# ---- design 1 ----
Fig. 1: design 1, register map, names as in the netlist
Scale: 3 px per um. Other sequential cells in the stronger gray, the rest of the logic in the fainter gray.
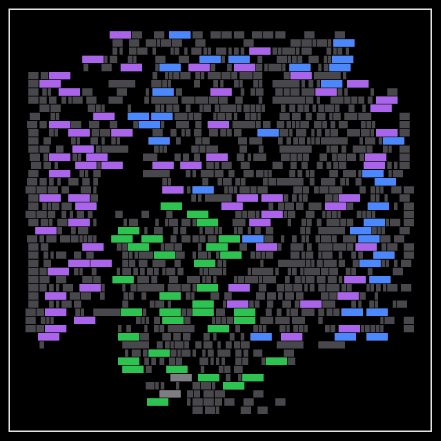
Fig. 2: design 1, routed metal, one color a layer
Scale: 3 px per um. Only two layers are drawn.
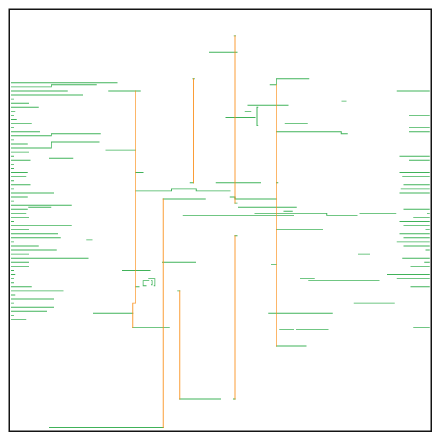
File: src/rtl/shift_add_multiplier.sv
// ---------------------------------------------------------------------------
// shift_add_multiplier
//
// Sequential unsigned N x N -> 2N multiplier using the classic shift-add
// algorithm. One partial product is folded in per BUSY cycle. The latency is
// fixed at N+1 edges from accept to out_valid, whatever the operand values.
//
// Ports
//   clk          : single clock, rising-edge
//   rst          : synchronous, active-high reset
//   in_valid     : operands present on a / b
//   in_ready     : block can accept operands (IDLE only)
//   a            : N-bit unsigned multiplicand
//   b            : N-bit unsigned multiplier
//   out_valid    : product holds a valid result (DONE only)
//   out_ready    : consumer accepts the product
//   product      : 2N-bit unsigned product a*b
//   o_dbg_state  : current FSM state, for observation only
//
// Handshake semantics (both ports): a transfer happens on a rising edge where
// valid and ready are both 1. Once a producer raises valid it holds the
// payload stable until that transfer. in_ready and out_valid are pure decodes
// of the registered state, so they never depend combinationally on the
// opposite side. The result transfer and the next operand accept never share
// an edge.
// ---------------------------------------------------------------------------
module shift_add_multiplier #(
    parameter int N = 32
) (
    input  logic           clk,
    input  logic           rst,
    input  logic           in_valid,
    output logic           in_ready,
    input  logic [N-1:0]   a,
    input  logic [N-1:0]   b,
    output logic           out_valid,
    input  logic           out_ready,
    output logic [2*N-1:0] product,
    output logic [1:0]     o_dbg_state
);

    localparam logic [1:0] S_IDLE = 2'd0;
    localparam logic [1:0] S_BUSY = 2'd1;
    localparam logic [1:0] S_DONE = 2'd2;

    localparam logic [N:0] CNT_LAST = (N+1)'(N);
    localparam logic [N:0] CNT_ONE  = (N+1)'(1);

    logic [1:0]     r_state;
    logic [N-1:0]   r_mcand;
    logic [2*N-1:0] r_acc;
    logic [N:0]     r_cnt;

    logic [N:0]     w_addend;
    logic [N:0]     w_sum;
    logic [2*N-1:0] w_shift;

    // The sum is N+1 bits wide. The carry of all-ones + all-ones survives
    // and becomes the top bit of the accumulator after the shift.
    always_comb begin
        w_addend = r_acc[0] ? {1'b0, r_mcand} : '0;
        w_sum    = {1'b0, r_acc[2*N-1:N]} + w_addend;
        // {carry, upper sum, lower half} shifted right by one
        w_shift  = {w_sum, r_acc[N-1:1]};
    end

    always_ff @(posedge clk) begin
        if (rst) begin
            r_state <= S_IDLE;
            r_mcand <= '0;
            r_acc   <= '0;
            r_cnt   <= '0;
        end else begin
            case (r_state)
                S_IDLE: begin
                    if (in_valid) begin
                        r_mcand <= a;
                        r_acc   <= {{N{1'b0}}, b};
                        r_cnt   <= '0;
                        r_state <= S_BUSY;
                    end
                end
                S_BUSY: begin
                    // N compute cycles take the counter from 0 to N. The
                    // cycle that observes N only moves to DONE, which gives
                    // the fixed accept-to-valid latency of N+1 edges.
                    if (r_cnt == CNT_LAST) begin
                        r_state <= S_DONE;
                    end else begin
                        r_acc <= w_shift;
                        r_cnt <= r_cnt + CNT_ONE;
                    end
                end
                S_DONE: begin
                    if (out_ready) begin
                        r_state <= S_IDLE;
                    end
                end
                default: begin
                    r_state <= S_IDLE;
                end
            endcase
        end
    end

    assign in_ready    = (r_state == S_IDLE);
    assign out_valid   = (r_state == S_DONE);
    assign product     = r_acc;
    assign o_dbg_state = r_state;

endmodule

File: config.mk
export PLATFORM = sky130hd
export DESIGN_NAME = shift_add_multiplier
export DESIGN_NICKNAME = d
export VERILOG_FILES = /design/src/rtl/shift_add_multiplier.sv
export SDC_FILE = /design/constraint.sdc
export NUM_CORES = 1
export LEC_CHECK = 0
export CAP_MARGIN = 30
export CELL_PAD_IN_SITES_DETAIL_PLACEMENT = 0
export CELL_PAD_IN_SITES_GLOBAL_PLACEMENT = 1
export CORE_MARGIN = 5
export CORE_UTILIZATION = 41
export DETAILED_ROUTE_END_ITERATION = 8
export PLACE_DENSITY = 0.95
export SYNTH_ARGS = -nofsm -noshare
export SYNTH_HDL_FRONTEND = slang
export SYNTH_SLANG_ARGS = --single-unit
File: constraint.sdc
create_clock -name clk -period 4.4 [get_ports clk]
set_input_delay 0.66 -clock clk [delete_from_list [all_inputs] [get_ports clk]]
set_output_delay 0.66 -clock clk [all_outputs]
set_load 0.01 [all_outputs]
==> run_results.csv <==
group,metric,value,unit
clock_network,holdBufCountCts,0,
routing,routedWlPerCell,15.9,um
synthesis,ys.flops,131,
die,fp.dieH,140,um
worst_setup_path,worstPathMaxFanout,20,
routing,dr.pass1.iters,5,
finish,stdcell_area,9030,sq um
run_status,status,"finished clean",
die,ios,136,
worst_setup_path,cpLargestDelayFamily,"AND-OR/OR-AND gates",
worst_setup_path,cp-start-kind,"flop",
worst_setup_path,crit_type,"reg -> reg",
power_and_ir_drop,p_clk_share,47.3,%
power_and_ir_drop,p_total,2.99,mW
sta,finalHoldViolations,0,
power_and_ir_drop,maxPowerGroup,"clock",
worst_setup_path,cp_cell_sequence,"buf_4 -> and2_1 -> ha_1 -> a2111oi_0 -> o21ai_1 -> nand3_1 -> o21ai_2 -> a31oi_1 -> o21ai_0 -> xnor2_1 -> o21ai_0",
power_and_ir_drop,seqPwrFrac,42.2,%
worst_setup_path,cp.buffers_inverters,1,
sta,fmax,295,MHz
die,die_area,19700,sq um
worst_setup_path,rr_endpoint,"product[56]",
global_routing,grt_max_degree,47,
clock_network,cts_buffer_depth,2,
power_and_ir_drop,p_leak,3.36,nW
synthesis,top_area_cell,"dfxtp_1",
routing,routed_wl,19.3,mm
sta,fin_worst_skew,6.83,ps
synthesis,ys_sh_aoi,23.0,%
sta,finalMaxSlewViolations,0,
placement,dp_hpwl,13.5,mm
finish,fillerInstances,1590,
run,warnings,27,
worst_setup_path,cp.depth,11,
## Picture notes: Fig. 1
blue -> r_mcand  # placed flops 32
green -> r_cnt  # placed flops 33
purple -> product  # placed flops 64

## Picture notes: Fig. 2
green -> met3  # wire length 1250 um
orange -> met4  # wire length 424 um

area by class of cell:
class / count / share of cell area [%]
multi-input cells: 669 / 44.8
flip-flops and latches: 131 / 29.0
repair buffers: 146 / 15.8
clock buffers: 26 / 5.75
well taps: 220 / 3.05
inverters: 20 / 0.831
clock inverters: 4 / 0.776
per-layer routing:
layer,wire (um),global-route usage [%],up-vias
met5,0,0,-
met4,423,7.04,0
met3,1250,5.35,24
met2,8870,32.2,175
met1,8760,25.1,3077
li1,-,-,3307

# ---- design 2 ----
Fig. 3: design 2, routed metal, one color a layer
Scale: 6 px per um. Only two layers are drawn.
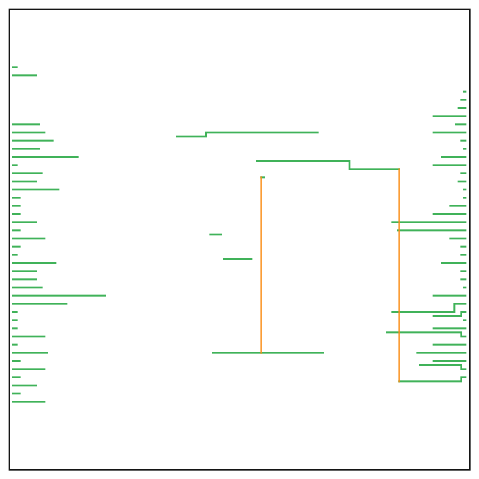
Fig. 4: design 2, the metal 1 layer
Scale: 8 px per um. Supply wires on this layer in gray.
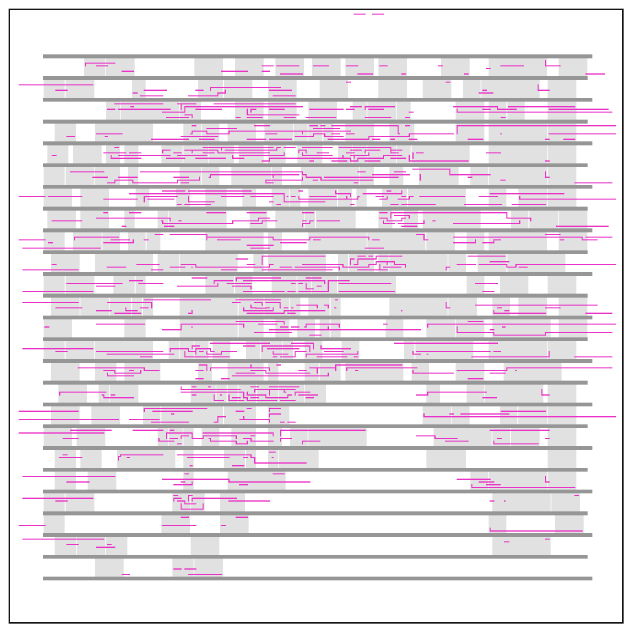
`src/rtl/postfft_pkg.sv`:
```
// postfft_pkg: shared types and constants for the post-FFT averaging RAM path
package postfft_pkg;

    localparam int AVG_DEPTH = 240;

    typedef enum logic [1:0] {
        IDLE,
        FILL,
        LAST,
        FULL
    } state_t;

    typedef enum logic {
        PORT_A,
        PORT_B
    } port_t;

    // A read address is serviceable only if it lies inside the stored block
    function automatic logic addr_ok(input int addr, input int depth);
        return addr < depth;
    endfunction

endpackage

```
`src/rtl/avg_ram_ctrl_if.sv`:
```
// avg_ram_ctrl_if: upstream stream, two read ports and RAM-side signals of the averaging RAM controller
interface avg_ram_ctrl_if #(
    parameter int RAM_WIDTH  = 16,
    parameter int ADDR_WIDTH = 8
);
    logic                         in_valid;
    logic signed [RAM_WIDTH-1:0]  in_data;
    logic                         in_ready;
    logic                         buf_full;
    logic                         buf_release;
    logic                         rd_req_a;
    logic                         rd_req_b;
    logic        [ADDR_WIDTH-1:0] rd_addr_a;
    logic        [ADDR_WIDTH-1:0] rd_addr_b;
    logic                         rd_gnt_a;
    logic                         rd_gnt_b;
    logic                         rd_valid_a;
    logic                         rd_valid_b;
    logic                         rd_err_a;
    logic                         rd_err_b;
    logic signed [RAM_WIDTH-1:0]  rd_data;
    logic                         ram_wre;
    logic signed [RAM_WIDTH-1:0]  ram_din;
    logic        [ADDR_WIDTH-1:0] ram_rd_addr;
    logic signed [RAM_WIDTH-1:0]  ram_dout;

    modport master (
        input  in_valid, in_data, buf_release,
        input  rd_req_a, rd_req_b, rd_addr_a, rd_addr_b,
        input  ram_dout,
        output in_ready, buf_full,
        output rd_gnt_a, rd_gnt_b, rd_valid_a, rd_valid_b, rd_err_a, rd_err_b, rd_data,
        output ram_wre, ram_din, ram_rd_addr
    );

    modport slave (
        output in_valid, in_data, buf_release,
        output rd_req_a, rd_req_b, rd_addr_a, rd_addr_b,
        output ram_dout,
        input  in_ready, buf_full,
        input  rd_gnt_a, rd_gnt_b, rd_valid_a, rd_valid_b, rd_err_a, rd_err_b, rd_data,
        input  ram_wre, ram_din, ram_rd_addr
    );

endinterface

```
`src/rtl/avg_ram_ctrl_rr_arb2.sv`:
```
// rr_arb2: two-way round-robin arbiter, the port that did not win last gets priority on a tie
module rr_arb2
    import postfft_pkg::*;
(
    input  logic       clk,
    input  logic       rst,
    input  logic [1:0] req_i,
    output logic [1:0] gnt_o
);

    port_t rr_ptr_q, rr_ptr_d;

    // Grant selection and pointer follow-up: on a tie the port opposite rr_ptr wins
    always_comb begin
        gnt_o    = &req_i ? (rr_ptr_q == PORT_A ? 2'b10 : 2'b01) : req_i;
        rr_ptr_d = gnt_o[1] ? PORT_B : gnt_o[0] ? PORT_A : rr_ptr_q;
    end

    // Pointer register remembers the most recently granted port
    always_ff @(posedge clk) begin
        rr_ptr_q <= rst ? PORT_A : rr_ptr_d;
    end

endmodule

```
`src/rtl/avg_ram_ctrl.sv`:
```
// avg_ram_ctrl: fills the averaging RAM with one block, then arbitrates reads between two consumers
module avg_ram_ctrl
    import postfft_pkg::*;
#(
    parameter int RAM_WIDTH  = 16,
    parameter int ADDR_WIDTH = 8,
    parameter int DEPTH      = AVG_DEPTH
) (
    input logic            clk,
    input logic            rst,
    avg_ram_ctrl_if.master bus
);

    state_t                      state_q, state_d;
    logic       [ADDR_WIDTH-1:0] fill_cnt_q, fill_cnt_d;
    logic                        ram_wre_q;
    logic signed [RAM_WIDTH-1:0] ram_din_q;
    logic       [ADDR_WIDTH-1:0] ram_rd_addr_q;
    logic       [1:0]            vld_a_q, vld_b_q;
    logic                        in_ready, accept, last_acc, arb_en, ok_a, ok_b, hit_a, hit_b;
    logic       [1:0]            req, gnt;

    assign in_ready = state_q == IDLE || state_q == FILL;
    assign accept   = bus.in_valid & in_ready;
    assign last_acc = accept && fill_cnt_q == ADDR_WIDTH'(DEPTH - 1);
    assign arb_en   = state_q == FULL && !ram_wre_q;
    assign req      = {bus.rd_req_b, bus.rd_req_a} & {2{arb_en}};
    assign ok_a     = addr_ok(int'(bus.rd_addr_a), DEPTH);
    assign ok_b     = addr_ok(int'(bus.rd_addr_b), DEPTH);
    assign hit_a    = gnt[0] & ok_a;
    assign hit_b    = gnt[1] & ok_b;

    rr_arb2 u_arb (
        .clk   (clk),
        .rst   (rst),
        .req_i (req),
        .gnt_o (gnt)
    );

    // Next state and fill counter; the DEPTH-th accept (IDLE one included) ends the fill
    always_comb begin
        state_d    = state_q;
        fill_cnt_d = accept ? (last_acc ? '0 : fill_cnt_q + 1'b1) : fill_cnt_q;
        unique case (state_q)
            IDLE:    state_d = accept ? (last_acc ? LAST : FILL) : IDLE;
            FILL:    state_d = last_acc ? LAST : FILL;
            LAST:    state_d = FULL;
            FULL:    state_d = bus.buf_release ? IDLE : FULL;
            default: state_d = IDLE;
        endcase
    end

    // State and fill counter registers
    always_ff @(posedge clk) begin
        if (rst) begin
            state_q    <= IDLE;
            fill_cnt_q <= '0;
        end else begin
            state_q    <= state_d;
            fill_cnt_q <= fill_cnt_d;
        end
    end

    // Write pipeline: the RAM sees each accepted sample one cycle later
    always_ff @(posedge clk) begin
        if (rst) begin
            ram_wre_q <= 1'b0;
            ram_din_q <= '0;
        end else begin
            ram_wre_q <= accept;
            ram_din_q <= bus.in_data;
        end
    end

    // Read pipeline: address registered at grant, valid tracks the synchronous RAM latency
    always_ff @(posedge clk) begin
        if (rst) begin
            ram_rd_addr_q <= '0;
            vld_a_q       <= '0;
            vld_b_q       <= '0;
        end else begin
            ram_rd_addr_q <= hit_a ? bus.rd_addr_a : hit_b ? bus.rd_addr_b : ram_rd_addr_q;
            vld_a_q       <= {vld_a_q[0], hit_a};
            vld_b_q       <= {vld_b_q[0], hit_b};
        end
    end

    assign bus.in_ready    = in_ready;
    assign bus.buf_full    = state_q == FULL;
    assign bus.rd_gnt_a    = gnt[0];
    assign bus.rd_gnt_b    = gnt[1];
    assign bus.rd_err_a    = gnt[0] & ~ok_a;
    assign bus.rd_err_b    = gnt[1] & ~ok_b;
    assign bus.rd_valid_a  = vld_a_q[1];
    assign bus.rd_valid_b  = vld_b_q[1];
    assign bus.rd_data     = bus.ram_dout;
    assign bus.ram_wre     = ram_wre_q;
    assign bus.ram_din     = ram_din_q;
    assign bus.ram_rd_addr = ram_rd_addr_q;

endmodule

```
`src/flat_wrapper.sv`:
```
// flat-port wrapper written by rule: the top's interface ports become plain ports
module avg_ram_ctrl_flat import postfft_pkg::*;
#(
    parameter int RAM_WIDTH  = 16,
    parameter int ADDR_WIDTH = 8,
    parameter int DEPTH      = AVG_DEPTH
)
  (clk, rst, bus_in_valid, bus_in_data, bus_buf_release, bus_rd_req_a, bus_rd_req_b, bus_rd_addr_a, bus_rd_addr_b, bus_ram_dout, bus_in_ready, bus_buf_full, bus_rd_gnt_a, bus_rd_gnt_b, bus_rd_valid_a, bus_rd_valid_b, bus_rd_err_a, bus_rd_err_b, bus_rd_data, bus_ram_wre, bus_ram_din, bus_ram_rd_addr);
  avg_ram_ctrl_if #(.RAM_WIDTH(RAM_WIDTH), .ADDR_WIDTH(ADDR_WIDTH)) bus_i ();
  input logic clk;
  input logic rst;
  input wire logic [$bits(bus_i.in_valid)-1:0] bus_in_valid;
  input wire logic [$bits(bus_i.in_data)-1:0] bus_in_data;
  input wire logic [$bits(bus_i.buf_release)-1:0] bus_buf_release;
  input wire logic [$bits(bus_i.rd_req_a)-1:0] bus_rd_req_a;
  input wire logic [$bits(bus_i.rd_req_b)-1:0] bus_rd_req_b;
  input wire logic [$bits(bus_i.rd_addr_a)-1:0] bus_rd_addr_a;
  input wire logic [$bits(bus_i.rd_addr_b)-1:0] bus_rd_addr_b;
  input wire logic [$bits(bus_i.ram_dout)-1:0] bus_ram_dout;
  output wire logic [$bits(bus_i.in_ready)-1:0] bus_in_ready;
  output wire logic [$bits(bus_i.buf_full)-1:0] bus_buf_full;
  output wire logic [$bits(bus_i.rd_gnt_a)-1:0] bus_rd_gnt_a;
  output wire logic [$bits(bus_i.rd_gnt_b)-1:0] bus_rd_gnt_b;
  output wire logic [$bits(bus_i.rd_valid_a)-1:0] bus_rd_valid_a;
  output wire logic [$bits(bus_i.rd_valid_b)-1:0] bus_rd_valid_b;
  output wire logic [$bits(bus_i.rd_err_a)-1:0] bus_rd_err_a;
  output wire logic [$bits(bus_i.rd_err_b)-1:0] bus_rd_err_b;
  output wire logic [$bits(bus_i.rd_data)-1:0] bus_rd_data;
  output wire logic [$bits(bus_i.ram_wre)-1:0] bus_ram_wre;
  output wire logic [$bits(bus_i.ram_din)-1:0] bus_ram_din;
  output wire logic [$bits(bus_i.ram_rd_addr)-1:0] bus_ram_rd_addr;
  assign bus_i.in_valid = bus_in_valid;
  assign bus_i.in_data = bus_in_data;
  assign bus_i.buf_release = bus_buf_release;
  assign bus_i.rd_req_a = bus_rd_req_a;
  assign bus_i.rd_req_b = bus_rd_req_b;
  assign bus_i.rd_addr_a = bus_rd_addr_a;
  assign bus_i.rd_addr_b = bus_rd_addr_b;
  assign bus_i.ram_dout = bus_ram_dout;
  assign bus_in_ready = bus_i.in_ready;
  assign bus_buf_full = bus_i.buf_full;
  assign bus_rd_gnt_a = bus_i.rd_gnt_a;
  assign bus_rd_gnt_b = bus_i.rd_gnt_b;
  assign bus_rd_valid_a = bus_i.rd_valid_a;
  assign bus_rd_valid_b = bus_i.rd_valid_b;
  assign bus_rd_err_a = bus_i.rd_err_a;
  assign bus_rd_err_b = bus_i.rd_err_b;
  assign bus_rd_data = bus_i.rd_data;
  assign bus_ram_wre = bus_i.ram_wre;
  assign bus_ram_din = bus_i.ram_din;
  assign bus_ram_rd_addr = bus_i.ram_rd_addr;
  avg_ram_ctrl #(.RAM_WIDTH(RAM_WIDTH), .ADDR_WIDTH(ADDR_WIDTH), .DEPTH(DEPTH)) u_core (.clk(clk), .rst(rst), .bus(bus_i));
endmodule
```
`config.mk`:
```
export PLATFORM = sky130hd
export DESIGN_NAME = avg_ram_ctrl_flat
export DESIGN_NICKNAME = d
export VERILOG_FILES = /design/src/rtl/postfft_pkg.sv /design/src/rtl/avg_ram_ctrl_if.sv /design/src/rtl/avg_ram_ctrl_rr_arb2.sv /design/src/rtl/avg_ram_ctrl.sv /design/src/flat_wrapper.sv
export SDC_FILE = /design/constraint.sdc
export NUM_CORES = 1
export LEC_CHECK = 0
export CAP_MARGIN = 10
export CORE_MARGIN = 4
export CORE_UTILIZATION = 37
export DETAILED_ROUTE_END_ITERATION = 6
export GPL_TIMING_DRIVEN = 0
export PLACE_DENSITY = 0.79
export SLEW_MARGIN = 10
export SYNTH_ARGS = -nofsm -noshare
export SYNTH_HDL_FRONTEND = slang
export SYNTH_HIERARCHICAL = 1
export SYNTH_SLANG_ARGS = --single-unit
```
`constraint.sdc`:
```
create_clock -name clk -period 2.65 [get_ports clk]
set_input_delay 0.265 -clock clk [delete_from_list [all_inputs] [get_ports clk]]
set_output_delay 0.265 -clock clk [all_outputs]
set_load 0.005 [all_outputs]
```
==> run_results.csv <==
group,metric,value,unit
run_status,status,"finished clean",
finish,comb_area,739,sq um
routing,drc_errors,0,
clock_network,cts_setup_buffers,0,
worst_setup_path,rr_endpoint,"u_core/bus.ram_rd_addr[5]",
sta,fin_setup_tns,0,ps
global_routing,grt_usage,14.8,%
sta,slew_headroom,69.1,%
die,placementRows,24,
clock_network,cts_inserted_buffers,5,
worst_setup_path,crit_slowest_cell,"clkdlybuf4s50_1",
sta,whs,455,ps
die,taps,52,
sta,finalHoldViolations,0,
finish,area_growth,58.5,%
worst_setup_path,cpLargestDelayFamily,"buffers and inverters",
Notes on Fig. 3 above:
orange -> met4  # wire length 64.6 um
green -> met3  # wire length 369 um

Notes on Fig. 4 above:
wire length on this layer = 1980 um
share of all routed wire = 45%
main direction = horizontal

## per-layer routing
| layer | global-route usage, % | routed length, um |
|---|---|---|
| met3 | 5.44 | 369 |
| met4 | 5.98 | 64 |
| met1 | 17.9 | 1980 |
| met2 | 23.6 | 1940 |
| met5 | 0 | 0 |
## logic make-up (layout without fill, tap and decap cells)
family / count (synthesis) / after routing / share of synthesized area [%]
simple gates: 73 / 73 / 24.9
compound gates: 41 / 41 / 16.2
flops: 40 / 40 / 46.1
buf+inv: 36 / 129 / 11.6
fa+ha+maj: 1 / 1 / 0.720
xor+xnor: 1 / 1 / 0.504

# ---- design 3 ----
Fig. 5: design 3, the metal 3 layer
Scale: 4 px per um.
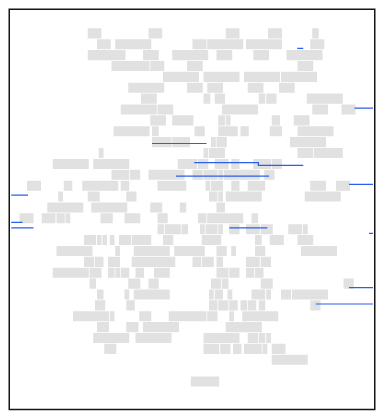
Fig. 6: design 3, routing congestion
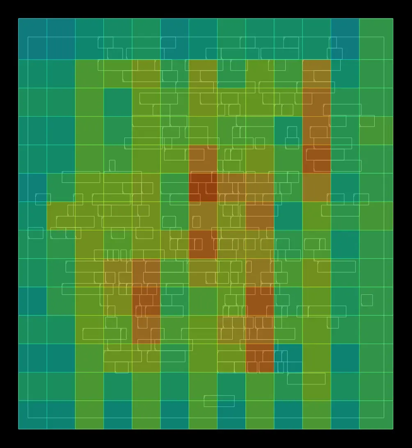
Fig. 7: design 3, register map, names as in the netlist
Scale: 4 px per um. Other sequential cells in the stronger gray, the rest of the logic in the fainter gray.
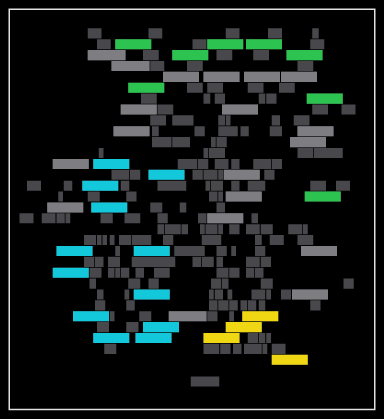
--- config.mk ---
export PLATFORM = sky130hd
export DESIGN_NAME = m_uart_receiver
export DESIGN_NICKNAME = d
export VERILOG_FILES = /design/src/rtl/m_uart_receiver.sv
export SDC_FILE = /design/constraint.sdc
export NUM_CORES = 1
export LEC_CHECK = 0
export CAP_MARGIN = 30
export CORE_ASPECT_RATIO = 1.1
export CORE_MARGIN = 2
export CORE_UTILIZATION = 25
export CTS_CLUSTER_SIZE = 14
export DETAILED_ROUTE_END_ITERATION = 12
export PLACE_DENSITY = 0.46
export REMOVE_ABC_BUFFERS = 1
export SLEW_MARGIN = 0
export SYNTH_ARGS = -nofsm -noshare
export SYNTH_HDL_FRONTEND = slang
export SYNTH_SLANG_ARGS = --single-unit
--- constraint.sdc ---
create_clock -name clk -period 2.2 [get_ports clk]
set_input_delay 0.44 -clock clk [delete_from_list [all_inputs] [get_ports clk]]
set_output_delay 0.44 -clock clk [all_outputs]
set_load 0.05 [all_outputs]
--- src/rtl/m_uart_receiver.sv ---
// m_uart_receiver
//   UART receive end for 8N1-style framing (start 0, WORD data bits LSB
//   first, stop 1). RXD is sampled on a OVERSAMPLE-per-bit tick. The
//   recovered word is offered on a valid/ready handshake.
//
// Ports
//   clk        system clock
//   reset      asynchronous, active-low reset
//   RXD        serial line (idles high, asynchronous to clk)
//   data_o     last received word, stable while valid=1
//   valid      data_o holds an unread word
//   ready      consumer accepts the word on a clk edge with valid & ready
//   busy       a frame is in progress (state != IDLE)
//   frame_err  sticky: a stop bit was sampled low
//   overrun    sticky: a frame completed while the previous word was unread
//   err_clr    clears frame_err/overrun on the next edge (a same-edge set wins)
//   state      IDLE=00 START=01 DATA=10 STOP=11
module m_uart_receiver #(
  parameter int WORD       = 8,
  parameter int BAUD_RATE  = 115200,
  parameter int CLK_FREQ   = 16_000_000,
  parameter int OVERSAMPLE = 16,
  parameter int DIV_W      = 12
) (
  input  logic            clk,
  input  logic            reset,
  input  logic            RXD,
  output logic [WORD-1:0] data_o,
  output logic            valid,
  input  logic            ready,
  output logic            busy,
  output logic            frame_err,
  output logic            overrun,
  input  logic            err_clr,
  output logic [1:0]      state
);

  localparam int DIV_RAW = CLK_FREQ / (BAUD_RATE * OVERSAMPLE);
  localparam int DIV     = (DIV_RAW < 1) ? 1 : DIV_RAW;
  localparam int TW      = $clog2(OVERSAMPLE);
  localparam int BW      = (WORD > 1) ? $clog2(WORD) : 1;

  typedef enum logic [1:0] {
    S_IDLE  = 2'b00,
    S_START = 2'b01,
    S_DATA  = 2'b10,
    S_STOP  = 2'b11
  } st_t;

  // Synchronizer: sync1 -> rx_s (used by all logic) -> rx_d (edge detect only)
  logic sync1_q, rx_s_q, rx_d_q;

  always_ff @(posedge clk or negedge reset) begin
    if (!reset) begin
      sync1_q <= 1'b1;
      rx_s_q  <= 1'b1;
      rx_d_q  <= 1'b1;
    end else begin
      sync1_q <= RXD;
      rx_s_q  <= sync1_q;
      rx_d_q  <= rx_s_q;
    end
  end

  // Free-running oversample tick divider
  logic [DIV_W-1:0] div_q;
  logic             tick;

  assign tick = (div_q == DIV_W'(DIV - 1));

  always_ff @(posedge clk or negedge reset) begin
    if (!reset)    div_q <= '0;
    else if (tick) div_q <= '0;
    else           div_q <= div_q + 1'b1;
  end

  // Receive FSM and datapath
  st_t             st_q, st_d;
  logic [TW-1:0]   tcnt_q, tcnt_d;
  logic [BW-1:0]   bidx_q, bidx_d;
  logic [WORD-1:0] sh_q, sh_d;
  logic [WORD-1:0] data_q, data_d;
  logic            valid_q, valid_d;
  logic            ferr_q, ferr_d;
  logic            ovr_q, ovr_d;

  always_ff @(posedge clk or negedge reset) begin
    if (!reset) begin
      st_q    <= S_IDLE;
      tcnt_q  <= '0;
      bidx_q  <= '0;
      sh_q    <= '0;
      data_q  <= '0;
      valid_q <= 1'b0;
      ferr_q  <= 1'b0;
      ovr_q   <= 1'b0;
    end else begin
      st_q    <= st_d;
      tcnt_q  <= tcnt_d;
      bidx_q  <= bidx_d;
      sh_q    <= sh_d;
      data_q  <= data_d;
      valid_q <= valid_d;
      ferr_q  <= ferr_d;
      ovr_q   <= ovr_d;
    end
  end

  always_comb begin
    st_d    = st_q;
    tcnt_d  = tcnt_q;
    bidx_d  = bidx_q;
    sh_d    = sh_q;
    data_d  = data_q;
    valid_d = valid_q;
    // Clear first so that an error detected on the same edge overrides it
    ferr_d  = err_clr ? 1'b0 : ferr_q;
    ovr_d   = err_clr ? 1'b0 : ovr_q;

    if (valid_q && ready) valid_d = 1'b0;

    case (st_q)
      S_IDLE: begin
        // Needs a high-to-low transition; a line stuck low never re-arms
        if (rx_d_q && !rx_s_q) begin
          tcnt_d = '0;
          st_d   = S_START;
        end
      end
      S_START: begin
        if (tick) begin
          if (tcnt_q == TW'(OVERSAMPLE/2 - 1)) begin
            if (!rx_s_q) begin
              tcnt_d = '0;
              bidx_d = '0;
              st_d   = S_DATA;
            end else begin
              st_d   = S_IDLE;   // false start: glitch, no flags
            end
          end else begin
            tcnt_d = tcnt_q + 1'b1;
          end
        end
      end
      S_DATA: begin
        if (tick) begin
          if (tcnt_q == TW'(OVERSAMPLE - 1)) begin
            sh_d[bidx_q] = rx_s_q;
            tcnt_d       = '0;
            if (bidx_q == BW'(WORD - 1)) st_d = S_STOP;
            else                         bidx_d = bidx_q + 1'b1;
          end else begin
            tcnt_d = tcnt_q + 1'b1;
          end
        end
      end
      S_STOP: begin
        if (tick) begin
          if (tcnt_q == TW'(OVERSAMPLE - 1)) begin
            st_d = S_IDLE;
            if (rx_s_q) begin
              // An accept on this same edge frees the slot for the new word
              if (!valid_q || ready) begin
                data_d  = sh_q;
                valid_d = 1'b1;
              end else begin
                ovr_d   = 1'b1;
              end
            end else begin
              ferr_d = 1'b1;
            end
          end else begin
            tcnt_d = tcnt_q + 1'b1;
          end
        end
      end
      default: st_d = S_IDLE;
    endcase
  end

  assign data_o    = data_q;
  assign valid     = valid_q;
  assign busy      = (st_q != S_IDLE);
  assign frame_err = ferr_q;
  assign overrun   = ovr_q;
  assign state     = st_q;

endmodule

==> run_results.csv <==
group,metric,value,unit
power_and_ir_drop,comb_power_share,24.2,%
die,die_area,9070,sq um
die,fp.dieH,99.7,um
sta,rsz0062_at_grt,"no",
routing,wl_met2,2.05,mm
synthesis,syn-mean-instance-area,11.6,sq um
placement,dp_cells,314,
die,fp-utilization,26.0,%
clock_network,cts_inserted_buffers,5,
run_status,status,"finished clean",
worst_setup_path,arrival,2300,ps
finish,nets,223,
finish,fin_cells,323,
clock_network,cts_setup_buffers,0,
die,chipWidth,91.0,um
worst_setup_path,cp.buffers_inverters,0,
die,taps,108,
clock_network,clock_latency,290,ps
sta,fmax,473,MHz
power_and_ir_drop,p_clk_share,30.7,%
worst_setup_path,worst-r2r-cell-count,4,
global_routing,gr-usage-met1,14.0,%
About Fig. 5:
main direction = horizontal
longest straight run = 23.0 um
share of all routed wire = 2.7%
wire length on this layer = 117 um

About Fig. 6:
gr busiest metal: met2
grt met3 use: 1.89%
All-Layer GR Usage: 10.3%
post-route core utilization: 32.9%
grt met2 use: 17.0%

About Fig. 7:
cyan -> div_q  # placed flops 12
yellow -> tcnt_q  # placed flops 4
green -> data_o  # placed flops 8
not colored = 19

[cells in the mapped netlist, drive strengths merged, types with 3 or more instances]
library cell	instances	area (sq um)
xnor2	7	61.3
xor2	4	35.0
and3	4	27.5
dfstp	3	78.8
nand2b	4	25.0
or3	3	23.8
a221o	3	31.3
clkbuf	6	23.8
nor3	3	15.0
and2	4	26.3
dfrtp	40	1000
inv	5	18.8
ha	4	50.1
nor2	14	52.6
mux2	18	203
nand3	10	50.1
o22ai	3	18.8
nand2	7	26.3
nand4	5	31.3
nand3b	3	22.5

# ---- design 4 ----
Fig. 8: design 4, routed metal, one color a layer
Scale: 4 px per um. Only two layers are drawn.
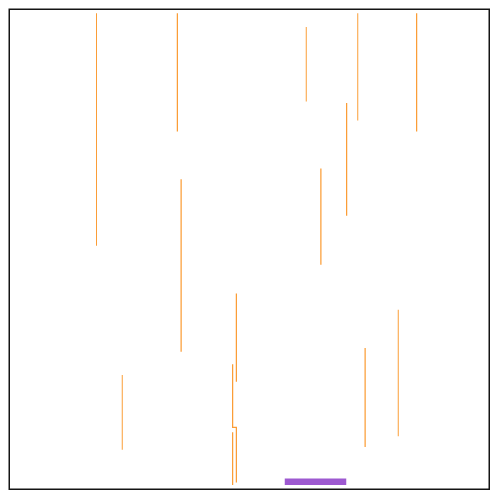
Fig. 9: design 4, the metal 1 layer
Scale: 4 px per um. Supply wires on this layer in gray.
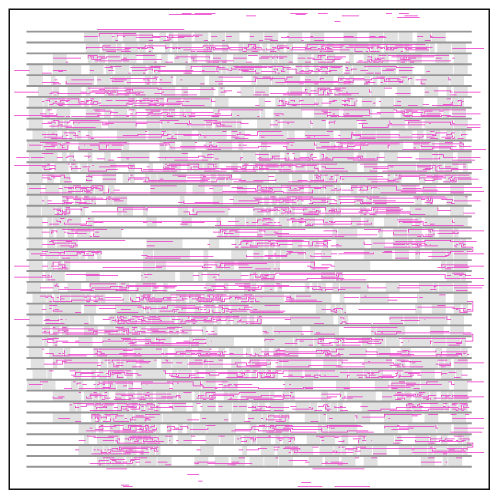
<file path="src/rtl/xgmii_tx_arbiter_if.sv">
// Source-side bundle for xgmii_tx_arbiter: per-source ready, pop strobe and FWFT head beat.
// Pure wiring, adds no latency.
// Pull-style flow: sources only present beats, the arbiter pops one beat per src_rd_en pulse.
interface xgmii_tx_arbiter_if #(
  parameter int NUM_SRC = 3
);
  logic [NUM_SRC-1:0]    src_rdy;
  logic [NUM_SRC-1:0]    src_rd_en;
  logic [64*NUM_SRC-1:0] src_data;
  logic [NUM_SRC-1:0]    src_last;
  logic [3*NUM_SRC-1:0]  src_bytes;

  modport master (
    output src_rdy,
    output src_data,
    output src_last,
    output src_bytes,
    input  src_rd_en
  );

  modport slave (
    input  src_rdy,
    input  src_data,
    input  src_last,
    input  src_bytes,
    output src_rd_en
  );
endinterface

</file>
<file path="src/rtl/xgmii_tx_arbiter.sv">
// Frame-level round-robin arbiter driving one XGMII 64-bit TX port from NUM_SRC frame queues.
// Ready in IDLE -> start beat next cycle; a popped head beat appears on xgmii one cycle after its pop.
// No backpressure toward the MAC; sources must hold a whole frame when ready, pops run unstalled.
module xgmii_tx_arbiter #(
  parameter int NUM_SRC   = 3,
  parameter int IFG_BEATS = 2
) (
  input  logic               sys_clk,
  input  logic               sys_rst,
  xgmii_tx_arbiter_if.slave  src,
  output logic [63:0]        xgmii_txd,
  output logic [7:0]         xgmii_txc,
  output logic [NUM_SRC-1:0] grant,
  output logic               busy
);

  localparam int PTR_W = (NUM_SRC > 1) ? $clog2(NUM_SRC) : 1;
  localparam int SUM_W = PTR_W + 1;
  localparam int CNT_W = $clog2(IFG_BEATS + 1);

  typedef struct packed {
    logic [63:0] txd;
    logic [7:0]  txc;
  } beat_t;

  localparam beat_t IDLE_BEAT  = {64'h0707070707070707, 8'hff};
  localparam beat_t START_BEAT = {64'hd5555555555555fb, 8'h01};
  localparam beat_t TERM_BEAT  = {64'h07070707070707fd, 8'hff};

  typedef enum logic [1:0] {IDLE, DATA, TERM, IFG} state_t;

  state_t               state_q, state_d;
  logic [PTR_W-1:0]     ptr_q, ptr_d;
  logic [PTR_W-1:0]     gidx_q, gidx_d;
  logic [NUM_SRC-1:0]   grant_q, grant_d;
  logic                 busy_q, busy_d;
  logic [CNT_W-1:0]     ifg_q, ifg_d;
  beat_t                out_q, out_d;

  logic [2*NUM_SRC-1:0] rdy_dbl;
  logic [NUM_SRC-1:0]   rdy_rot;
  logic [SUM_W-1:0]     pick_sum;
  logic [PTR_W-1:0]     pick_idx;
  logic [PTR_W-1:0]     ptr_next;
  logic                 pick_vld;

  logic [63:0]          head_dat;
  logic                 head_last;
  logic [2:0]           head_bytes;

  // Terminate-bearing beat: lanes below n carry data, lane n is /T/, lanes above are /I/.
  function automatic beat_t term_beat(input logic [63:0] d, input logic [2:0] n);
    beat_t b;
    b = IDLE_BEAT;
    for (int j = 0; j < 8; j++) begin
      if (j < int'(n)) begin
        b.txd[8*j +: 8] = d[8*j +: 8];
        b.txc[j]        = 1'b0;
      end else if (j == int'(n)) begin
        b.txd[8*j +: 8] = 8'hfd;
        b.txc[j]        = 1'b1;
      end
    end
    return b;
  endfunction

  // Round-robin search: rotate ready so ptr sits at bit 0, the lowest set bit wins.
  always_comb begin
    rdy_dbl  = {src.src_rdy, src.src_rdy};
    rdy_rot  = NUM_SRC'(rdy_dbl >> ptr_q);
    pick_vld = 1'b0;
    pick_sum = '0;
    for (int k = NUM_SRC - 1; k >= 0; k--) begin
      if (rdy_rot[k]) begin
        pick_vld = 1'b1;
        pick_sum = {1'b0, ptr_q} + SUM_W'(k);
      end
    end
    if (pick_sum >= SUM_W'(NUM_SRC)) begin
      pick_idx = PTR_W'(pick_sum - SUM_W'(NUM_SRC));
    end else begin
      pick_idx = PTR_W'(pick_sum);
    end
    ptr_next = (pick_idx == PTR_W'(NUM_SRC - 1)) ? '0 : pick_idx + PTR_W'(1);
  end

  // Head beat of the granted source.
  always_comb begin
    head_dat   = src.src_data[64*int'(gidx_q) +: 64];
    head_last  = src.src_last[int'(gidx_q)];
    head_bytes = src.src_bytes[3*int'(gidx_q) +: 3];
  end

  // Next-state and next-output logic; a grant from IDLE or an expired IFG overrides the defaults.
  always_comb begin
    state_d = state_q;
    ptr_d   = ptr_q;
    gidx_d  = gidx_q;
    grant_d = grant_q;
    busy_d  = busy_q;
    ifg_d   = ifg_q;
    out_d   = IDLE_BEAT;

    case (state_q)
      IDLE: begin
        grant_d = '0;
        busy_d  = 1'b0;
        if (pick_vld) begin
          state_d = DATA;
          out_d   = START_BEAT;
          gidx_d  = pick_idx;
          grant_d = NUM_SRC'(1) << pick_idx;
          busy_d  = 1'b1;
          ptr_d   = ptr_next;
        end
      end
      DATA: begin
        out_d = {head_dat, 8'h00};
        if (head_last) begin
          if (head_bytes == 3'd0) begin
            state_d = TERM;
          end else begin
            out_d   = term_beat(head_dat, head_bytes);
            state_d = IFG;
            ifg_d   = '0;
          end
        end
      end
      TERM: begin
        out_d   = TERM_BEAT;
        state_d = IFG;
        ifg_d   = '0;
      end
      IFG: begin
        grant_d = '0;
        busy_d  = 1'b0;
        if (ifg_q == CNT_W'(IFG_BEATS)) begin
          if (pick_vld) begin
            state_d = DATA;
            out_d   = START_BEAT;
            gidx_d  = pick_idx;
            grant_d = NUM_SRC'(1) << pick_idx;
            busy_d  = 1'b1;
            ptr_d   = ptr_next;
          end else begin
            state_d = IDLE;
          end
        end else begin
          ifg_d = ifg_q + CNT_W'(1);
        end
      end
      default: begin
        state_d = IDLE;
        grant_d = '0;
        busy_d  = 1'b0;
      end
    endcase
  end

  // State and output registers; reset drops any frame in flight without a terminate.
  always_ff @(posedge sys_clk) begin
    if (sys_rst) begin
      state_q <= IDLE;
      ptr_q   <= '0;
      gidx_q  <= '0;
      grant_q <= '0;
      busy_q  <= 1'b0;
      ifg_q   <= '0;
      out_q   <= IDLE_BEAT;
    end else begin
      state_q <= state_d;
      ptr_q   <= ptr_d;
      gidx_q  <= gidx_d;
      grant_q <= grant_d;
      busy_q  <= busy_d;
      ifg_q   <= ifg_d;
      out_q   <= out_d;
    end
  end

  assign src.src_rd_en = (state_q == DATA) ? grant_q : '0;
  assign xgmii_txd     = out_q.txd;
  assign xgmii_txc     = out_q.txc;
  assign grant         = grant_q;
  assign busy          = busy_q;

endmodule

</file>
<file path="src/flat_wrapper.sv">
// flat-port wrapper written by rule: the top's interface ports become plain ports
module xgmii_tx_arbiter_flat 
#(
  parameter int NUM_SRC   = 3,
  parameter int IFG_BEATS = 2
)
  (sys_clk, sys_rst, xgmii_txd, xgmii_txc, grant, busy, src_src_rdy, src_src_data, src_src_last, src_src_bytes, src_src_rd_en);
  xgmii_tx_arbiter_if #(.NUM_SRC(NUM_SRC)) src_i ();
  input  logic sys_clk;
  input  logic sys_rst;
  output logic [63:0] xgmii_txd;
  output logic [7:0] xgmii_txc;
  output logic [NUM_SRC-1:0] grant;
  output logic busy;
  input wire logic [$bits(src_i.src_rdy)-1:0] src_src_rdy;
  input wire logic [$bits(src_i.src_data)-1:0] src_src_data;
  input wire logic [$bits(src_i.src_last)-1:0] src_src_last;
  input wire logic [$bits(src_i.src_bytes)-1:0] src_src_bytes;
  output wire logic [$bits(src_i.src_rd_en)-1:0] src_src_rd_en;
  assign src_i.src_rdy = src_src_rdy;
  assign src_i.src_data = src_src_data;
  assign src_i.src_last = src_src_last;
  assign src_i.src_bytes = src_src_bytes;
  assign src_src_rd_en = src_i.src_rd_en;
  xgmii_tx_arbiter #(.NUM_SRC(NUM_SRC), .IFG_BEATS(IFG_BEATS)) u_core (.sys_clk(sys_clk), .sys_rst(sys_rst), .src(src_i), .xgmii_txd(xgmii_txd), .xgmii_txc(xgmii_txc), .grant(grant), .busy(busy));
endmodule
</file>
<file path="config.mk">
export PLATFORM = sky130hd
export DESIGN_NAME = xgmii_tx_arbiter_flat
export DESIGN_NICKNAME = d
export VERILOG_FILES = /design/src/rtl/xgmii_tx_arbiter_if.sv /design/src/rtl/xgmii_tx_arbiter.sv /design/src/flat_wrapper.sv
export SDC_FILE = /design/constraint.sdc
export NUM_CORES = 1
export LEC_CHECK = 0
export ABC_AREA = 1
export CORE_MARGIN = 4
export CORE_UTILIZATION = 37
export CTS_CLUSTER_DIAMETER = 60
export DETAILED_ROUTE_END_ITERATION = 16
export HOLD_SLACK_MARGIN = 0.08
export PLACE_DENSITY = 0.81
export SLEW_MARGIN = 10
export SYNTH_ARGS = -nofsm -noshare
export SYNTH_HDL_FRONTEND = slang
export SYNTH_SLANG_ARGS = --single-unit
</file>
<file path="constraint.sdc">
create_clock -name sys_clk -period 2.2 [get_ports sys_clk]
set_input_delay 0.55 -clock sys_clk [delete_from_list [all_inputs] [get_ports sys_clk]]
set_output_delay 0.55 -clock sys_clk [all_outputs]
set_load 0.05 [all_outputs]
</file>
==> run_results.csv <==
group,metric,value,unit
clock_network,ctsResizeCount,8,
synthesis,ys.flops,84,
worst_setup_path,crit_slowest_cell,"clkdlybuf4s50_1",
sta,slew_headroom,61.6,%
routing,num_vias,6064,
synthesis,common_cells,"nand2_1 (187), a21oi_1 (101), dfxtp_1 (84), nor2_1 (76), o21ai_0 (67)",
finish,dominant-cell-class,"buffers",
synthesis,syn-mean-instance-area,6.49,sq um
routing,met1_length,7.87,mm
synthesis,synth-edff-count,0,
synthesis,async_flop_share,0,%
global_routing,grt_pass1_vias,5879,
worst_setup_path,crit_start,"u_core.grant[1]",
finish,layout_top_cell,"clkdlybuf4s50_1",
synthesis,ys_chip_area,4610,sq um
min_path,hold_depth,2,
synthesis,syn_inst,711,
worst_setup_path,critPathCapture,"grant[1]",
die,die_area,14300,sq um
worst_setup_path,r2r_slack,150,ps
min_path,min_to,"u_core.busy",
die,taps,168,
sta,whs,467,ps
synthesis,synth_cell_types,40,
die,chipWidth,120,um
finish,seqCellArea,1690,sq um
finish,comb_area,2610,sq um
finish,lay_top_cells,"clkdlybuf4s50_1 (281), nand2_1 (181), a21oi_1 (101)",
finish,n_all_inverters,60,
run,maxCapViolations,0,
synthesis,ys_warn_count,0,
sta,finalHoldViolations,0,
worst_setup_path,worst-r2r-cell-count,16,
synthesis,ff_type,"dfxtp_1",
finish,clock_buffers,10,
worst_setup_path,crit_type,"reg -> out",
sta,fin_crit_sh,95.6,%
sta,fmax,475,MHz
worst_setup_path,cp.depth,1,
placement,portBuffers,287,
synthesis,synth_area,4610,sq um
finish,sh_comb_area,30.9,%
finish,stdcell_area,8420,sq um
run_status,status,"finished clean",
finish,buffer_area_share,40.2,%
die,fp-utilization,38.1,%
synthesis,logic_family,"AND-OR/OR-AND gates",
clock_network,clock_sinks,84,
routing,via_per_inst,5.02,
clock_network,h-tree-depth,3,
finish,area_growth,82.6,%
finish,seq_share,20.0,%
min_path,min_path_type,"reg -> reg",
global_routing,grt_max_degree,44,
routing,wl_met3,1.86,mm
sta,tightest_slew,574,ps
routing,dr.pass1.iters,5,
global_routing,grt_antenna_before_repair,1,
sta,min_period,2100,ps
## Picture notes: Fig. 8
orange -> met4  # wire length 395 um
purple -> met5  # wire length 13.8 um

## Picture notes: Fig. 9
nets with wire on the layer = 1103
share of all routed wire = 39%
main direction = horizontal

power by group:
part,switching (mW),leakage [nW],internal [mW]
Combinational,4.94,2.75,2.74
Clock,0.655,0.155,0.924
Sequential,0.197,0.696,2.10
stage by stage:
| stage | setup slack (ps) | setup TNS [ps] |
|---|---|---|
| after floorplan | 134 | 0 |
| after global placement | -292 | -4960 |
| after detailed placement | -446 | -7490 |
| after CTS | 1.58 | 0 |
| after global routing | -15.2 | -17.1 |
| final | 96.9 | 0 |

# ---- design 5 ----
### config.mk
export PLATFORM = sky130hd
export DESIGN_NAME = mem_req_arbiter_flat
export DESIGN_NICKNAME = d
export VERILOG_FILES = /design/src/rtl/mem_arb_pkg.sv /design/src/rtl/mem_req_arbiter_if.sv /design/src/rtl/rr_pick.sv /design/src/rtl/mem_req_arbiter.sv /design/src/flat_wrapper.sv
export SDC_FILE = /design/constraint.sdc
export NUM_CORES = 1
export LEC_CHECK = 0
export ABC_CLOCK_PERIOD_IN_PS = 14850
export CAP_MARGIN = 20
export CORE_AREA = 3 3 278 280
export DETAILED_ROUTE_END_ITERATION = 10
export DIE_AREA = 0 0 281 283
export HOLD_SLACK_MARGIN = 0.05
export PLACE_DENSITY = 0.46
export SETUP_SLACK_MARGIN = 0.1
export SLEW_MARGIN = 20
export SYNTH_ARGS = -nofsm -noshare
export SYNTH_HDL_FRONTEND = slang
export SYNTH_HIERARCHICAL = 1
export SYNTH_SLANG_ARGS = --single-unit
### constraint.sdc
create_clock -name clk -period 14.85 [get_ports clk]
set_input_delay 2.97 -clock clk [delete_from_list [all_inputs] [get_ports clk]]
set_output_delay 2.97 -clock clk [all_outputs]
set_load 0.02 [all_outputs]
### src/rtl/mem_arb_pkg.sv
// Shared types and width helpers for the memory request arbiter.
package mem_arb_pkg;

    typedef enum logic [1:0] {
        IDLE    = 2'd0,
        BUSY    = 2'd1,
        RELEASE = 2'd2
    } arb_state_e;

    localparam int DEF_NUM_CORES      = 2;
    localparam int DEF_ADDR_W         = 20;
    localparam int DEF_DATA_W         = 128;
    localparam int DEF_TIMEOUT_CYCLES = 1024;

    // grant_id keeps at least one bit so a single-core build still has a port.
    function automatic int grant_width(input int num_cores);
        return (num_cores <= 1) ? 1 : $clog2(num_cores);
    endfunction

    function automatic int wdog_width(input int timeout_cycles);
        return $clog2(timeout_cycles + 1);
    endfunction

endpackage

### src/rtl/mem_req_arbiter_if.sv
// Core-side and SRAM-line-side bus of the arbiter; slave is the arbiter's view.
interface mem_req_arbiter_if #(
    parameter int NUM_CORES = 2,
    parameter int ADDR_W    = 20,
    parameter int DATA_W    = 128
);
    logic [NUM_CORES-1:0]        core_req;
    logic [NUM_CORES-1:0]        core_we;
    logic [NUM_CORES*ADDR_W-1:0] core_addr;
    logic [NUM_CORES*DATA_W-1:0] core_wdata;
    logic [NUM_CORES-1:0]        core_ready;
    logic [DATA_W-1:0]           core_rdata;

    logic                        mem_req;
    logic                        mem_we;
    logic [ADDR_W-1:0]           mem_addr;
    logic [DATA_W-1:0]           mem_wdata;
    logic                        mem_req_reset;
    logic                        mem_ready;
    logic [DATA_W-1:0]           mem_rdata;

    modport master (
        output core_req, core_we, core_addr, core_wdata, mem_ready, mem_rdata,
        input  core_ready, core_rdata, mem_req, mem_we, mem_addr, mem_wdata, mem_req_reset
    );

    modport slave (
        input  core_req, core_we, core_addr, core_wdata, mem_ready, mem_rdata,
        output core_ready, core_rdata, mem_req, mem_we, mem_addr, mem_wdata, mem_req_reset
    );
endinterface

### src/rtl/rr_pick.sv
// Combinational round-robin picker: first requester strictly after last_grant_i, with wrap.
module rr_pick #(
    parameter int NUM_CORES = 2,
    parameter int GRANT_W   = 1
) (
    input  logic [NUM_CORES-1:0] req_i,
    input  logic [GRANT_W-1:0]   last_grant_i,
    output logic [GRANT_W-1:0]   winner_o,
    output logic                 valid_o
);
    localparam int SUM_W = GRANT_W + 1;
    localparam logic [SUM_W-1:0] N_L = SUM_W'(NUM_CORES);

    logic [2*NUM_CORES-1:0] dbl_sh;
    logic [NUM_CORES-1:0]   rot;
    logic [SUM_W-1:0]       offset;
    logic [SUM_W-1:0]       sum;

    // Rotating a doubled copy puts the core after last_grant at bit 0.
    assign dbl_sh = {req_i, req_i} >> ({1'b0, last_grant_i} + SUM_W'(1));
    assign rot    = dbl_sh[NUM_CORES-1:0];

    // NOTE: every output of a combinational block gets a default first, so no path can infer a latch.
    always_comb begin
        offset  = '0;
        valid_o = 1'b0;
        for (int i = NUM_CORES - 1; i >= 0; i--) begin
            if (rot[i]) begin
                offset  = SUM_W'(i);
                valid_o = 1'b1;
            end
        end
        sum = {1'b0, last_grant_i} + SUM_W'(1) + offset;
        if (sum >= N_L) begin
            sum = sum - N_L;
        end
        winner_o = sum[GRANT_W-1:0];
    end
endmodule

### src/rtl/mem_req_arbiter.sv
// Round-robin arbiter sharing the SRAM line port among cores, with grant hold-off and a watchdog.
module mem_req_arbiter
    import mem_arb_pkg::*;
#(
    parameter int NUM_CORES      = DEF_NUM_CORES,
    parameter int ADDR_W         = DEF_ADDR_W,
    parameter int DATA_W         = DEF_DATA_W,
    parameter int TIMEOUT_CYCLES = DEF_TIMEOUT_CYCLES,
    localparam int GRANT_W       = grant_width(NUM_CORES),
    localparam int WDOG_W        = wdog_width(TIMEOUT_CYCLES)
) (
    input  logic                 clk,
    input  logic                 rst,
    input  logic                 hold_grants_i,
    mem_req_arbiter_if.slave     bus,
    output logic                 err_timeout_o,
    output logic [GRANT_W-1:0]   grant_id_o
);
    arb_state_e           state_q;
    logic [GRANT_W-1:0]   grant_q, last_grant_q;
    logic [WDOG_W-1:0]    wdog_q, wdog_d;
    logic                 mem_req_q, mem_we_q, mem_req_reset_q, err_q;
    logic [ADDR_W-1:0]    mem_addr_q;
    logic [DATA_W-1:0]    mem_wdata_q, core_rdata_q;
    logic [NUM_CORES-1:0] core_ready_q;

    logic [GRANT_W-1:0]   winner;
    logic                 winner_valid;
    logic                 sel_we, granted_req, timeout_hit;
    logic [ADDR_W-1:0]    sel_addr;
    logic [DATA_W-1:0]    sel_wdata;

    rr_pick #(
        .NUM_CORES (NUM_CORES),
        .GRANT_W   (GRANT_W)
    ) u_pick (
        .req_i        (bus.core_req),
        .last_grant_i (last_grant_q),
        .winner_o     (winner),
        .valid_o      (winner_valid)
    );

    // Fields of the picked core feed the latches; granted_req tracks the current grantee.
    always_comb begin
        sel_we      = 1'b0;
        sel_addr    = '0;
        sel_wdata   = '0;
        granted_req = 1'b0;
        for (int i = 0; i < NUM_CORES; i++) begin
            if (winner == GRANT_W'(i)) begin
                sel_we    = bus.core_we[i];
                sel_addr  = bus.core_addr[i*ADDR_W +: ADDR_W];
                sel_wdata = bus.core_wdata[i*DATA_W +: DATA_W];
            end
            if (grant_q == GRANT_W'(i)) begin
                granted_req = bus.core_req[i];
            end
        end
    end

    assign wdog_d      = wdog_q + WDOG_W'(1);
    assign timeout_hit = (wdog_d == WDOG_W'(TIMEOUT_CYCLES));

    // NOTE: the datapath latches are reset along with the control state because every output must read 0 in reset.
    always_ff @(posedge clk or posedge rst) begin
        if (rst) begin
            state_q         <= IDLE;
            grant_q         <= '0;
            last_grant_q    <= GRANT_W'(NUM_CORES - 1);
            wdog_q          <= '0;
            mem_req_q       <= 1'b0;
            mem_we_q        <= 1'b0;
            mem_addr_q      <= '0;
            mem_wdata_q     <= '0;
            mem_req_reset_q <= 1'b0;
            core_ready_q    <= '0;
            core_rdata_q    <= '0;
            err_q           <= 1'b0;
        end else begin
            // NOTE: non-blocking assignments keep every register reading its pre-edge value.
            core_ready_q    <= '0;
            mem_req_reset_q <= 1'b0;
            case (state_q)
                IDLE: begin
                    if (!hold_grants_i && winner_valid) begin
                        grant_q     <= winner;
                        mem_we_q    <= sel_we;
                        mem_addr_q  <= sel_addr;
                        mem_wdata_q <= sel_wdata;
                        mem_req_q   <= 1'b1;
                        wdog_q      <= '0;
                        state_q     <= BUSY;
                    end
                end
                BUSY: begin
                    wdog_q <= wdog_d;
                    if (bus.mem_ready) begin
                        core_rdata_q    <= bus.mem_rdata;
                        core_ready_q    <= NUM_CORES'(1) << grant_q;
                        mem_req_q       <= 1'b0;
                        mem_req_reset_q <= 1'b1;
                        state_q         <= RELEASE;
                    end else if (timeout_hit) begin
                        err_q           <= 1'b1;
                        core_rdata_q    <= '0;
                        core_ready_q    <= NUM_CORES'(1) << grant_q;
                        mem_req_q       <= 1'b0;
                        mem_req_reset_q <= 1'b1;
                        state_q         <= RELEASE;
                    end
                end
                RELEASE: begin
                    if (!granted_req) begin
                        last_grant_q <= grant_q;
                        state_q      <= IDLE;
                    end
                end
                default: state_q <= IDLE;
            endcase
        end
    end

    assign bus.mem_req       = mem_req_q;
    assign bus.mem_we        = mem_we_q;
    assign bus.mem_addr      = mem_addr_q;
    assign bus.mem_wdata     = mem_wdata_q;
    assign bus.mem_req_reset = mem_req_reset_q;
    assign bus.core_ready    = core_ready_q;
    assign bus.core_rdata    = core_rdata_q;
    assign err_timeout_o     = err_q;
    assign grant_id_o        = grant_q;
endmodule
### src/flat_wrapper.sv
// flat-port wrapper written by rule: the top's interface ports become plain ports
module mem_req_arbiter_flat import mem_arb_pkg::*;
#(
    parameter int NUM_CORES      = DEF_NUM_CORES,
    parameter int ADDR_W         = DEF_ADDR_W,
    parameter int DATA_W         = DEF_DATA_W,
    parameter int TIMEOUT_CYCLES = DEF_TIMEOUT_CYCLES,
    localparam int GRANT_W       = grant_width(NUM_CORES),
    localparam int WDOG_W        = wdog_width(TIMEOUT_CYCLES)
)
  (clk, rst, hold_grants_i, err_timeout_o, grant_id_o, bus_core_req, bus_core_we, bus_core_addr, bus_core_wdata, bus_mem_ready, bus_mem_rdata, bus_core_ready, bus_core_rdata, bus_mem_req, bus_mem_we, bus_mem_addr, bus_mem_wdata, bus_mem_req_reset);
  mem_req_arbiter_if #(.NUM_CORES(NUM_CORES), .ADDR_W(ADDR_W), .DATA_W(DATA_W)) bus_i ();
  input  logic clk;
  input  logic rst;
  input  logic hold_grants_i;
  output logic err_timeout_o;
  output logic [GRANT_W-1:0] grant_id_o;
  input wire logic [$bits(bus_i.core_req)-1:0] bus_core_req;
  input wire logic [$bits(bus_i.core_we)-1:0] bus_core_we;
  input wire logic [$bits(bus_i.core_addr)-1:0] bus_core_addr;
  input wire logic [$bits(bus_i.core_wdata)-1:0] bus_core_wdata;
  input wire logic [$bits(bus_i.mem_ready)-1:0] bus_mem_ready;
  input wire logic [$bits(bus_i.mem_rdata)-1:0] bus_mem_rdata;
  output wire logic [$bits(bus_i.core_ready)-1:0] bus_core_ready;
  output wire logic [$bits(bus_i.core_rdata)-1:0] bus_core_rdata;
  output wire logic [$bits(bus_i.mem_req)-1:0] bus_mem_req;
  output wire logic [$bits(bus_i.mem_we)-1:0] bus_mem_we;
  output wire logic [$bits(bus_i.mem_addr)-1:0] bus_mem_addr;
  output wire logic [$bits(bus_i.mem_wdata)-1:0] bus_mem_wdata;
  output wire logic [$bits(bus_i.mem_req_reset)-1:0] bus_mem_req_reset;
  assign bus_i.core_req = bus_core_req;
  assign bus_i.core_we = bus_core_we;
  assign bus_i.core_addr = bus_core_addr;
  assign bus_i.core_wdata = bus_core_wdata;
  assign bus_i.mem_ready = bus_mem_ready;
  assign bus_i.mem_rdata = bus_mem_rdata;
  assign bus_core_ready = bus_i.core_ready;
  assign bus_core_rdata = bus_i.core_rdata;
  assign bus_mem_req = bus_i.mem_req;
  assign bus_mem_we = bus_i.mem_we;
  assign bus_mem_addr = bus_i.mem_addr;
  assign bus_mem_wdata = bus_i.mem_wdata;
  assign bus_mem_req_reset = bus_i.mem_req_reset;
  mem_req_arbiter #(.NUM_CORES(NUM_CORES), .ADDR_W(ADDR_W), .DATA_W(DATA_W), .TIMEOUT_CYCLES(TIMEOUT_CYCLES)) u_core (.clk(clk), .rst(rst), .hold_grants_i(hold_grants_i), .bus(bus_i), .err_timeout_o(err_timeout_o), .grant_id_o(grant_id_o));
endmodule
Fig. 10: design 5, routed metal, one color a layer
Scale: 1.5 px per um. Only two layers are drawn.
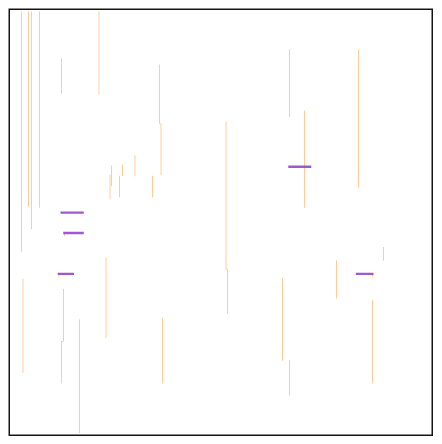
purple -> met5  # wire length 58.9 um
orange -> met4  # wire length 1600 um

Fig. 11: design 5, register map, names as in the netlist
Scale: 1.5 px per um. Other sequential cells in the stronger gray, the rest of the logic in the fainter gray.
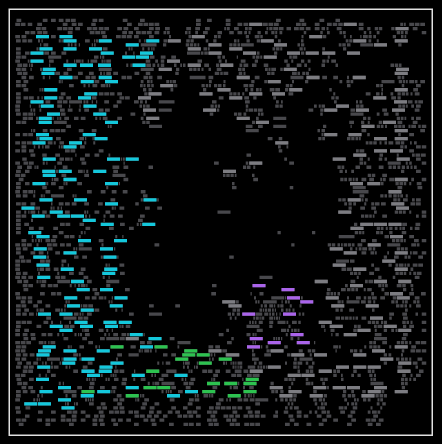
purple -> u_core/wdog_q  # placed flops 11
cyan -> u_core/bus.mem_wdata  # placed flops 128, where a column on the left
green -> u_core/bus.mem_addr  # placed flops 20, where bottom middle
not colored = 138

Fig. 12: design 5, met4 routing
Scale: 1.5 px per um. Supply wires on this layer in gray.
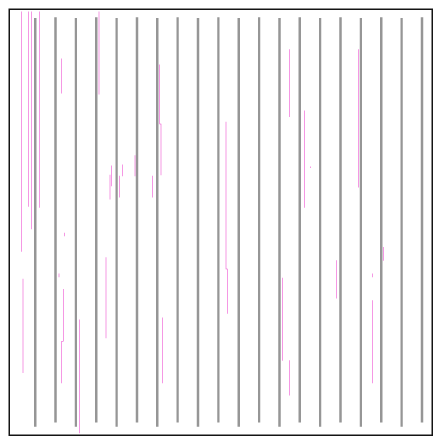
nets with wire on the layer = 22
wire length on this layer = 1600 um
main direction = vertical

==> stage by stage <==
stage	power, mW	setup slack [ps]	utilization, %	cells	hold slack [ps]
4_1_cts	5.08	9420	33.4	3258	477
3_5_place_dp	4.02	8800	31.5	3187	463
2_1_floorplan	2.71	3680	-	1645	460
3_3_place_gp	3.99	8790	31.5	3187	461
5_1_grt	5.29	9100	33.4	3258	500
6_report	4.98	9480	33.4	3261	476
==> metal layers <==
metal,wire length (um),GRT usage (%),vias to the layer above
met4,1600,3.79,10
met1,27500,20.0,7213
li1,-,-,7157
met5,58,0,-
met3,6150,5.71,84
met2,38400,32.7,545
==> run_results.csv <==
group,metric,value,unit
sta,tightest_slew,1070,ps
global_routing,grt_pass1_wl,107,mm
global_routing,grt_pass1_vias,15400,
synthesis,synth-edff-count,0,
worst_setup_path,cp.depth,7,
synthesis,async_flop_share,100,%
worst_setup_path,cp.buffers_inverters,3,
run_status,status,"finished clean",
finish,fillerInstances,7590,
power_and_ir_drop,maxPowerGroup,"combinational cells",
die,placementRows,100,
run,warnings,42,
global_routing,grt_usage,17.8,%
worst_setup_path,worst-r2r-cell-count,8,
worst_setup_path,reg2reg_from,"u_core/wdog_q[0]",
power_and_ir_drop,swShare,41.7,%
finish,logic_gates,1189,
power_and_ir_drop,ir_drop,90.1,uV

# ---- design 6 ----
Fig. 13: design 6, pin placement
Scale: 4 px per um. Pins as bars across the die edge, other pins in gray.
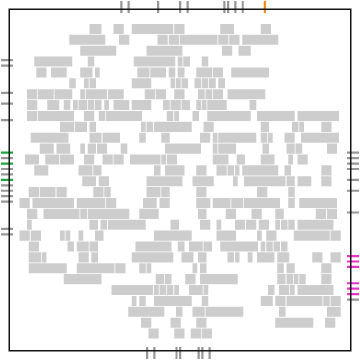
Fig. 14: design 6, routed metal, one color a layer
Scale: 6 px per um. Only two layers are drawn.
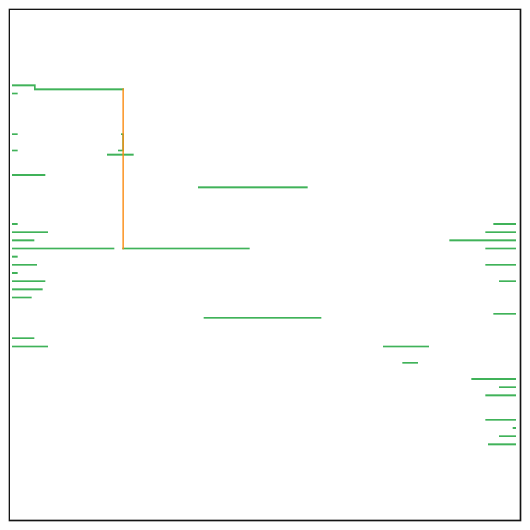
$ cat src/rtl/watch_timekeeper.sv
// Time-of-day clock and stopwatch counters for the watch chip.
// Binary s/m/h fields, all outputs registered; BCD conversion happens downstream.
module watch_timekeeper #(
    parameter int HOUR_WRAP    = 24,
    parameter int SW_HOUR_WRAP = 24
) (
    input  logic       clk,
    input  logic       rst_n,
    input  logic       seconds_clk,
    input  logic [2:0] state,
    input  logic       btn_inc,
    input  logic       btn_startstop,
    input  logic       btn_clr,
    output logic [5:0] current_s,
    output logic [5:0] current_m,
    output logic [5:0] current_h,
    output logic [5:0] stopwatch_s,
    output logic [5:0] stopwatch_m,
    output logic [5:0] stopwatch_h,
    output logic       second,
    output logic       sw_running,
    output logic       sw_ovf
);

    localparam logic [2:0] MODE_SET_H = 3'd1;
    localparam logic [2:0] MODE_SET_M = 3'd2;
    localparam logic [2:0] MODE_SW    = 3'd4;
    localparam logic [5:0] SM_MAX     = 6'd59;
    localparam logic [5:0] H_MAX      = 6'(HOUR_WRAP - 1);
    localparam logic [5:0] SW_H_MAX   = 6'(SW_HOUR_WRAP - 1);

    typedef enum logic [1:0] {SW_IDLE, SW_RUN, SW_PAUSED} sw_state_e;

    sw_state_e  sw_state_q, sw_state_d;
    logic [5:0] cur_s_q, cur_s_d, cur_m_q, cur_m_d, cur_h_q, cur_h_d;
    logic [5:0] sw_s_q, sw_s_d, sw_m_q, sw_m_d, sw_h_q, sw_h_d;
    logic       second_q, second_d, sw_running_q, sw_running_d, sw_ovf_q, sw_ovf_d;
    logic       sw_ss, sw_clr;

    // Time of day: frozen while a field is being set, otherwise ripples on each tick.
    always_comb begin
        cur_s_d  = cur_s_q;
        cur_m_d  = cur_m_q;
        cur_h_d  = cur_h_q;
        second_d = second_q ^ seconds_clk;
        if (state == MODE_SET_H) begin
            if (btn_inc) cur_h_d = (cur_h_q == H_MAX) ? 6'd0 : cur_h_q + 6'd1;
            if (btn_clr) cur_s_d = 6'd0;
        end else if (state == MODE_SET_M) begin
            if (btn_inc) cur_m_d = (cur_m_q == SM_MAX) ? 6'd0 : cur_m_q + 6'd1;
            if (btn_clr) cur_s_d = 6'd0;
        end else if (seconds_clk) begin
            if (cur_s_q == SM_MAX) begin
                cur_s_d = 6'd0;
                if (cur_m_q == SM_MAX) begin
                    cur_m_d = 6'd0;
                    cur_h_d = (cur_h_q == H_MAX) ? 6'd0 : cur_h_q + 6'd1;
                end else begin
                    cur_m_d = cur_m_q + 6'd1;
                end
            end else begin
                cur_s_d = cur_s_q + 6'd1;
            end
        end
    end

    // Stopwatch FSM keeps running in any mode; its buttons only count in stopwatch mode.
    always_comb begin
        sw_state_d = sw_state_q;
        sw_s_d     = sw_s_q;
        sw_m_d     = sw_m_q;
        sw_h_d     = sw_h_q;
        sw_ovf_d   = sw_ovf_q;
        sw_ss      = (state == MODE_SW) && btn_startstop;
        sw_clr     = (state == MODE_SW) && btn_clr;
        case (sw_state_q)
            SW_IDLE: begin
                if (sw_ss) sw_state_d = SW_RUN;
            end
            SW_RUN: begin
                if (seconds_clk) begin
                    if (sw_s_q == SM_MAX) begin
                        sw_s_d = 6'd0;
                        if (sw_m_q == SM_MAX) begin
                            sw_m_d = 6'd0;
                            if (sw_h_q == SW_H_MAX) begin
                                sw_h_d   = 6'd0;
                                sw_ovf_d = 1'b1;
                            end else begin
                                sw_h_d = sw_h_q + 6'd1;
                            end
                        end else begin
                            sw_m_d = sw_m_q + 6'd1;
                        end
                    end else begin
                        sw_s_d = sw_s_q + 6'd1;
                    end
                end
                if (sw_ss) sw_state_d = SW_PAUSED;
            end
            SW_PAUSED: begin
                // Clear takes priority over a simultaneous resume.
                if (sw_clr) begin
                    sw_state_d = SW_IDLE;
                    sw_s_d     = 6'd0;
                    sw_m_d     = 6'd0;
                    sw_h_d     = 6'd0;
                    sw_ovf_d   = 1'b0;
                end else if (sw_ss) begin
                    sw_state_d = SW_RUN;
                end
            end
            default: sw_state_d = SW_IDLE;
        endcase
        sw_running_d = (sw_state_d == SW_RUN);
    end

    always_ff @(posedge clk or negedge rst_n) begin
        if (!rst_n) begin
            sw_state_q   <= SW_IDLE;
            cur_s_q      <= 6'd0;
            cur_m_q      <= 6'd0;
            cur_h_q      <= 6'd0;
            sw_s_q       <= 6'd0;
            sw_m_q       <= 6'd0;
            sw_h_q       <= 6'd0;
            second_q     <= 1'b0;
            sw_running_q <= 1'b0;
            sw_ovf_q     <= 1'b0;
        end else begin
            sw_state_q   <= sw_state_d;
            cur_s_q      <= cur_s_d;
            cur_m_q      <= cur_m_d;
            cur_h_q      <= cur_h_d;
            sw_s_q       <= sw_s_d;
            sw_m_q       <= sw_m_d;
            sw_h_q       <= sw_h_d;
            second_q     <= second_d;
            sw_running_q <= sw_running_d;
            sw_ovf_q     <= sw_ovf_d;
        end
    end

    assign current_s   = cur_s_q;
    assign current_m   = cur_m_q;
    assign current_h   = cur_h_q;
    assign stopwatch_s = sw_s_q;
    assign stopwatch_m = sw_m_q;
    assign stopwatch_h = sw_h_q;
    assign second      = second_q;
    assign sw_running  = sw_running_q;
    assign sw_ovf      = sw_ovf_q;

endmodule

$ cat config.mk
export PLATFORM = sky130hd
export DESIGN_NAME = watch_timekeeper
export DESIGN_NICKNAME = d
export VERILOG_FILES = /design/src/rtl/watch_timekeeper.sv
export SDC_FILE = /design/constraint.sdc
export NUM_CORES = 1
export LEC_CHECK = 0
export ABC_AREA = 0
export CAP_MARGIN = 0
export CORE_MARGIN = 2
export CORE_UTILIZATION = 35
export CTS_CLUSTER_DIAMETER = 80
export CTS_CLUSTER_SIZE = 16
export DETAILED_ROUTE_END_ITERATION = 7
export SKIP_CTS_REPAIR_TIMING = 1
export SYNTH_ARGS = -nofsm -noshare
export SYNTH_HDL_FRONTEND = slang
export SYNTH_SLANG_ARGS = --single-unit
export TNS_END_PERCENT = 30
$ cat constraint.sdc
create_clock -name clk -period 2 [get_ports clk]
set_clock_uncertainty 0.05 [all_clocks]
set_input_delay 0.2 -clock clk [delete_from_list [all_inputs] [get_ports clk]]
set_output_delay 0.2 -clock clk [all_outputs]
set_load 0.1 [all_outputs]
==> run_results.csv <==
group,metric,value,unit
finish,layout_top_cell,"buf_4",
power_and_ir_drop,p_leak,1.33,nW
run_status,status,"finished clean",
finish,seqCellArea,1080,sq um
routing,dr.pass1.iters,4,
finish,nets,313,
power_and_ir_drop,p_sw,2.02,mW
finish,lay_top_cells,"buf_4 (54), o21ai_0 (33), nand2_1 (25)",
global_routing,grt_pass1_vias,1932,
power_and_ir_drop,p_clk_share,17.3,%
die,fp-utilization,36.1,%
sta,fmax,528,MHz
sta,timing.final.ws_setup,105,ps
worst_setup_path,crit_path_end_kind,"flop",
finish,stdcell_area,3070,sq um
synthesis,ys_chip_area,2290,sq um
placement,portBuffers,47,
worst_setup_path,worst-r2r-cell-count,6,
placement,dp_slack,12.9,ps
finish,logic_gates,182,
worst_setup_path,cpLargestDelayFamily,"flip-flops",
finish,seq_cell_count,41,
routing,drtAntennaViolNets,0,
synthesis,ys_seq_share,44.7,%
routing,first_iter_violations,94,
routing,wl_met3,217,um
clock_network,cts_buffer_depth,2,
synthesis,fa_ha_area_share,3.27,%
global_routing,gr-usage-met1,20.6,%
synthesis,ys_sh_mux,3.76,%
Notes on Fig. 13 above:
orange -> second  # pins 1, direction output, edge top
green -> state  # pins 3, direction input, edge left
magenta -> stopwatch_h  # pins 6, direction output, edge right
all pins by edge = 17 left, 14 right, 10 top, 7 bottom

Notes on Fig. 14 above:
orange -> met4  # wire length 26.5 um
green -> met3  # wire length 218 um

Yosys cell counts (5+ instances only):
library cell,instances,area (sq um)
a21oi_1,9,45.0
nand2_1,26,97.6
o31ai_1,10,75.1
o21ai_0,33,165
nor3_1,6,30.0
nor2b_1,5,31.3
nand3_1,13,65.1
inv_1,5,18.8
nor2_1,9,33.8
mux2_2,5,56.3
dfrtp_1,41,1030
ha_1,6,75.1
worst reg2reg max path, cell delays in order, from the launching register on:
cell	delay, ps
dfrtp_4	510
ha_4	180
nand3b_2	170
nor2_4	80
a211oi_1	250
buf_4	210
mux2_2	340

# ---- design 7 ----
Fig. 15: design 7, the metal 3 layer
Scale: 4 px per um.
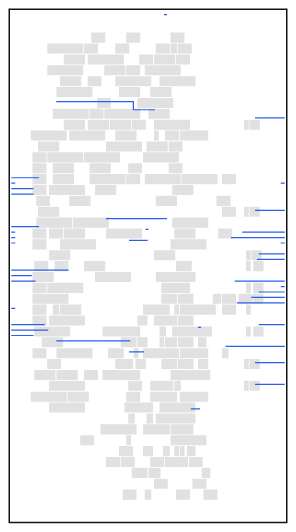
**src/rtl/demux_stream_n.sv**
```systemverilog
// Registered 1-to-N stream demultiplexer with a one-entry holding register per channel.
// Routes each beat by in_sel (mode 0) or by an internal round-robin pointer (mode 1).
module demux_stream_n #(
    parameter int WIDTH    = 8,
    parameter int CHANNELS = 4,
    localparam int SEL_W   = $clog2(CHANNELS)
) (
    input  logic                      clk,
    input  logic                      rst_n,
    input  logic                      mode,
    input  logic                      in_valid,
    output logic                      in_ready,
    input  logic [WIDTH-1:0]          in_data,
    input  logic [SEL_W-1:0]          in_sel,
    output logic [CHANNELS-1:0]       out_valid,
    input  logic [CHANNELS-1:0]       out_ready,
    output logic [CHANNELS*WIDTH-1:0] out_data,
    output logic [SEL_W-1:0]          rr_ptr,
    output logic                      drop_err,
    output logic [7:0]                drop_cnt
);

    localparam logic [SEL_W:0] CH_LIMIT = (SEL_W+1)'(CHANNELS);
    localparam logic [SEL_W-1:0] LAST_CH = SEL_W'(CHANNELS - 1);

    function automatic logic [7:0] sat_inc8(input logic [7:0] v);
        return (v == 8'hFF) ? v : v + 8'd1;
    endfunction

    function automatic logic [SEL_W-1:0] rr_advance(input logic [SEL_W-1:0] p);
        return (p == LAST_CH) ? '0 : p + 1'b1;
    endfunction

    logic [CHANNELS-1:0] valid_p0;
    logic [WIDTH-1:0]    data_p0 [CHANNELS];
    logic [SEL_W-1:0]    rr_p0;

    logic [SEL_W-1:0]    tgt;
    logic                in_range;
    logic                chan_ready;
    logic                accept;
    logic                fire_drop;
    logic [CHANNELS-1:0] hit;
    logic [CHANNELS-1:0] load;

    // Routing decision: out-of-range selects are always accepted so they can be discarded.
    always_comb begin
        tgt      = mode ? rr_p0 : in_sel;
        in_range = mode | ({1'b0, in_sel} < CH_LIMIT);
        for (int k = 0; k < CHANNELS; k++) begin
            hit[k] = in_range && (tgt == SEL_W'(k));
        end
        chan_ready = |(hit & (~valid_p0 | out_ready));
        in_ready   = in_range ? chan_ready : 1'b1;
        accept     = in_valid & in_ready;
        load       = hit & {CHANNELS{accept}};
        fire_drop  = accept & ~in_range;
    end

    // Stage p0: per-channel holding registers, round-robin pointer and drop statistics.
    always_ff @(posedge clk or negedge rst_n) begin
        if (!rst_n) begin
            valid_p0 <= '0;
            rr_p0    <= '0;
            drop_err <= 1'b0;
            drop_cnt <= 8'd0;
            for (int k = 0; k < CHANNELS; k++) begin
                data_p0[k] <= '0;
            end
        end else begin
            for (int k = 0; k < CHANNELS; k++) begin
                if (load[k]) begin
                    valid_p0[k] <= 1'b1;
                    data_p0[k]  <= in_data;
                end else if (out_ready[k]) begin
                    valid_p0[k] <= 1'b0;
                end
            end
            if (accept && mode) begin
                rr_p0 <= rr_advance(rr_p0);
            end
            drop_err <= fire_drop;
            if (fire_drop) begin
                drop_cnt <= sat_inc8(drop_cnt);
            end
        end
    end

    generate
        for (genvar g = 0; g < CHANNELS; g++) begin : g_pack
            assign out_data[g*WIDTH +: WIDTH] = data_p0[g];
        end
    endgenerate

    assign out_valid = valid_p0;
    assign rr_ptr    = rr_p0;

endmodule

```
**config.mk**
```make
export PLATFORM = sky130hd
export DESIGN_NAME = demux_stream_n
export DESIGN_NICKNAME = d
export VERILOG_FILES = /design/src/rtl/demux_stream_n.sv
export SDC_FILE = /design/constraint.sdc
export NUM_CORES = 1
export LEC_CHECK = 0
export ABC_CLOCK_PERIOD_IN_PS = 1670
export CAP_MARGIN = 20
export CORE_ASPECT_RATIO = 2
export CORE_MARGIN = 5
export CORE_UTILIZATION = 25
export CTS_BUF_LIST = sky130_fd_sc_hd__clkbuf_16
export DETAILED_ROUTE_END_ITERATION = 16
export GPL_TIMING_DRIVEN = 0
export HOLD_SLACK_MARGIN = 0.12
export PLACE_DENSITY = 0.62
export SLEW_MARGIN = 30
export SYNTH_ARGS = -nofsm -noshare
export SYNTH_HDL_FRONTEND = slang
export SYNTH_SLANG_ARGS = --single-unit
```
**constraint.sdc**
```tcl
create_clock -name clk -period 1.67 [get_ports clk]
set_input_delay 0.334 -clock clk [delete_from_list [all_inputs] [get_ports clk]]
set_output_delay 0.334 -clock clk [all_outputs]
set_load 0.01 [all_outputs]
```
==> run_results.csv <==
group,metric,value,unit
synthesis,post-synth-top-count-cell,"dfrtp_1",
power_and_ir_drop,maxPowerGroup,"combinational cells",
synthesis,synth_area,1740,sq um
finish,antenna_cells,0,
finish,fin_cells,292,
sta,finalHoldViolations,0,
finish,comb_area,916,sq um
die,core,6890,sq um
die,placementRows,43,
finish,seqCellArea,953,sq um
worst_setup_path,crit_path_end_kind,"flop",
worst_setup_path,cp.depth,6,
routing,wl_met3,270,um
finish,stdcell_area,2930,sq um
worst_setup_path,required,1840,ps
global_routing,grt_pass1_vias,1345,
routing,routedWlPerCell,15.9,um
global_routing,gr-usage-met1,11.6,%
sta,setup_viol,35,
run_status,status,"complete, but fails checks",
power_and_ir_drop,p_clk_share,18.0,%
worst_setup_path,worstPathMaxFanout,6,
synthesis,ff_type,"dfrtp_1",
sta,fin_crit_sh,109,%
sta,rsz0062_at_grt,"yes",
sta,timing.final.ws_setup,-154,ps
finish,seq_cell_count,38,
clock_network,cts_buffer_depth,2,
worst_setup_path,cpLargestDelayFamily,"flip-flops",
finish,clock_buffers,5,
run_status,violations,"setup timing",
## Picture notes: Fig. 15
share of all routed wire = 5.8%
main direction = horizontal
nets with wire on the layer = 35
longest straight run = 19.1 um
wire length on this layer = 270 um

worst min-delay path by stage:
stage                      start      endpoint  slack [ps]  cells after the start
floorplan                  rst_n   out_data[0]          40                      0
global placement    out_data[26]  out_data[26]         490                      1
detailed placement         rst_n  out_data[17]         260                      1
CTS                        rst_n  out_data[25]         490                      2
global route               rst_n  out_data[25]         520                      2
finish                     rst_n  out_data[25]         490                      2
logic make-up after synthesis:
logic type      Yosys count  synth area share, %
simple gates             17                 6.47
fa+ha+maj                 1                0.719
other cells               1                0.216
compound gates           14                 11.4
buf+inv                  10                 4.10
flops                    38                 54.7
mux                      34                 22.4

# ---- design 8 ----
Fig. 16: design 8, the metal 3 layer
Scale: 3 px per um.
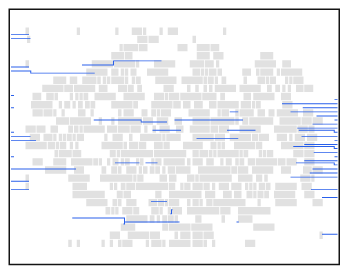
Fig. 17: design 8, the metal 1 layer
Scale: 4 px per um. Supply wires on this layer in gray.
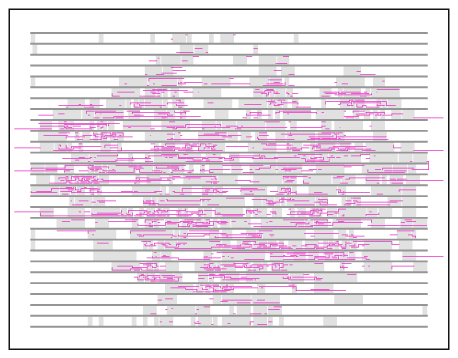
Fig. 18: design 8, routing congestion
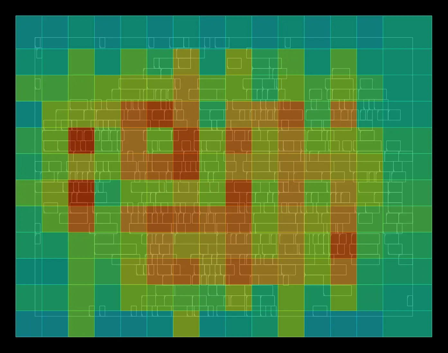
[src/rtl/chimera_apb_cluster_ctrl.sv]
// chimera_apb_cluster_ctrl
// APB completer for the TopLevelCfgRegs slot. For each external cluster it
// drives a clock enable, a timed soft-reset pulse and an isolation
// request/acknowledge handshake.
//
// Register offsets (paddr_i[7:0]):
//   0x00 CLK_EN   RW   per-cluster clock enable
//   0x04 RST      W1S  starts a RstCycles-long reset pulse; reads cluster_rst_o
//   0x08 ISO_TGT  RW   target isolation state per cluster
//   0x0C ISO_STAT RO   [i] isolated, [16+i] transition in progress
//   0x10 TIMEOUT  W1C  sticky handshake-timeout flags (optional build only)
//
// Optional build: define CHIMERA_CLU_CTRL_TIMEOUT_EN to abort isolation
// handshakes that get no acknowledge within TimeoutCycles cycles. Without
// that macro the FSMs wait indefinitely and 0x10 is unmapped.
module chimera_apb_cluster_ctrl #(
  parameter int unsigned NumClusters   = 5,
  parameter int unsigned AddrWidth     = 48,
  parameter int unsigned RstCycles     = 8,
  parameter int unsigned TimeoutCycles = 1024
) (
  input  logic                   clk_i,
  input  logic                   rst_i,
  input  logic                   psel_i,
  input  logic                   penable_i,
  input  logic                   pwrite_i,
  input  logic [AddrWidth-1:0]   paddr_i,
  input  logic [31:0]            pwdata_i,
  input  logic [3:0]             pstrb_i,
  output logic [31:0]            prdata_o,
  output logic                   pready_o,
  output logic                   pslverr_o,
  output logic [NumClusters-1:0] cluster_clk_en_o,
  output logic [NumClusters-1:0] cluster_rst_o,
  output logic [NumClusters-1:0] cluster_iso_req_o,
  input  logic [NumClusters-1:0] cluster_iso_ack_i
);

  // Elaboration-time parameter sanity checks.
  if (NumClusters < 1 || NumClusters > 16) begin : g_bad_num_clusters
    $error("NumClusters must be in 1..16");
  end
  if (RstCycles < 1) begin : g_bad_rst_cycles
    $error("RstCycles must be at least 1");
  end
  if (TimeoutCycles < 1) begin : g_bad_timeout_cycles
    $error("TimeoutCycles must be at least 1");
  end
  if (AddrWidth < 9) begin : g_bad_addr_width
    $error("AddrWidth must be at least 9");
  end

  localparam int unsigned RstCntW = $clog2(RstCycles + 1);

  localparam logic [7:0] OffClkEn   = 8'h00;
  localparam logic [7:0] OffRst     = 8'h04;
  localparam logic [7:0] OffIsoTgt  = 8'h08;
  localparam logic [7:0] OffIsoStat = 8'h0C;
`ifdef CHIMERA_CLU_CTRL_TIMEOUT_EN
  localparam logic [7:0] OffTimeout = 8'h10;
  localparam int unsigned ToCntW = $clog2(TimeoutCycles + 1);
  localparam logic [ToCntW-1:0] ToLast = ToCntW'(TimeoutCycles - 1);
`endif

  typedef enum logic [1:0] {
    ST_ACTIVE    = 2'd0,
    ST_ISOLATING = 2'd1,
    ST_ISOLATED  = 2'd2,
    ST_RELEASING = 2'd3
  } iso_state_e;

  // APB response registers
  logic        pready_q;
  logic        pslverr_q;
  logic [31:0] prdata_q;

  // Configuration and per-cluster state
  logic [NumClusters-1:0] clk_en_q, clk_en_d;
  logic [NumClusters-1:0] iso_tgt_q, iso_tgt_wr;
  logic [NumClusters-1:0] iso_req_q;
  logic [RstCntW-1:0]     rst_cnt_q [NumClusters];
  logic [RstCntW-1:0]     rst_cnt_d [NumClusters];
  iso_state_e             state_q   [NumClusters];
`ifdef CHIMERA_CLU_CTRL_TIMEOUT_EN
  logic [ToCntW-1:0]      to_cnt_q  [NumClusters];
  logic [NumClusters-1:0] to_stat_q;
`endif

  // Bus decode
  logic [7:0]             offs;
  logic                   access_first;
  logic                   commit_wr;
  logic [15:0]            wmask16;
  logic [15:0]            wdata16;
  logic [NumClusters-1:0] wmask_n;
  logic [NumClusters-1:0] wdata_n;
  logic                   wr_clk_en, wr_rst, wr_iso_tgt;
  logic [NumClusters-1:0] stat_iso, stat_busy;
  logic [31:0]            rd_data;
  logic                   rd_err;
  logic                   unused_bits;

  // The wait state is the first enable cycle; the second one is the ready
  // cycle, at whose closing edge a write takes effect.
  assign offs         = paddr_i[7:0];
  assign access_first = psel_i & penable_i & ~pready_q;
  assign commit_wr    = psel_i & penable_i & pready_q & pwrite_i;

  // Only the two low bytes carry cluster bits; strobes mask them per byte.
  assign wmask16 = {{8{pstrb_i[1]}}, {8{pstrb_i[0]}}};
  assign wdata16 = pwdata_i[15:0] & wmask16;
  assign wmask_n = wmask16[NumClusters-1:0];
  assign wdata_n = wdata16[NumClusters-1:0];

  assign wr_clk_en  = commit_wr && (offs == OffClkEn);
  assign wr_rst     = commit_wr && (offs == OffRst);
  assign wr_iso_tgt = commit_wr && (offs == OffIsoTgt);

  assign iso_tgt_wr = (iso_tgt_q & ~wmask_n) | (wdata_n & wmask_n);

  assign unused_bits = ^{paddr_i[AddrWidth-1:8], pwdata_i[31:16], pstrb_i[3:2],
                         wdata16, wmask16};

  // Status decode of each cluster FSM and reset-pulse outputs.
  always_comb begin
    stat_iso      = '0;
    stat_busy     = '0;
    cluster_rst_o = '0;
    for (int i = 0; i < NumClusters; i++) begin
      stat_iso[i]      = (state_q[i] == ST_ISOLATED);
      stat_busy[i]     = (state_q[i] == ST_ISOLATING) || (state_q[i] == ST_RELEASING);
      cluster_rst_o[i] = (rst_cnt_q[i] != '0);
    end
  end

  // Read mux and error decode for the access presented on the bus.
  always_comb begin
    rd_data = '0;
    rd_err  = 1'b0;
    case (offs)
      OffClkEn:   rd_data[NumClusters-1:0] = clk_en_q;
      OffRst:     rd_data[NumClusters-1:0] = cluster_rst_o;
      OffIsoTgt:  rd_data[NumClusters-1:0] = iso_tgt_q;
      OffIsoStat: begin
        rd_data[NumClusters-1:0]    = stat_iso;
        rd_data[16 +: NumClusters]  = stat_busy;
        rd_err                      = pwrite_i;
      end
`ifdef CHIMERA_CLU_CTRL_TIMEOUT_EN
      OffTimeout: rd_data[NumClusters-1:0] = to_stat_q;
`endif
      default:    rd_err = 1'b1;
    endcase
  end

  // APB response: one wait state, then a single ready cycle carrying data/error.
  always_ff @(posedge clk_i) begin
    if (rst_i) begin
      pready_q  <= 1'b0;
      pslverr_q <= 1'b0;
      prdata_q  <= '0;
    end else if (access_first) begin
      pready_q  <= 1'b1;
      pslverr_q <= rd_err;
      prdata_q  <= pwrite_i ? 32'h0 : rd_data;
    end else begin
      pready_q  <= 1'b0;
      pslverr_q <= 1'b0;
      prdata_q  <= '0;
    end
  end

  // Next clock-enable and reset-pulse counter values.
  always_comb begin
    clk_en_d = clk_en_q;
    if (wr_clk_en) clk_en_d = (clk_en_q & ~wmask_n) | (wdata_n & wmask_n);
    for (int i = 0; i < NumClusters; i++) begin
      rst_cnt_d[i] = rst_cnt_q[i];
      if (wr_rst && wdata_n[i]) begin
        // A write during a pulse reloads and so extends it.
        rst_cnt_d[i] = RstCntW'(RstCycles);
      end else if (rst_cnt_q[i] != '0) begin
        rst_cnt_d[i] = rst_cnt_q[i] - 1'b1;
      end
    end
  end

  // Clock-enable register and soft-reset counters.
  always_ff @(posedge clk_i) begin
    if (rst_i) begin
      clk_en_q <= '0;
      for (int i = 0; i < NumClusters; i++) rst_cnt_q[i] <= '0;
    end else begin
      clk_en_q <= clk_en_d;
      for (int i = 0; i < NumClusters; i++) rst_cnt_q[i] <= rst_cnt_d[i];
    end
  end

  // Isolation FSMs; the target is only sampled in the stable states so a
  // target flipped mid-handshake is acted on once the handshake completes.
  // A timeout abort overrides a same-cycle bus write to the target bit, and a
  // timeout flag set overrides a same-cycle clear.
  always_ff @(posedge clk_i) begin
    if (rst_i) begin
      iso_tgt_q <= '0;
      iso_req_q <= '0;
      for (int i = 0; i < NumClusters; i++) state_q[i] <= ST_ACTIVE;
`ifdef CHIMERA_CLU_CTRL_TIMEOUT_EN
      to_stat_q <= '0;
      for (int i = 0; i < NumClusters; i++) to_cnt_q[i] <= '0;
`endif
    end else begin
      if (wr_iso_tgt) iso_tgt_q <= iso_tgt_wr;
`ifdef CHIMERA_CLU_CTRL_TIMEOUT_EN
      if (commit_wr && (offs == OffTimeout)) to_stat_q <= to_stat_q & ~wdata_n;
`endif
      for (int i = 0; i < NumClusters; i++) begin
`ifdef CHIMERA_CLU_CTRL_TIMEOUT_EN
        to_cnt_q[i] <= '0;
`endif
        case (state_q[i])
          ST_ACTIVE: begin
            if (iso_tgt_q[i]) begin
              state_q[i]   <= ST_ISOLATING;
              iso_req_q[i] <= 1'b1;
            end
          end
          ST_ISOLATING: begin
            if (cluster_iso_ack_i[i]) begin
              state_q[i] <= ST_ISOLATED;
            end
`ifdef CHIMERA_CLU_CTRL_TIMEOUT_EN
            else if (to_cnt_q[i] == ToLast) begin
              state_q[i]   <= ST_ACTIVE;
              iso_req_q[i] <= 1'b0;
              iso_tgt_q[i] <= 1'b0;
              to_stat_q[i] <= 1'b1;
            end else begin
              to_cnt_q[i] <= to_cnt_q[i] + 1'b1;
            end
`endif
          end
          ST_ISOLATED: begin
            if (!iso_tgt_q[i]) begin
              state_q[i]   <= ST_RELEASING;
              iso_req_q[i] <= 1'b0;
            end
          end
          ST_RELEASING: begin
            if (!cluster_iso_ack_i[i]) begin
              state_q[i] <= ST_ACTIVE;
            end
`ifdef CHIMERA_CLU_CTRL_TIMEOUT_EN
            else if (to_cnt_q[i] == ToLast) begin
              state_q[i]   <= ST_ISOLATED;
              iso_req_q[i] <= 1'b1;
              iso_tgt_q[i] <= 1'b1;
              to_stat_q[i] <= 1'b1;
            end else begin
              to_cnt_q[i] <= to_cnt_q[i] + 1'b1;
            end
`endif
          end
          default: begin
            state_q[i]   <= ST_ACTIVE;
            iso_req_q[i] <= 1'b0;
          end
        endcase
      end
    end
  end

  assign prdata_o          = prdata_q;
  assign pready_o          = pready_q;
  assign pslverr_o         = pslverr_q;
  assign cluster_clk_en_o  = clk_en_q;
  assign cluster_iso_req_o = iso_req_q;

endmodule

[config.mk]
export PLATFORM = sky130hd
export DESIGN_NAME = chimera_apb_cluster_ctrl
export DESIGN_NICKNAME = d
export VERILOG_FILES = /design/src/rtl/chimera_apb_cluster_ctrl.sv
export SDC_FILE = /design/constraint.sdc
export NUM_CORES = 1
export LEC_CHECK = 0
export CORE_ASPECT_RATIO = 0.75
export CORE_MARGIN = 5
export CORE_UTILIZATION = 40
export DETAILED_ROUTE_END_ITERATION = 16
export HOLD_SLACK_MARGIN = 0.15
export PLACE_DENSITY = 0.79
export SYNTH_ARGS = -nofsm -noshare
export SYNTH_HDL_FRONTEND = slang
export SYNTH_SLANG_ARGS = --single-unit
[constraint.sdc]
create_clock -name clk_i -period 2.3 [get_ports clk_i]
set_input_delay 0.69 -clock clk_i [delete_from_list [all_inputs] [get_ports clk_i]]
set_output_delay 0.69 -clock clk_i [all_outputs]
set_load 0.01 [all_outputs]
==> run_results.csv <==
group,metric,value,unit
routing,drtAntennaViolNets,0,
die,chipWidth,109,um
finish,antenna_cells,0,
die,fp.dieH,84.6,um
power_and_ir_drop,seqPwrFrac,38.2,%
finish,sh_comb_area,39.8,%
sta,timing.final.ws_setup,98.4,ps
finish,fin_cells,511,
run_status,status,"finished clean",
finish,stdcell_area,3900,sq um
synthesis,ys_chip_area,2970,sq um
routing,drc_errors,0,
clock_network,clock_latency,340,ps
die,fp-utilization,40.7,%
placement,portBuffers,50,
Notes on Fig. 16 above:
share of all routed wire = 7.2%
longest straight run = 22.5 um
wire length on this layer = 471 um
main direction = horizontal

Notes on Fig. 17 above:
main direction = horizontal
longest straight run = 31.7 um
wire length on this layer = 2850 um

Notes on Fig. 18 above:
All-Layer GR Usage: 14.9%
met1 track demand over resource: 18.6%
post-route core utilization: 53.5%
grt met2 use: 23.2%
gr busiest metal: met2

==> cell families after synthesis <==
group	share of synthesized area, %
XOR/XNOR	4.42
other	0.126
AND/OR/NAND/NOR	21.2
buffers and inverters	8.68
adder cells (fa/ha/maj)	4.21
AND-OR/OR-AND	10.1
multiplexers	9.44
flip-flops	41.8
==> per-layer routing <==
layer  global-route usage [%]  routed length, um  share of wire, %
met5                        0                  0                 0
met4                     4.76                 52              0.80
met3                     6.15                471               7.2
met2                     23.2               3130                48
met1                     18.6               2850                44
==> timing repair <==
item / CTS / global route
setup endpoints to repair: 5 / 0
gates resized: 6 / 0
hold buffers: 0 / 0

# ---- design 9 ----
Fig. 19: design 9, the metal 3 layer
Scale: 3 px per um.
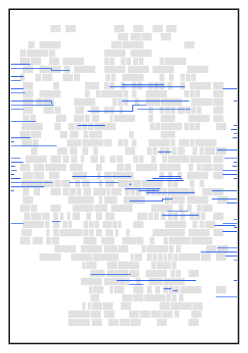
Fig. 20: design 9, routing congestion
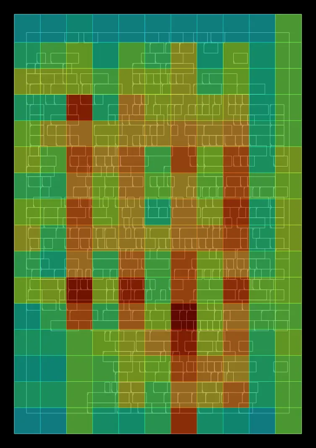
Fig. 21: design 9, routed metal, one color a layer
Scale: 4 px per um. Only two layers are drawn.
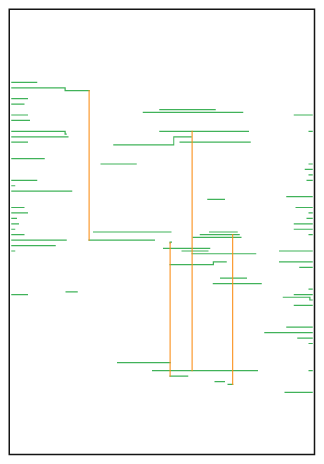
## config.mk

```make
export PLATFORM = sky130hd
export DESIGN_NAME = ldpc_iter_ctrl
export DESIGN_NICKNAME = d
export VERILOG_FILES = /design/src/rtl/ldpc_pkg.sv /design/src/rtl/ldpc_iter_ctrl.sv
export SDC_FILE = /design/constraint.sdc
export NUM_CORES = 1
export LEC_CHECK = 0
export CORE_ASPECT_RATIO = 1.5
export CORE_MARGIN = 3
export CORE_UTILIZATION = 40
export CTS_CLUSTER_SIZE = 20
export DETAILED_ROUTE_END_ITERATION = 8
export PLACE_DENSITY = 0.69
export RECOVER_POWER = 25
export SLEW_MARGIN = 20
export SYNTH_ARGS = -nofsm -noshare
export SYNTH_HDL_FRONTEND = slang
export SYNTH_SLANG_ARGS = --single-unit
```

## constraint.sdc

```tcl
create_clock -name clk -period 1.9 [get_ports clk]
set_input_delay 0.38 -clock clk [delete_from_list [all_inputs] [get_ports clk]]
set_output_delay 0.38 -clock clk [all_outputs]
set_load 0.005 [all_outputs]
```

## src/rtl/ldpc_pkg.sv

```systemverilog
// Shared definitions for the 6-variable / 4-check LDPC decoder blocks.
package ldpc_pkg;

    localparam int N_VAR     = 6;
    localparam int N_CHK     = 4;
    localparam int LLR_W_DEF = 8;

    typedef enum logic [1:0] {
        ST_LOAD  = 2'd0,
        ST_START = 2'd1,
        ST_WAIT  = 2'd2,
        ST_OUT   = 2'd3
    } state_t;

    // Bit offset of lambda[idx] inside the packed lambda vector.
    function automatic int lambda_lsb(input int idx, input int llr_w);
        return idx * llr_w;
    endfunction

endpackage

```

## src/rtl/ldpc_iter_ctrl.sv

```systemverilog
// Iteration controller: gathers one codeword of channel LLRs, launches
// decoder iterations until parity is met or the iteration budget runs out,
// then hands the hard decision to the downstream sink.
//
// state    | meaning
// ---------+------------------------------------------------------------
// ST_LOAD  | accepting lambda samples 0..N_VAR-1 (o_rdy=1)
// ST_START | one-cycle o_start pulse, iteration count advances
// ST_WAIT  | iteration in flight, waiting for i_chk_val
// ST_OUT   | o_val=1, holding the decoded word until i_rdy
module ldpc_iter_ctrl
    import ldpc_pkg::*;
#(
    parameter int LLR_W    = LLR_W_DEF,
    parameter int N_VAR    = ldpc_pkg::N_VAR,
    parameter int MAX_ITER = 10,
    parameter int ITER_W   = 4
) (
    input  logic                     clk,
    input  logic                     xrst,
    input  logic [LLR_W-1:0]         i_data,
    input  logic                     i_val,
    output logic                     o_rdy,
    output logic [N_VAR*LLR_W-1:0]   o_lambda,
    output logic                     o_start,
    input  logic [N_VAR-1:0]         i_est,
    input  logic                     i_parity,
    input  logic                     i_chk_val,
    output logic [N_VAR-1:0]         o_data,
    output logic                     o_val,
    input  logic                     i_rdy,
    output logic [ITER_W-1:0]        o_roop,
    output logic                     o_conv
);

    localparam int CNT_W = (N_VAR > 1) ? $clog2(N_VAR) : 1;
    localparam logic [CNT_W-1:0]  CNT_LAST  = CNT_W'(N_VAR - 1);
    localparam logic [ITER_W-1:0] ITER_MAX  = ITER_W'(MAX_ITER);
    localparam logic [ITER_W-1:0] ITER_SAT  = {ITER_W{1'b1}};

    state_t            state;
    state_t            state_nxt;
    logic [CNT_W-1:0]  cnt;
    logic [ITER_W-1:0] iter;

    logic              sample_we;
    logic              sample_last;
    logic              latch_out;
    logic              out_done;

    // State register.
    always_ff @(posedge clk) begin
        if (xrst) begin
            state <= ST_LOAD;
        end else begin
            state <= state_nxt;
        end
    end

    // Next-state decode plus the handshake/strobe outputs derived from state.
    always_comb begin
        state_nxt   = state;
        o_rdy       = 1'b0;
        o_start     = 1'b0;
        o_val       = 1'b0;
        sample_we   = 1'b0;
        sample_last = 1'b0;
        latch_out   = 1'b0;
        out_done    = 1'b0;
        case (state)
            ST_LOAD: begin
                o_rdy = 1'b1;
                if (i_val) begin
                    sample_we = 1'b1;
                    if (cnt == CNT_LAST) begin
                        sample_last = 1'b1;
                        state_nxt   = ST_START;
                    end
                end
            end
            ST_START: begin
                o_start   = 1'b1;
                state_nxt = ST_WAIT;
            end
            ST_WAIT: begin
                if (i_chk_val) begin
                    // Parity met or budget exhausted both end the word.
                    if (i_parity || (iter == ITER_MAX)) begin
                        latch_out = 1'b1;
                        state_nxt = ST_OUT;
                    end else begin
                        state_nxt = ST_START;
                    end
                end
            end
            ST_OUT: begin
                o_val = 1'b1;
                if (i_rdy) begin
                    out_done  = 1'b1;
                    state_nxt = ST_LOAD;
                end
            end
            default: begin
                state_nxt = ST_LOAD;
            end
        endcase
    end

    // Sample counter and lambda buffer; lambda only moves while loading.
    always_ff @(posedge clk) begin
        if (xrst) begin
            cnt      <= '0;
            o_lambda <= '0;
        end else begin
            if (sample_we) begin
                for (int k = 0; k < N_VAR; k++) begin
                    if (int'(cnt) == k) begin
                        o_lambda[lambda_lsb(k, LLR_W) +: LLR_W] <= i_data;
                    end
                end
                cnt <= sample_last ? '0 : cnt + 1'b1;
            end else if (out_done) begin
                cnt <= '0;
            end
        end
    end

    // Iteration counter: cleared when a fresh word is complete, bumped per launch.
    always_ff @(posedge clk) begin
        if (xrst) begin
            iter <= '0;
        end else if (sample_last) begin
            iter <= '0;
        end else if (o_start && (iter != ITER_SAT)) begin
            iter <= iter + 1'b1;
        end
    end

    // Result registers hold the last word's outcome until the next word finishes.
    always_ff @(posedge clk) begin
        if (xrst) begin
            o_data <= '0;
            o_roop <= '0;
            o_conv <= 1'b0;
        end else if (latch_out) begin
            o_data <= i_est;
            o_roop <= iter;
            o_conv <= i_parity;
        end
    end

endmodule

```

==> run_results.csv <==
group,metric,value,unit
worst_setup_path,crit_slowest_cell,"clkdlybuf4s50_1",
synthesis,ys_sh_aoi,17.1,%
finish,regMostFlops,"o_lambda",
finish,nets,439,
finish,logic_gates,230,
synthesis,synth.top_cell.area_share,46.4,%
power_and_ir_drop,p_int,2.26,mW
synthesis,logic_family,"simple AND/OR/NAND/NOR gates",
global_routing,grt_antenna_before_repair,0,
synthesis,ys_seq_share,46.4,%
placement,dp_slack,-48.6,ps
clock_network,clock_latency,340,ps
clock_network,cts_buffer_depth,2,
power_and_ir_drop,maxPowerGroup,"registers",
global_routing,gr-total-overflow,0,
sta,finalHoldViolations,0,
synthesis,ys_warn_count,0,
finish,seqCellArea,1370,sq um
routing,highest_layer,"met4",
finish,fin_cells,514,
min_path,min_path_type,"reg -> reg",
global_routing,busiest_layer,"met2",
finish,seq_cell_count,68,
worst_setup_path,cp_cell_sequence,"nor2b_2 -> clkdlybuf4s50_1",
run_status,status,"finished clean",
finish,fillerInstances,615,
finish,lay_top_cells,"clkdlybuf4s50_1 (77), dfxtp_1 (66), a21oi_1 (51)",
clock_network,cts_tree,"built",
global_routing,met3_usage,5.53,%
die,chipWidth,75.9,um
routing,wl_met3,538,um
sta,finalMaxSlewViolations,0,
About Fig. 19:
main direction = horizontal
nets with wire on the layer = 62
wire length on this layer = 539 um
share of all routed wire = 7.1%

About Fig. 20:
WL/cell: 14.8 um
All-Layer GR Usage: 18.0%
post-route core utilization: 58.1%

About Fig. 21:
green -> met3  # wire length 539 um
orange -> met4  # wire length 168 um

[cells by family after synthesis]
kind of cell	Yosys count
AND/OR/NAND/NOR	108
AND-OR/OR-AND	97
flip-flops	68
buffers and inverters	36
multiplexers	18
adder cells (fa/ha/maj)	7
[path summary, 6_finish.rpt]
| kind | from | slack [ps] | depth (start not counted) | endpoint |
|---|---|---|---|---|
| min reg2reg | o_lambda[7] | 470 | 2 | o_lambda[7] |
| max reg2reg | state[1] | 300 | 4 | o_lambda[20] |
| max | state[0] | 80 | 2 | o_start |
| min | o_lambda[7] | 470 | 2 | o_lambda[7] |

# ---- design 10 ----
Fig. 22: design 10, register map, names as in the netlist
Scale: 8 px per um. Other sequential cells in the stronger gray, the rest of the logic in the fainter gray.
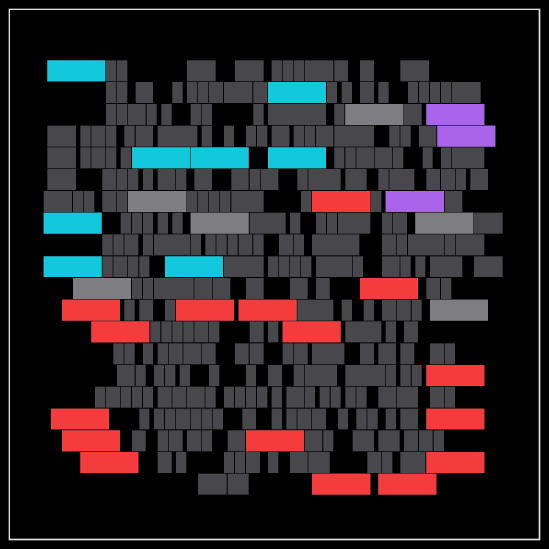
Fig. 23: design 10, routing congestion
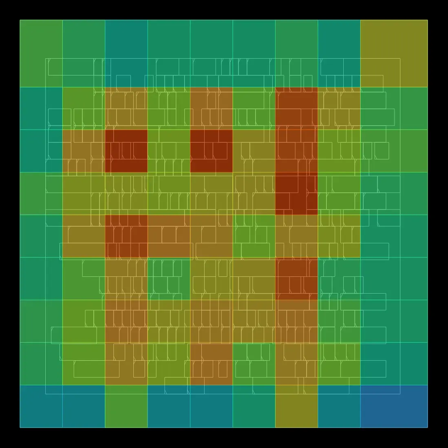
Fig. 24: design 10, the metal 1 layer
Scale: 8 px per um. Supply wires on this layer in gray.
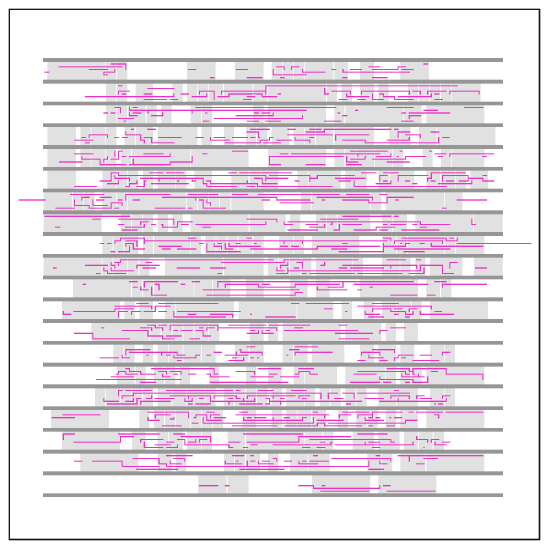
### config.mk
export PLATFORM = sky130hd
export DESIGN_NAME = serial_tx
export DESIGN_NICKNAME = d
export VERILOG_FILES = /design/src/rtl/serial_tx.sv
export SDC_FILE = /design/constraint.sdc
export NUM_CORES = 1
export LEC_CHECK = 0
export ABC_AREA = 1
export CORE_MARGIN = 4
export CORE_UTILIZATION = 59
export CTS_BUF_LIST = sky130_fd_sc_hd__clkbuf_8
export DETAILED_ROUTE_END_ITERATION = 16
export GPL_ROUTABILITY_DRIVEN = 0
export PLACE_DENSITY = 0.85
export SYNTH_ARGS = -nofsm -noshare
export SYNTH_HDL_FRONTEND = slang
export SYNTH_SLANG_ARGS = --single-unit
### constraint.sdc
create_clock -name clk -period 4 [get_ports clk]
set_clock_uncertainty 0.15 [all_clocks]
set_input_delay 1.2 -clock clk [delete_from_list [all_inputs] [get_ports clk]]
set_output_delay 1.2 -clock clk [all_outputs]
set_load 0.01 [all_outputs]
### src/rtl/serial_tx.sv
// Byte-serial UART transmitter: 8N1/8N2 frames, LSB first, fixed clocks per bit.
// Define SERIAL_TX_PARITY_EN to insert an even-parity bit (8E1/8E2).
module serial_tx #(
  parameter int CLKS_PER_BIT = 434,
  parameter int STOP_BITS    = 1
) (
  input  logic       clk,
  input  logic       reset,
  input  logic       txStart,
  input  logic [7:0] txData,
  output logic       txBusy,
  output logic       txDone,
  output logic       txd
);

  localparam logic [2:0] S_IDLE   = 3'd0;
  localparam logic [2:0] S_START  = 3'd1;
  localparam logic [2:0] S_DATA   = 3'd2;
`ifdef SERIAL_TX_PARITY_EN
  localparam logic [2:0] S_PARITY = 3'd3;
`endif
  localparam logic [2:0] S_STOP   = 3'd4;

  localparam logic [15:0] BCNT_LAST = 16'(CLKS_PER_BIT - 1);
  localparam logic        STOP_LAST = (STOP_BITS == 2);

  logic [2:0]  r_state;
  logic [7:0]  r_shift;
  logic [15:0] r_bcnt;
  logic [2:0]  r_bit_idx;
  logic        r_stop_idx;
  logic        r_txd;
  logic        r_busy;
  logic        r_done;
`ifdef SERIAL_TX_PARITY_EN
  logic        r_par;
`endif

  logic w_bit_end;
  assign w_bit_end = (r_bcnt == BCNT_LAST);

  always_ff @(posedge clk) begin
    if (reset) begin
      r_state    <= S_IDLE;
      r_shift    <= 8'd0;
      r_bcnt     <= 16'd0;
      r_bit_idx  <= 3'd0;
      r_stop_idx <= 1'b0;
      r_txd      <= 1'b1;
      r_busy     <= 1'b0;
      r_done     <= 1'b0;
`ifdef SERIAL_TX_PARITY_EN
      r_par      <= 1'b0;
`endif
    end else begin
      r_done <= 1'b0;
      // The baud counter only runs while a frame is in flight and wraps at every bit boundary.
      if (r_state != S_IDLE) begin
        r_bcnt <= w_bit_end ? 16'd0 : r_bcnt + 16'd1;
      end
      case (r_state)
        S_IDLE: begin
          if (txStart) begin
            r_shift    <= txData;
            r_busy     <= 1'b1;
            r_txd      <= 1'b0;
            r_bcnt     <= 16'd0;
            r_bit_idx  <= 3'd0;
            r_stop_idx <= 1'b0;
`ifdef SERIAL_TX_PARITY_EN
            r_par      <= 1'b0;
`endif
            r_state    <= S_START;
          end
        end
        S_START: begin
          if (w_bit_end) begin
            r_txd   <= r_shift[0];
            r_shift <= {1'b0, r_shift[7:1]};
`ifdef SERIAL_TX_PARITY_EN
            r_par   <= r_par ^ r_shift[0];
`endif
            r_state <= S_DATA;
          end
        end
        S_DATA: begin
          if (w_bit_end) begin
            if (r_bit_idx == 3'd7) begin
`ifdef SERIAL_TX_PARITY_EN
              r_txd   <= r_par;
              r_state <= S_PARITY;
`else
              r_txd   <= 1'b1;
              r_state <= S_STOP;
`endif
            end else begin
              r_bit_idx <= r_bit_idx + 3'd1;
              r_txd     <= r_shift[0];
              r_shift   <= {1'b0, r_shift[7:1]};
`ifdef SERIAL_TX_PARITY_EN
              r_par     <= r_par ^ r_shift[0];
`endif
            end
          end
        end
`ifdef SERIAL_TX_PARITY_EN
        S_PARITY: begin
          if (w_bit_end) begin
            r_txd   <= 1'b1;
            r_state <= S_STOP;
          end
        end
`endif
        S_STOP: begin
          if (w_bit_end) begin
            if (r_stop_idx == STOP_LAST) begin
              r_state <= S_IDLE;
              r_busy  <= 1'b0;
              r_done  <= 1'b1;
              r_txd   <= 1'b1;
            end else begin
              r_stop_idx <= 1'b1;
            end
          end
        end
        default: begin
          r_state <= S_IDLE;
          r_busy  <= 1'b0;
          r_txd   <= 1'b1;
        end
      endcase
    end
  end

  assign txd    = r_txd;
  assign txBusy = r_busy;
  assign txDone = r_done;

endmodule

==> run_results.csv <==
group,metric,value,unit
run_status,status,"finished clean",
min_path,min_to,"txBusy",
die,placementRows,20,
worst_setup_path,cp-start-kind,"primary input",
finish,post-route-util,70.7,%
finish,regMostFlops,"r_bcnt",
finish,n_all_inverters,36,
finish,stdcell_area,2210,sq um
run,maxCapViolations,0,
finish,sh_comb_area,51.6,%
clock_network,clock_sinks,33,
synthesis,synth.top_cell.area_share,33.2,%
clock_network,clock_latency,290,ps
sta,whs,314,ps
synthesis,common_cells,"nand2_1 (74), nor2_1 (47), dfxtp_1 (33), inv_1 (31), nand3_1 (24)",
die,taps,44,
finish,area_growth,11.1,%
sta,fin_setup_tns,0,ps
routing,drtAntennaViolNets,0,
global_routing,grt_antenna_before_repair,0,
sta,tightest_slew,518,ps
clock_network,h-tree-depth,2,
power_and_ir_drop,p_int,0.820,mW
synthesis,ys.flops,33,
synthesis,post-synth-top-count-cell,"nand2_1",
worst_setup_path,cp.depth,9,
die,fp-utilization,63.6,%
## Picture notes: Fig. 22
purple -> r_state  # placed flops 3
cyan -> r_shift  # placed flops 8
red -> r_bcnt  # placed flops 16

## Picture notes: Fig. 23
gr busiest metal: met2
grt met3 use: 5.10%

## Picture notes: Fig. 24
wire length on this layer = 2000 um
main direction = horizontal
share of all routed wire = 49%

[cell families (layout without fill, tap and decap cells)]
kind of cell,Yosys count,count (layout),share of synthesized area (%)
AOI/OAI and AO/OA,34,34,10.4
xor gates and xnor gates,1,1,0.440
adders and majority gates,4,4,2.51
buffers and inverters,44,58,9.49
DFF,33,33,33.2
and+or+nand+nor,184,184,43.9
[power groups by stage]
stage                     Sequential [mW]  Combinational, mW  Clock (mW)
final                               0.478              0.824       0.233
after global routing                0.489              0.945       0.257
after CTS                           0.477              0.822       0.236
after global placement              0.479              0.791           0
after floorplan                     0.477              0.675           0
after detailed placement            0.484              0.815           0

# ---- design 11 ----
Fig. 25: design 11, the metal 1 layer
Scale: 4 px per um. Supply wires on this layer in gray.
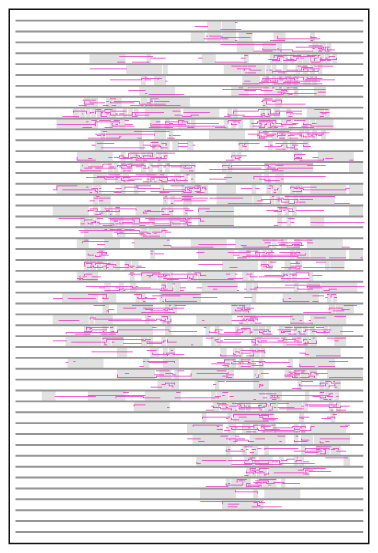
Fig. 26: design 11, routing congestion
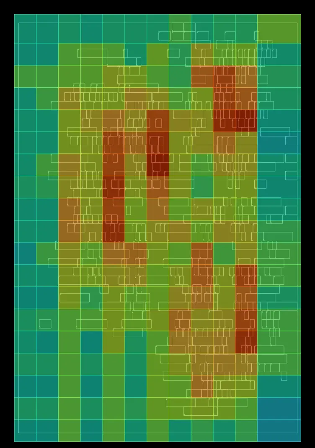
--- config.mk ---
export PLATFORM = sky130hd
export DESIGN_NAME = scan_index_gen_flat
export DESIGN_NICKNAME = d
export VERILOG_FILES = /design/src/rtl/scan_index_gen_if.sv /design/src/rtl/scan_index_gen.sv /design/src/flat_wrapper.sv
export SDC_FILE = /design/constraint.sdc
export NUM_CORES = 1
export LEC_CHECK = 0
export ABC_AREA = 1
export CORE_ASPECT_RATIO = 1.5
export CORE_UTILIZATION = 30
export CTS_CLUSTER_DIAMETER = 100
export DETAILED_ROUTE_END_ITERATION = 16
export PLACE_DENSITY_LB_ADDON = 0.25
export SYNTH_ARGS = -nofsm -noshare
export SYNTH_HDL_FRONTEND = slang
export SYNTH_SLANG_ARGS = --single-unit
--- constraint.sdc ---
create_clock -name CLOCK_50 -period 3.2 [get_ports CLOCK_50]
set_input_delay 0.48 -clock CLOCK_50 [delete_from_list [all_inputs] [get_ports CLOCK_50]]
set_output_delay 0.48 -clock CLOCK_50 [all_outputs]
set_load 0.02 [all_outputs]
--- src/rtl/scan_index_gen_if.sv ---
`default_nettype none
// +--------------------------------------------------------------------+
// | scan_index_gen_if : control/status bundle of the LED scan indexer  |
// | Rev 1.0                                                            |
// +--------------------------------------------------------------------+
interface scan_index_gen_if;
   logic       run;
   logic [1:0] mode;
   logic       step_key_n;
   logic       load;
   logic [3:0] load_val;
   logic [3:0] idx;
   logic       dir;
   logic       tick;
   logic       wrap;

   modport master (
      output run, mode, step_key_n, load, load_val,
      input  idx, dir, tick, wrap
   );

   modport slave (
      input  run, mode, step_key_n, load, load_val,
      output idx, dir, tick, wrap
   );
endinterface
`default_nettype wire

--- src/rtl/scan_index_gen.sv ---
`default_nettype none
// +--------------------------------------------------------------------+
// | scan_index_gen : 4-bit LED scan index, auto-rate or debounced key  |
// | Rev 1.0                                                            |
// +--------------------------------------------------------------------+
module scan_index_gen #(
   parameter int CLK_HZ     = 50_000_000,
   parameter int TICK_HZ    = 8,
   parameter int DEB_CYCLES = 1_000_000
) (
   input wire logic         CLOCK_50,
   input wire logic         rst_n,
   scan_index_gen_if.slave  bus
);

   localparam int c_div   = CLK_HZ / TICK_HZ;
   localparam int c_pre_w = $clog2(c_div);
   localparam int c_deb_w = $clog2(DEB_CYCLES);

   localparam logic [c_pre_w-1:0] c_pre_last = c_pre_w'(c_div - 1);
   localparam logic [c_deb_w-1:0] c_deb_last = c_deb_w'(DEB_CYCLES - 1);
   localparam logic [c_deb_w-1:0] c_deb_one  = c_deb_w'(1);

   localparam logic [1:0] c_mode_up     = 2'b00;
   localparam logic [1:0] c_mode_down   = 2'b01;
   localparam logic [1:0] c_mode_bounce = 2'b10;
   localparam logic [1:0] c_mode_hold   = 2'b11;

   typedef enum logic [1:0] {
      ST_HI_STABLE = 2'd0,
      ST_HI_TO_LO  = 2'd1,
      ST_LO_STABLE = 2'd2,
      ST_LO_TO_HI  = 2'd3
   } deb_state_t;

   logic               key_meta_q;
   logic               key_sync_q;
   deb_state_t         deb_state_q;
   logic [c_deb_w-1:0] deb_cnt_q;
   logic               key_deb_q;
   logic               step_pulse_q;
   logic [c_pre_w-1:0] pre_q;
   logic [3:0]         idx_q;
   logic [3:0]         idx_d;
   logic               dir_q;
   logic               dir_d;
   logic               tick_q;
   logic               tick_d;
   logic               wrap_q;
   logic               wrap_d;
   logic               w_tick_int;
   logic               w_adv;

   // Raw key is asynchronous to CLOCK_50; idle level is high.
   always_ff @(posedge CLOCK_50 or negedge rst_n) begin
      if (!rst_n) begin
         key_meta_q <= 1'b1;
         key_sync_q <= 1'b1;
      end else begin
         key_meta_q <= bus.step_key_n;
         key_sync_q <= key_meta_q;
      end
   end

   // Transitional states count consecutive disagreeing samples; the
   // DEB_CYCLES-th one commits. Only the press (commit to low) steps.
   always_ff @(posedge CLOCK_50 or negedge rst_n) begin
      if (!rst_n) begin
         deb_state_q  <= ST_HI_STABLE;
         deb_cnt_q    <= '0;
         key_deb_q    <= 1'b1;
         step_pulse_q <= 1'b0;
      end else begin
         step_pulse_q <= 1'b0;
         unique case (deb_state_q)
            ST_HI_STABLE: begin
               if (!key_sync_q) begin
                  deb_state_q <= ST_HI_TO_LO;
                  deb_cnt_q   <= c_deb_one;
               end
            end
            ST_HI_TO_LO: begin
               if (key_sync_q) begin
                  deb_state_q <= ST_HI_STABLE;
                  deb_cnt_q   <= '0;
               end else if (deb_cnt_q == c_deb_last) begin
                  deb_state_q  <= ST_LO_STABLE;
                  deb_cnt_q    <= '0;
                  key_deb_q    <= 1'b0;
                  step_pulse_q <= 1'b1;
               end else begin
                  deb_cnt_q <= deb_cnt_q + c_deb_one;
               end
            end
            ST_LO_STABLE: begin
               if (key_sync_q) begin
                  deb_state_q <= ST_LO_TO_HI;
                  deb_cnt_q   <= c_deb_one;
               end
            end
            ST_LO_TO_HI: begin
               if (!key_sync_q) begin
                  deb_state_q <= ST_LO_STABLE;
                  deb_cnt_q   <= '0;
               end else if (deb_cnt_q == c_deb_last) begin
                  deb_state_q <= ST_HI_STABLE;
                  deb_cnt_q   <= '0;
                  key_deb_q   <= 1'b1;
               end else begin
                  deb_cnt_q <= deb_cnt_q + c_deb_one;
               end
            end
         endcase
      end
   end

   assign w_tick_int = bus.run && (pre_q == c_pre_last);
   assign w_adv      = bus.run ? w_tick_int : (step_pulse_q && key_deb_q == 1'b0);

   always_ff @(posedge CLOCK_50 or negedge rst_n) begin
      if (!rst_n) begin
         pre_q <= '0;
      end else if (!bus.run || bus.load || w_tick_int) begin
         pre_q <= '0;
      end else begin
         pre_q <= pre_q + c_pre_w'(1);
      end
   end

   always_comb begin
      idx_d  = idx_q;
      dir_d  = dir_q;
      tick_d = 1'b0;
      wrap_d = 1'b0;
      if (bus.load) begin
         idx_d = bus.load_val;
      end else if (w_adv) begin
         tick_d = 1'b1;
         unique case (bus.mode)
            c_mode_up: begin
               dir_d  = 1'b0;
               idx_d  = idx_q + 4'd1;
               wrap_d = (idx_q == 4'd15);
            end
            c_mode_down: begin
               dir_d  = 1'b1;
               idx_d  = idx_q - 4'd1;
               wrap_d = (idx_q == 4'd0);
            end
            c_mode_bounce: begin
               // Reversal is taken at the end value itself, so the end
               // value is shown once per sweep.
               if (!dir_q) begin
                  if (idx_q == 4'd15) begin
                     idx_d  = 4'd14;
                     dir_d  = 1'b1;
                     wrap_d = 1'b1;
                  end else begin
                     idx_d = idx_q + 4'd1;
                  end
               end else begin
                  if (idx_q == 4'd0) begin
                     idx_d  = 4'd1;
                     dir_d  = 1'b0;
                     wrap_d = 1'b1;
                  end else begin
                     idx_d = idx_q - 4'd1;
                  end
               end
            end
            c_mode_hold: begin
               idx_d = idx_q;
            end
         endcase
      end
   end

   always_ff @(posedge CLOCK_50 or negedge rst_n) begin
      if (!rst_n) begin
         idx_q  <= 4'd0;
         dir_q  <= 1'b0;
         tick_q <= 1'b0;
         wrap_q <= 1'b0;
      end else begin
         idx_q  <= idx_d;
         dir_q  <= dir_d;
         tick_q <= tick_d;
         wrap_q <= wrap_d;
      end
   end

   assign bus.idx  = idx_q;
   assign bus.dir  = dir_q;
   assign bus.tick = tick_q;
   assign bus.wrap = wrap_q;

endmodule
`default_nettype wire

--- src/flat_wrapper.sv ---
// flat-port wrapper written by rule: the top's interface ports become plain ports
module scan_index_gen_flat 
#(
   parameter int CLK_HZ     = 50_000_000,
   parameter int TICK_HZ    = 8,
   parameter int DEB_CYCLES = 1_000_000
)
  (CLOCK_50, rst_n, bus_run, bus_mode, bus_step_key_n, bus_load, bus_load_val, bus_idx, bus_dir, bus_tick, bus_wrap);
  scan_index_gen_if bus_i ();
  input wire logic CLOCK_50;
  input wire logic rst_n;
  input wire logic [$bits(bus_i.run)-1:0] bus_run;
  input wire logic [$bits(bus_i.mode)-1:0] bus_mode;
  input wire logic [$bits(bus_i.step_key_n)-1:0] bus_step_key_n;
  input wire logic [$bits(bus_i.load)-1:0] bus_load;
  input wire logic [$bits(bus_i.load_val)-1:0] bus_load_val;
  output wire logic [$bits(bus_i.idx)-1:0] bus_idx;
  output wire logic [$bits(bus_i.dir)-1:0] bus_dir;
  output wire logic [$bits(bus_i.tick)-1:0] bus_tick;
  output wire logic [$bits(bus_i.wrap)-1:0] bus_wrap;
  assign bus_i.run = bus_run;
  assign bus_i.mode = bus_mode;
  assign bus_i.step_key_n = bus_step_key_n;
  assign bus_i.load = bus_load;
  assign bus_i.load_val = bus_load_val;
  assign bus_idx = bus_i.idx;
  assign bus_dir = bus_i.dir;
  assign bus_tick = bus_i.tick;
  assign bus_wrap = bus_i.wrap;
  scan_index_gen #(.CLK_HZ(CLK_HZ), .TICK_HZ(TICK_HZ), .DEB_CYCLES(DEB_CYCLES)) u_core (.CLOCK_50(CLOCK_50), .rst_n(rst_n), .bus(bus_i));
endmodule
==> run_results.csv <==
group,metric,value,unit
run_status,status,"finished clean",
placement,placed_area,3770,sq um
routing,drtAntennaViolNets,0,
synthesis,synth.top_cell.area_share,38.5,%
synthesis,synth-cells-yosys,463,
power_and_ir_drop,powerClk,0.569,mW
power_and_ir_drop,p_sw,0.584,mW
finish,n_all_buffers,19,
finish,n_all_inverters,68,
global_routing,grt_antenna_before_repair,0,
placement,dp_hpwl,6.18,mm
synthesis,xor_area_share,3.82,%
clock_network,clock_latency,300,ps
placement,gp_congestion,0.876,
clock_network,h-tree-depth,2,
synthesis,synth-edff-count,0,
finish,post-route-util,35.3,%
synthesis,logic_family,"simple AND/OR/NAND/NOR gates",
worst_setup_path,reg2reg_from,"u_core.deb_cnt_q[0]",
finish,dominant-cell-class,"logic gates",
synthesis,synth_area,3440,sq um
worst_setup_path,r2r_slack,1350,ps
worst_setup_path,rr_endpoint,"u_core.deb_cnt_q[8]",
synthesis,ys_chip_area,3440,sq um
finish,area_growth,13.9,%
finish,logic_gates,334,
worst_setup_path,cp-start-kind,"flop",
sta,finalHoldViolations,0,
global_routing,grt_pass1_vias,2917,
finish,stdcell_area,3920,sq um
worst_setup_path,crit_start,"u_core.bus.idx[2]",
power_and_ir_drop,p_int,1.19,mW
finish,antenna_cells,0,
sta,timing.final.ws_setup,1180,ps
sta,rsz0062_at_grt,"no",
synthesis,ys_sh_aoi,8.98,%
## Picture notes: Fig. 25
longest straight run = 21.6 um
main direction = horizontal
wire length on this layer = 3370 um

## Picture notes: Fig. 26
met1 track demand over resource: 16.1%
grt met3 use: 1.98%
grt met2 use: 26.9%
WL/cell: 12.7 um
gr busiest metal: met2

-- per-layer routing --
metal	vias up	global-route usage (%)	share of wire (%)
li1	1536	-	-
met1	1432	16.1	42
met2	39	26.9	54
met3	12	1.98	2.3
met4	0	5.11	1.9
met5	-	0	0
-- cell families after synthesis --
| group | after synthesis |
|---|---|
| adder cells (fa/ha/maj) | 10 |
| XOR/XNOR | 15 |
| AND/OR/NAND/NOR | 251 |
| AND-OR/OR-AND | 58 |
| buffers and inverters | 73 |
| flip-flops | 56 |


## Gallery

The metal 3 layer.
image #1
Scale: 6 px per um.
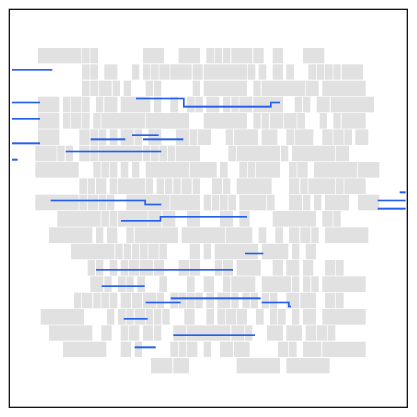
image #2
Scale: 4 px per um.
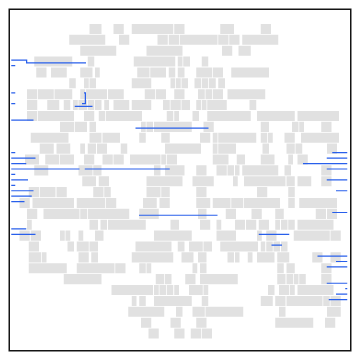
image #3
Scale: 4 px per um.
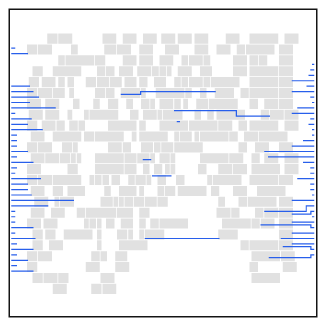
image #4
Scale: 3 px per um.
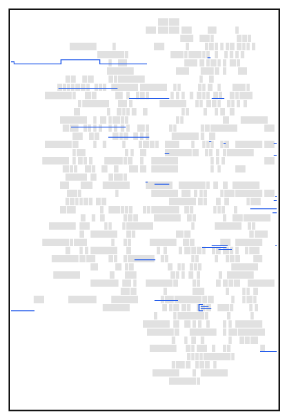
- image #1 = design 10
- image #4 = design 11
- image #2 = design 6
- image #3 = design 2
Of these, smallest die: image #1
Of these, largest die: image #4


==> layout pictures side by side <==
The metal 1 layer.
Plate I
Scale: 6 px per um. Supply wires on this layer in gray.
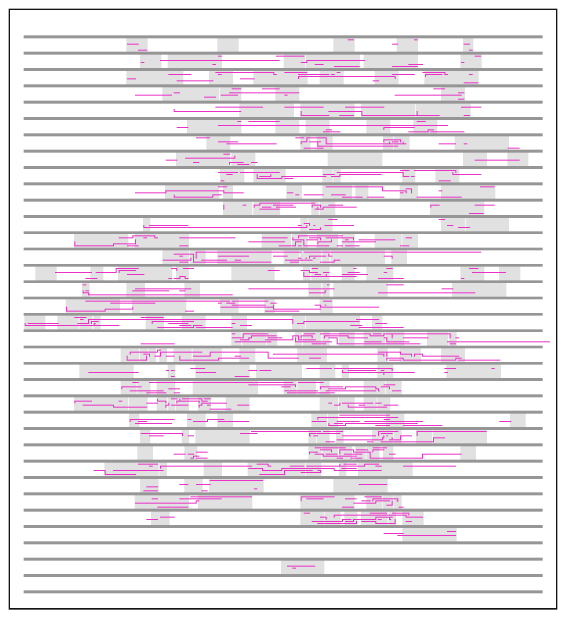
Plate II
Scale: 4 px per um. Supply wires on this layer in gray.
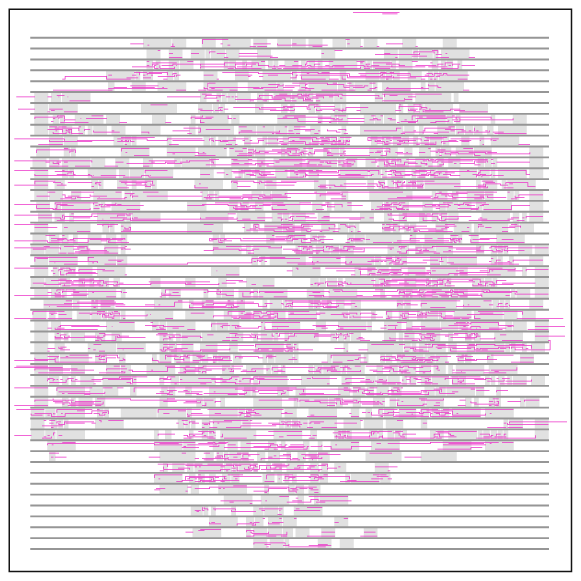
Plate III
Scale: 6 px per um. Supply wires on this layer in gray.
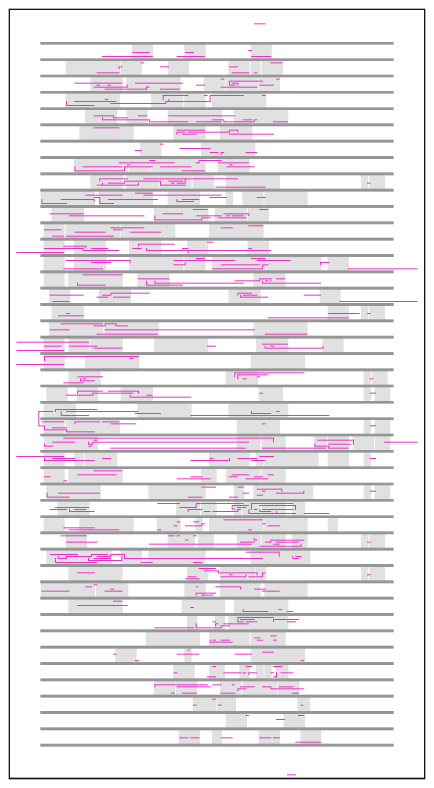
Plate IV
Scale: 4 px per um. Supply wires on this layer in gray.
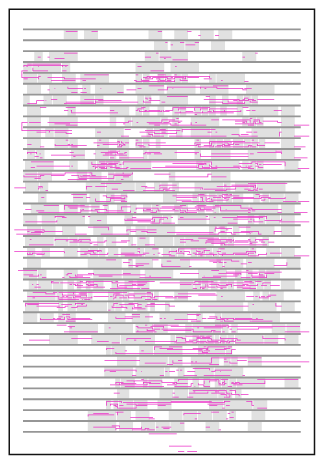
Plate V
Scale: 2 px per um. Supply wires on this layer in gray.
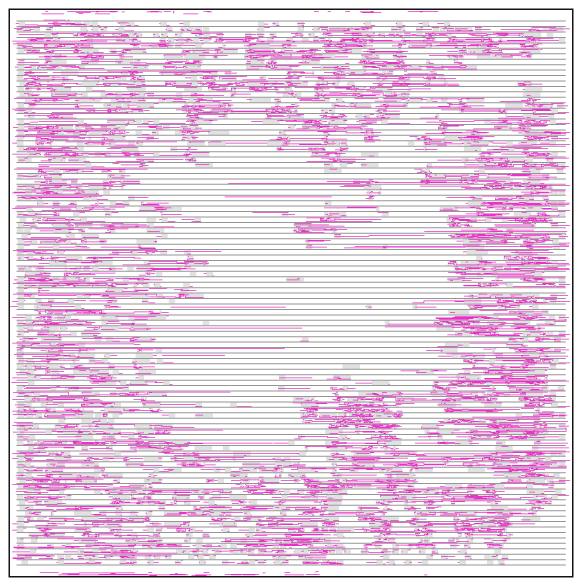
Plate VI
Scale: 6 px per um. Supply wires on this layer in gray.
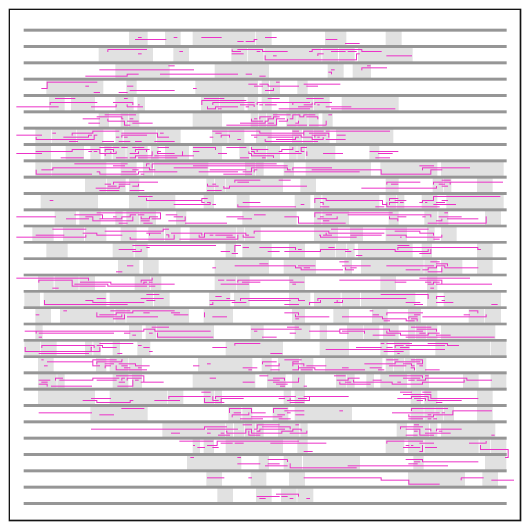
- Plate II = design 1
- Plate I = design 3
- Plate III = design 7
- Plate VI = design 6
- Plate IV = design 9
- Plate V = design 5
- smallest die: Plate VI
- largest die: Plate V

Key to Plate III:
share of all routed wire = 35%
wire length on this layer = 1650 um
nets with wire on the layer = 192
main direction = horizontal
longest straight run = 35.0 um

Power and IR drop assume default switching activity.
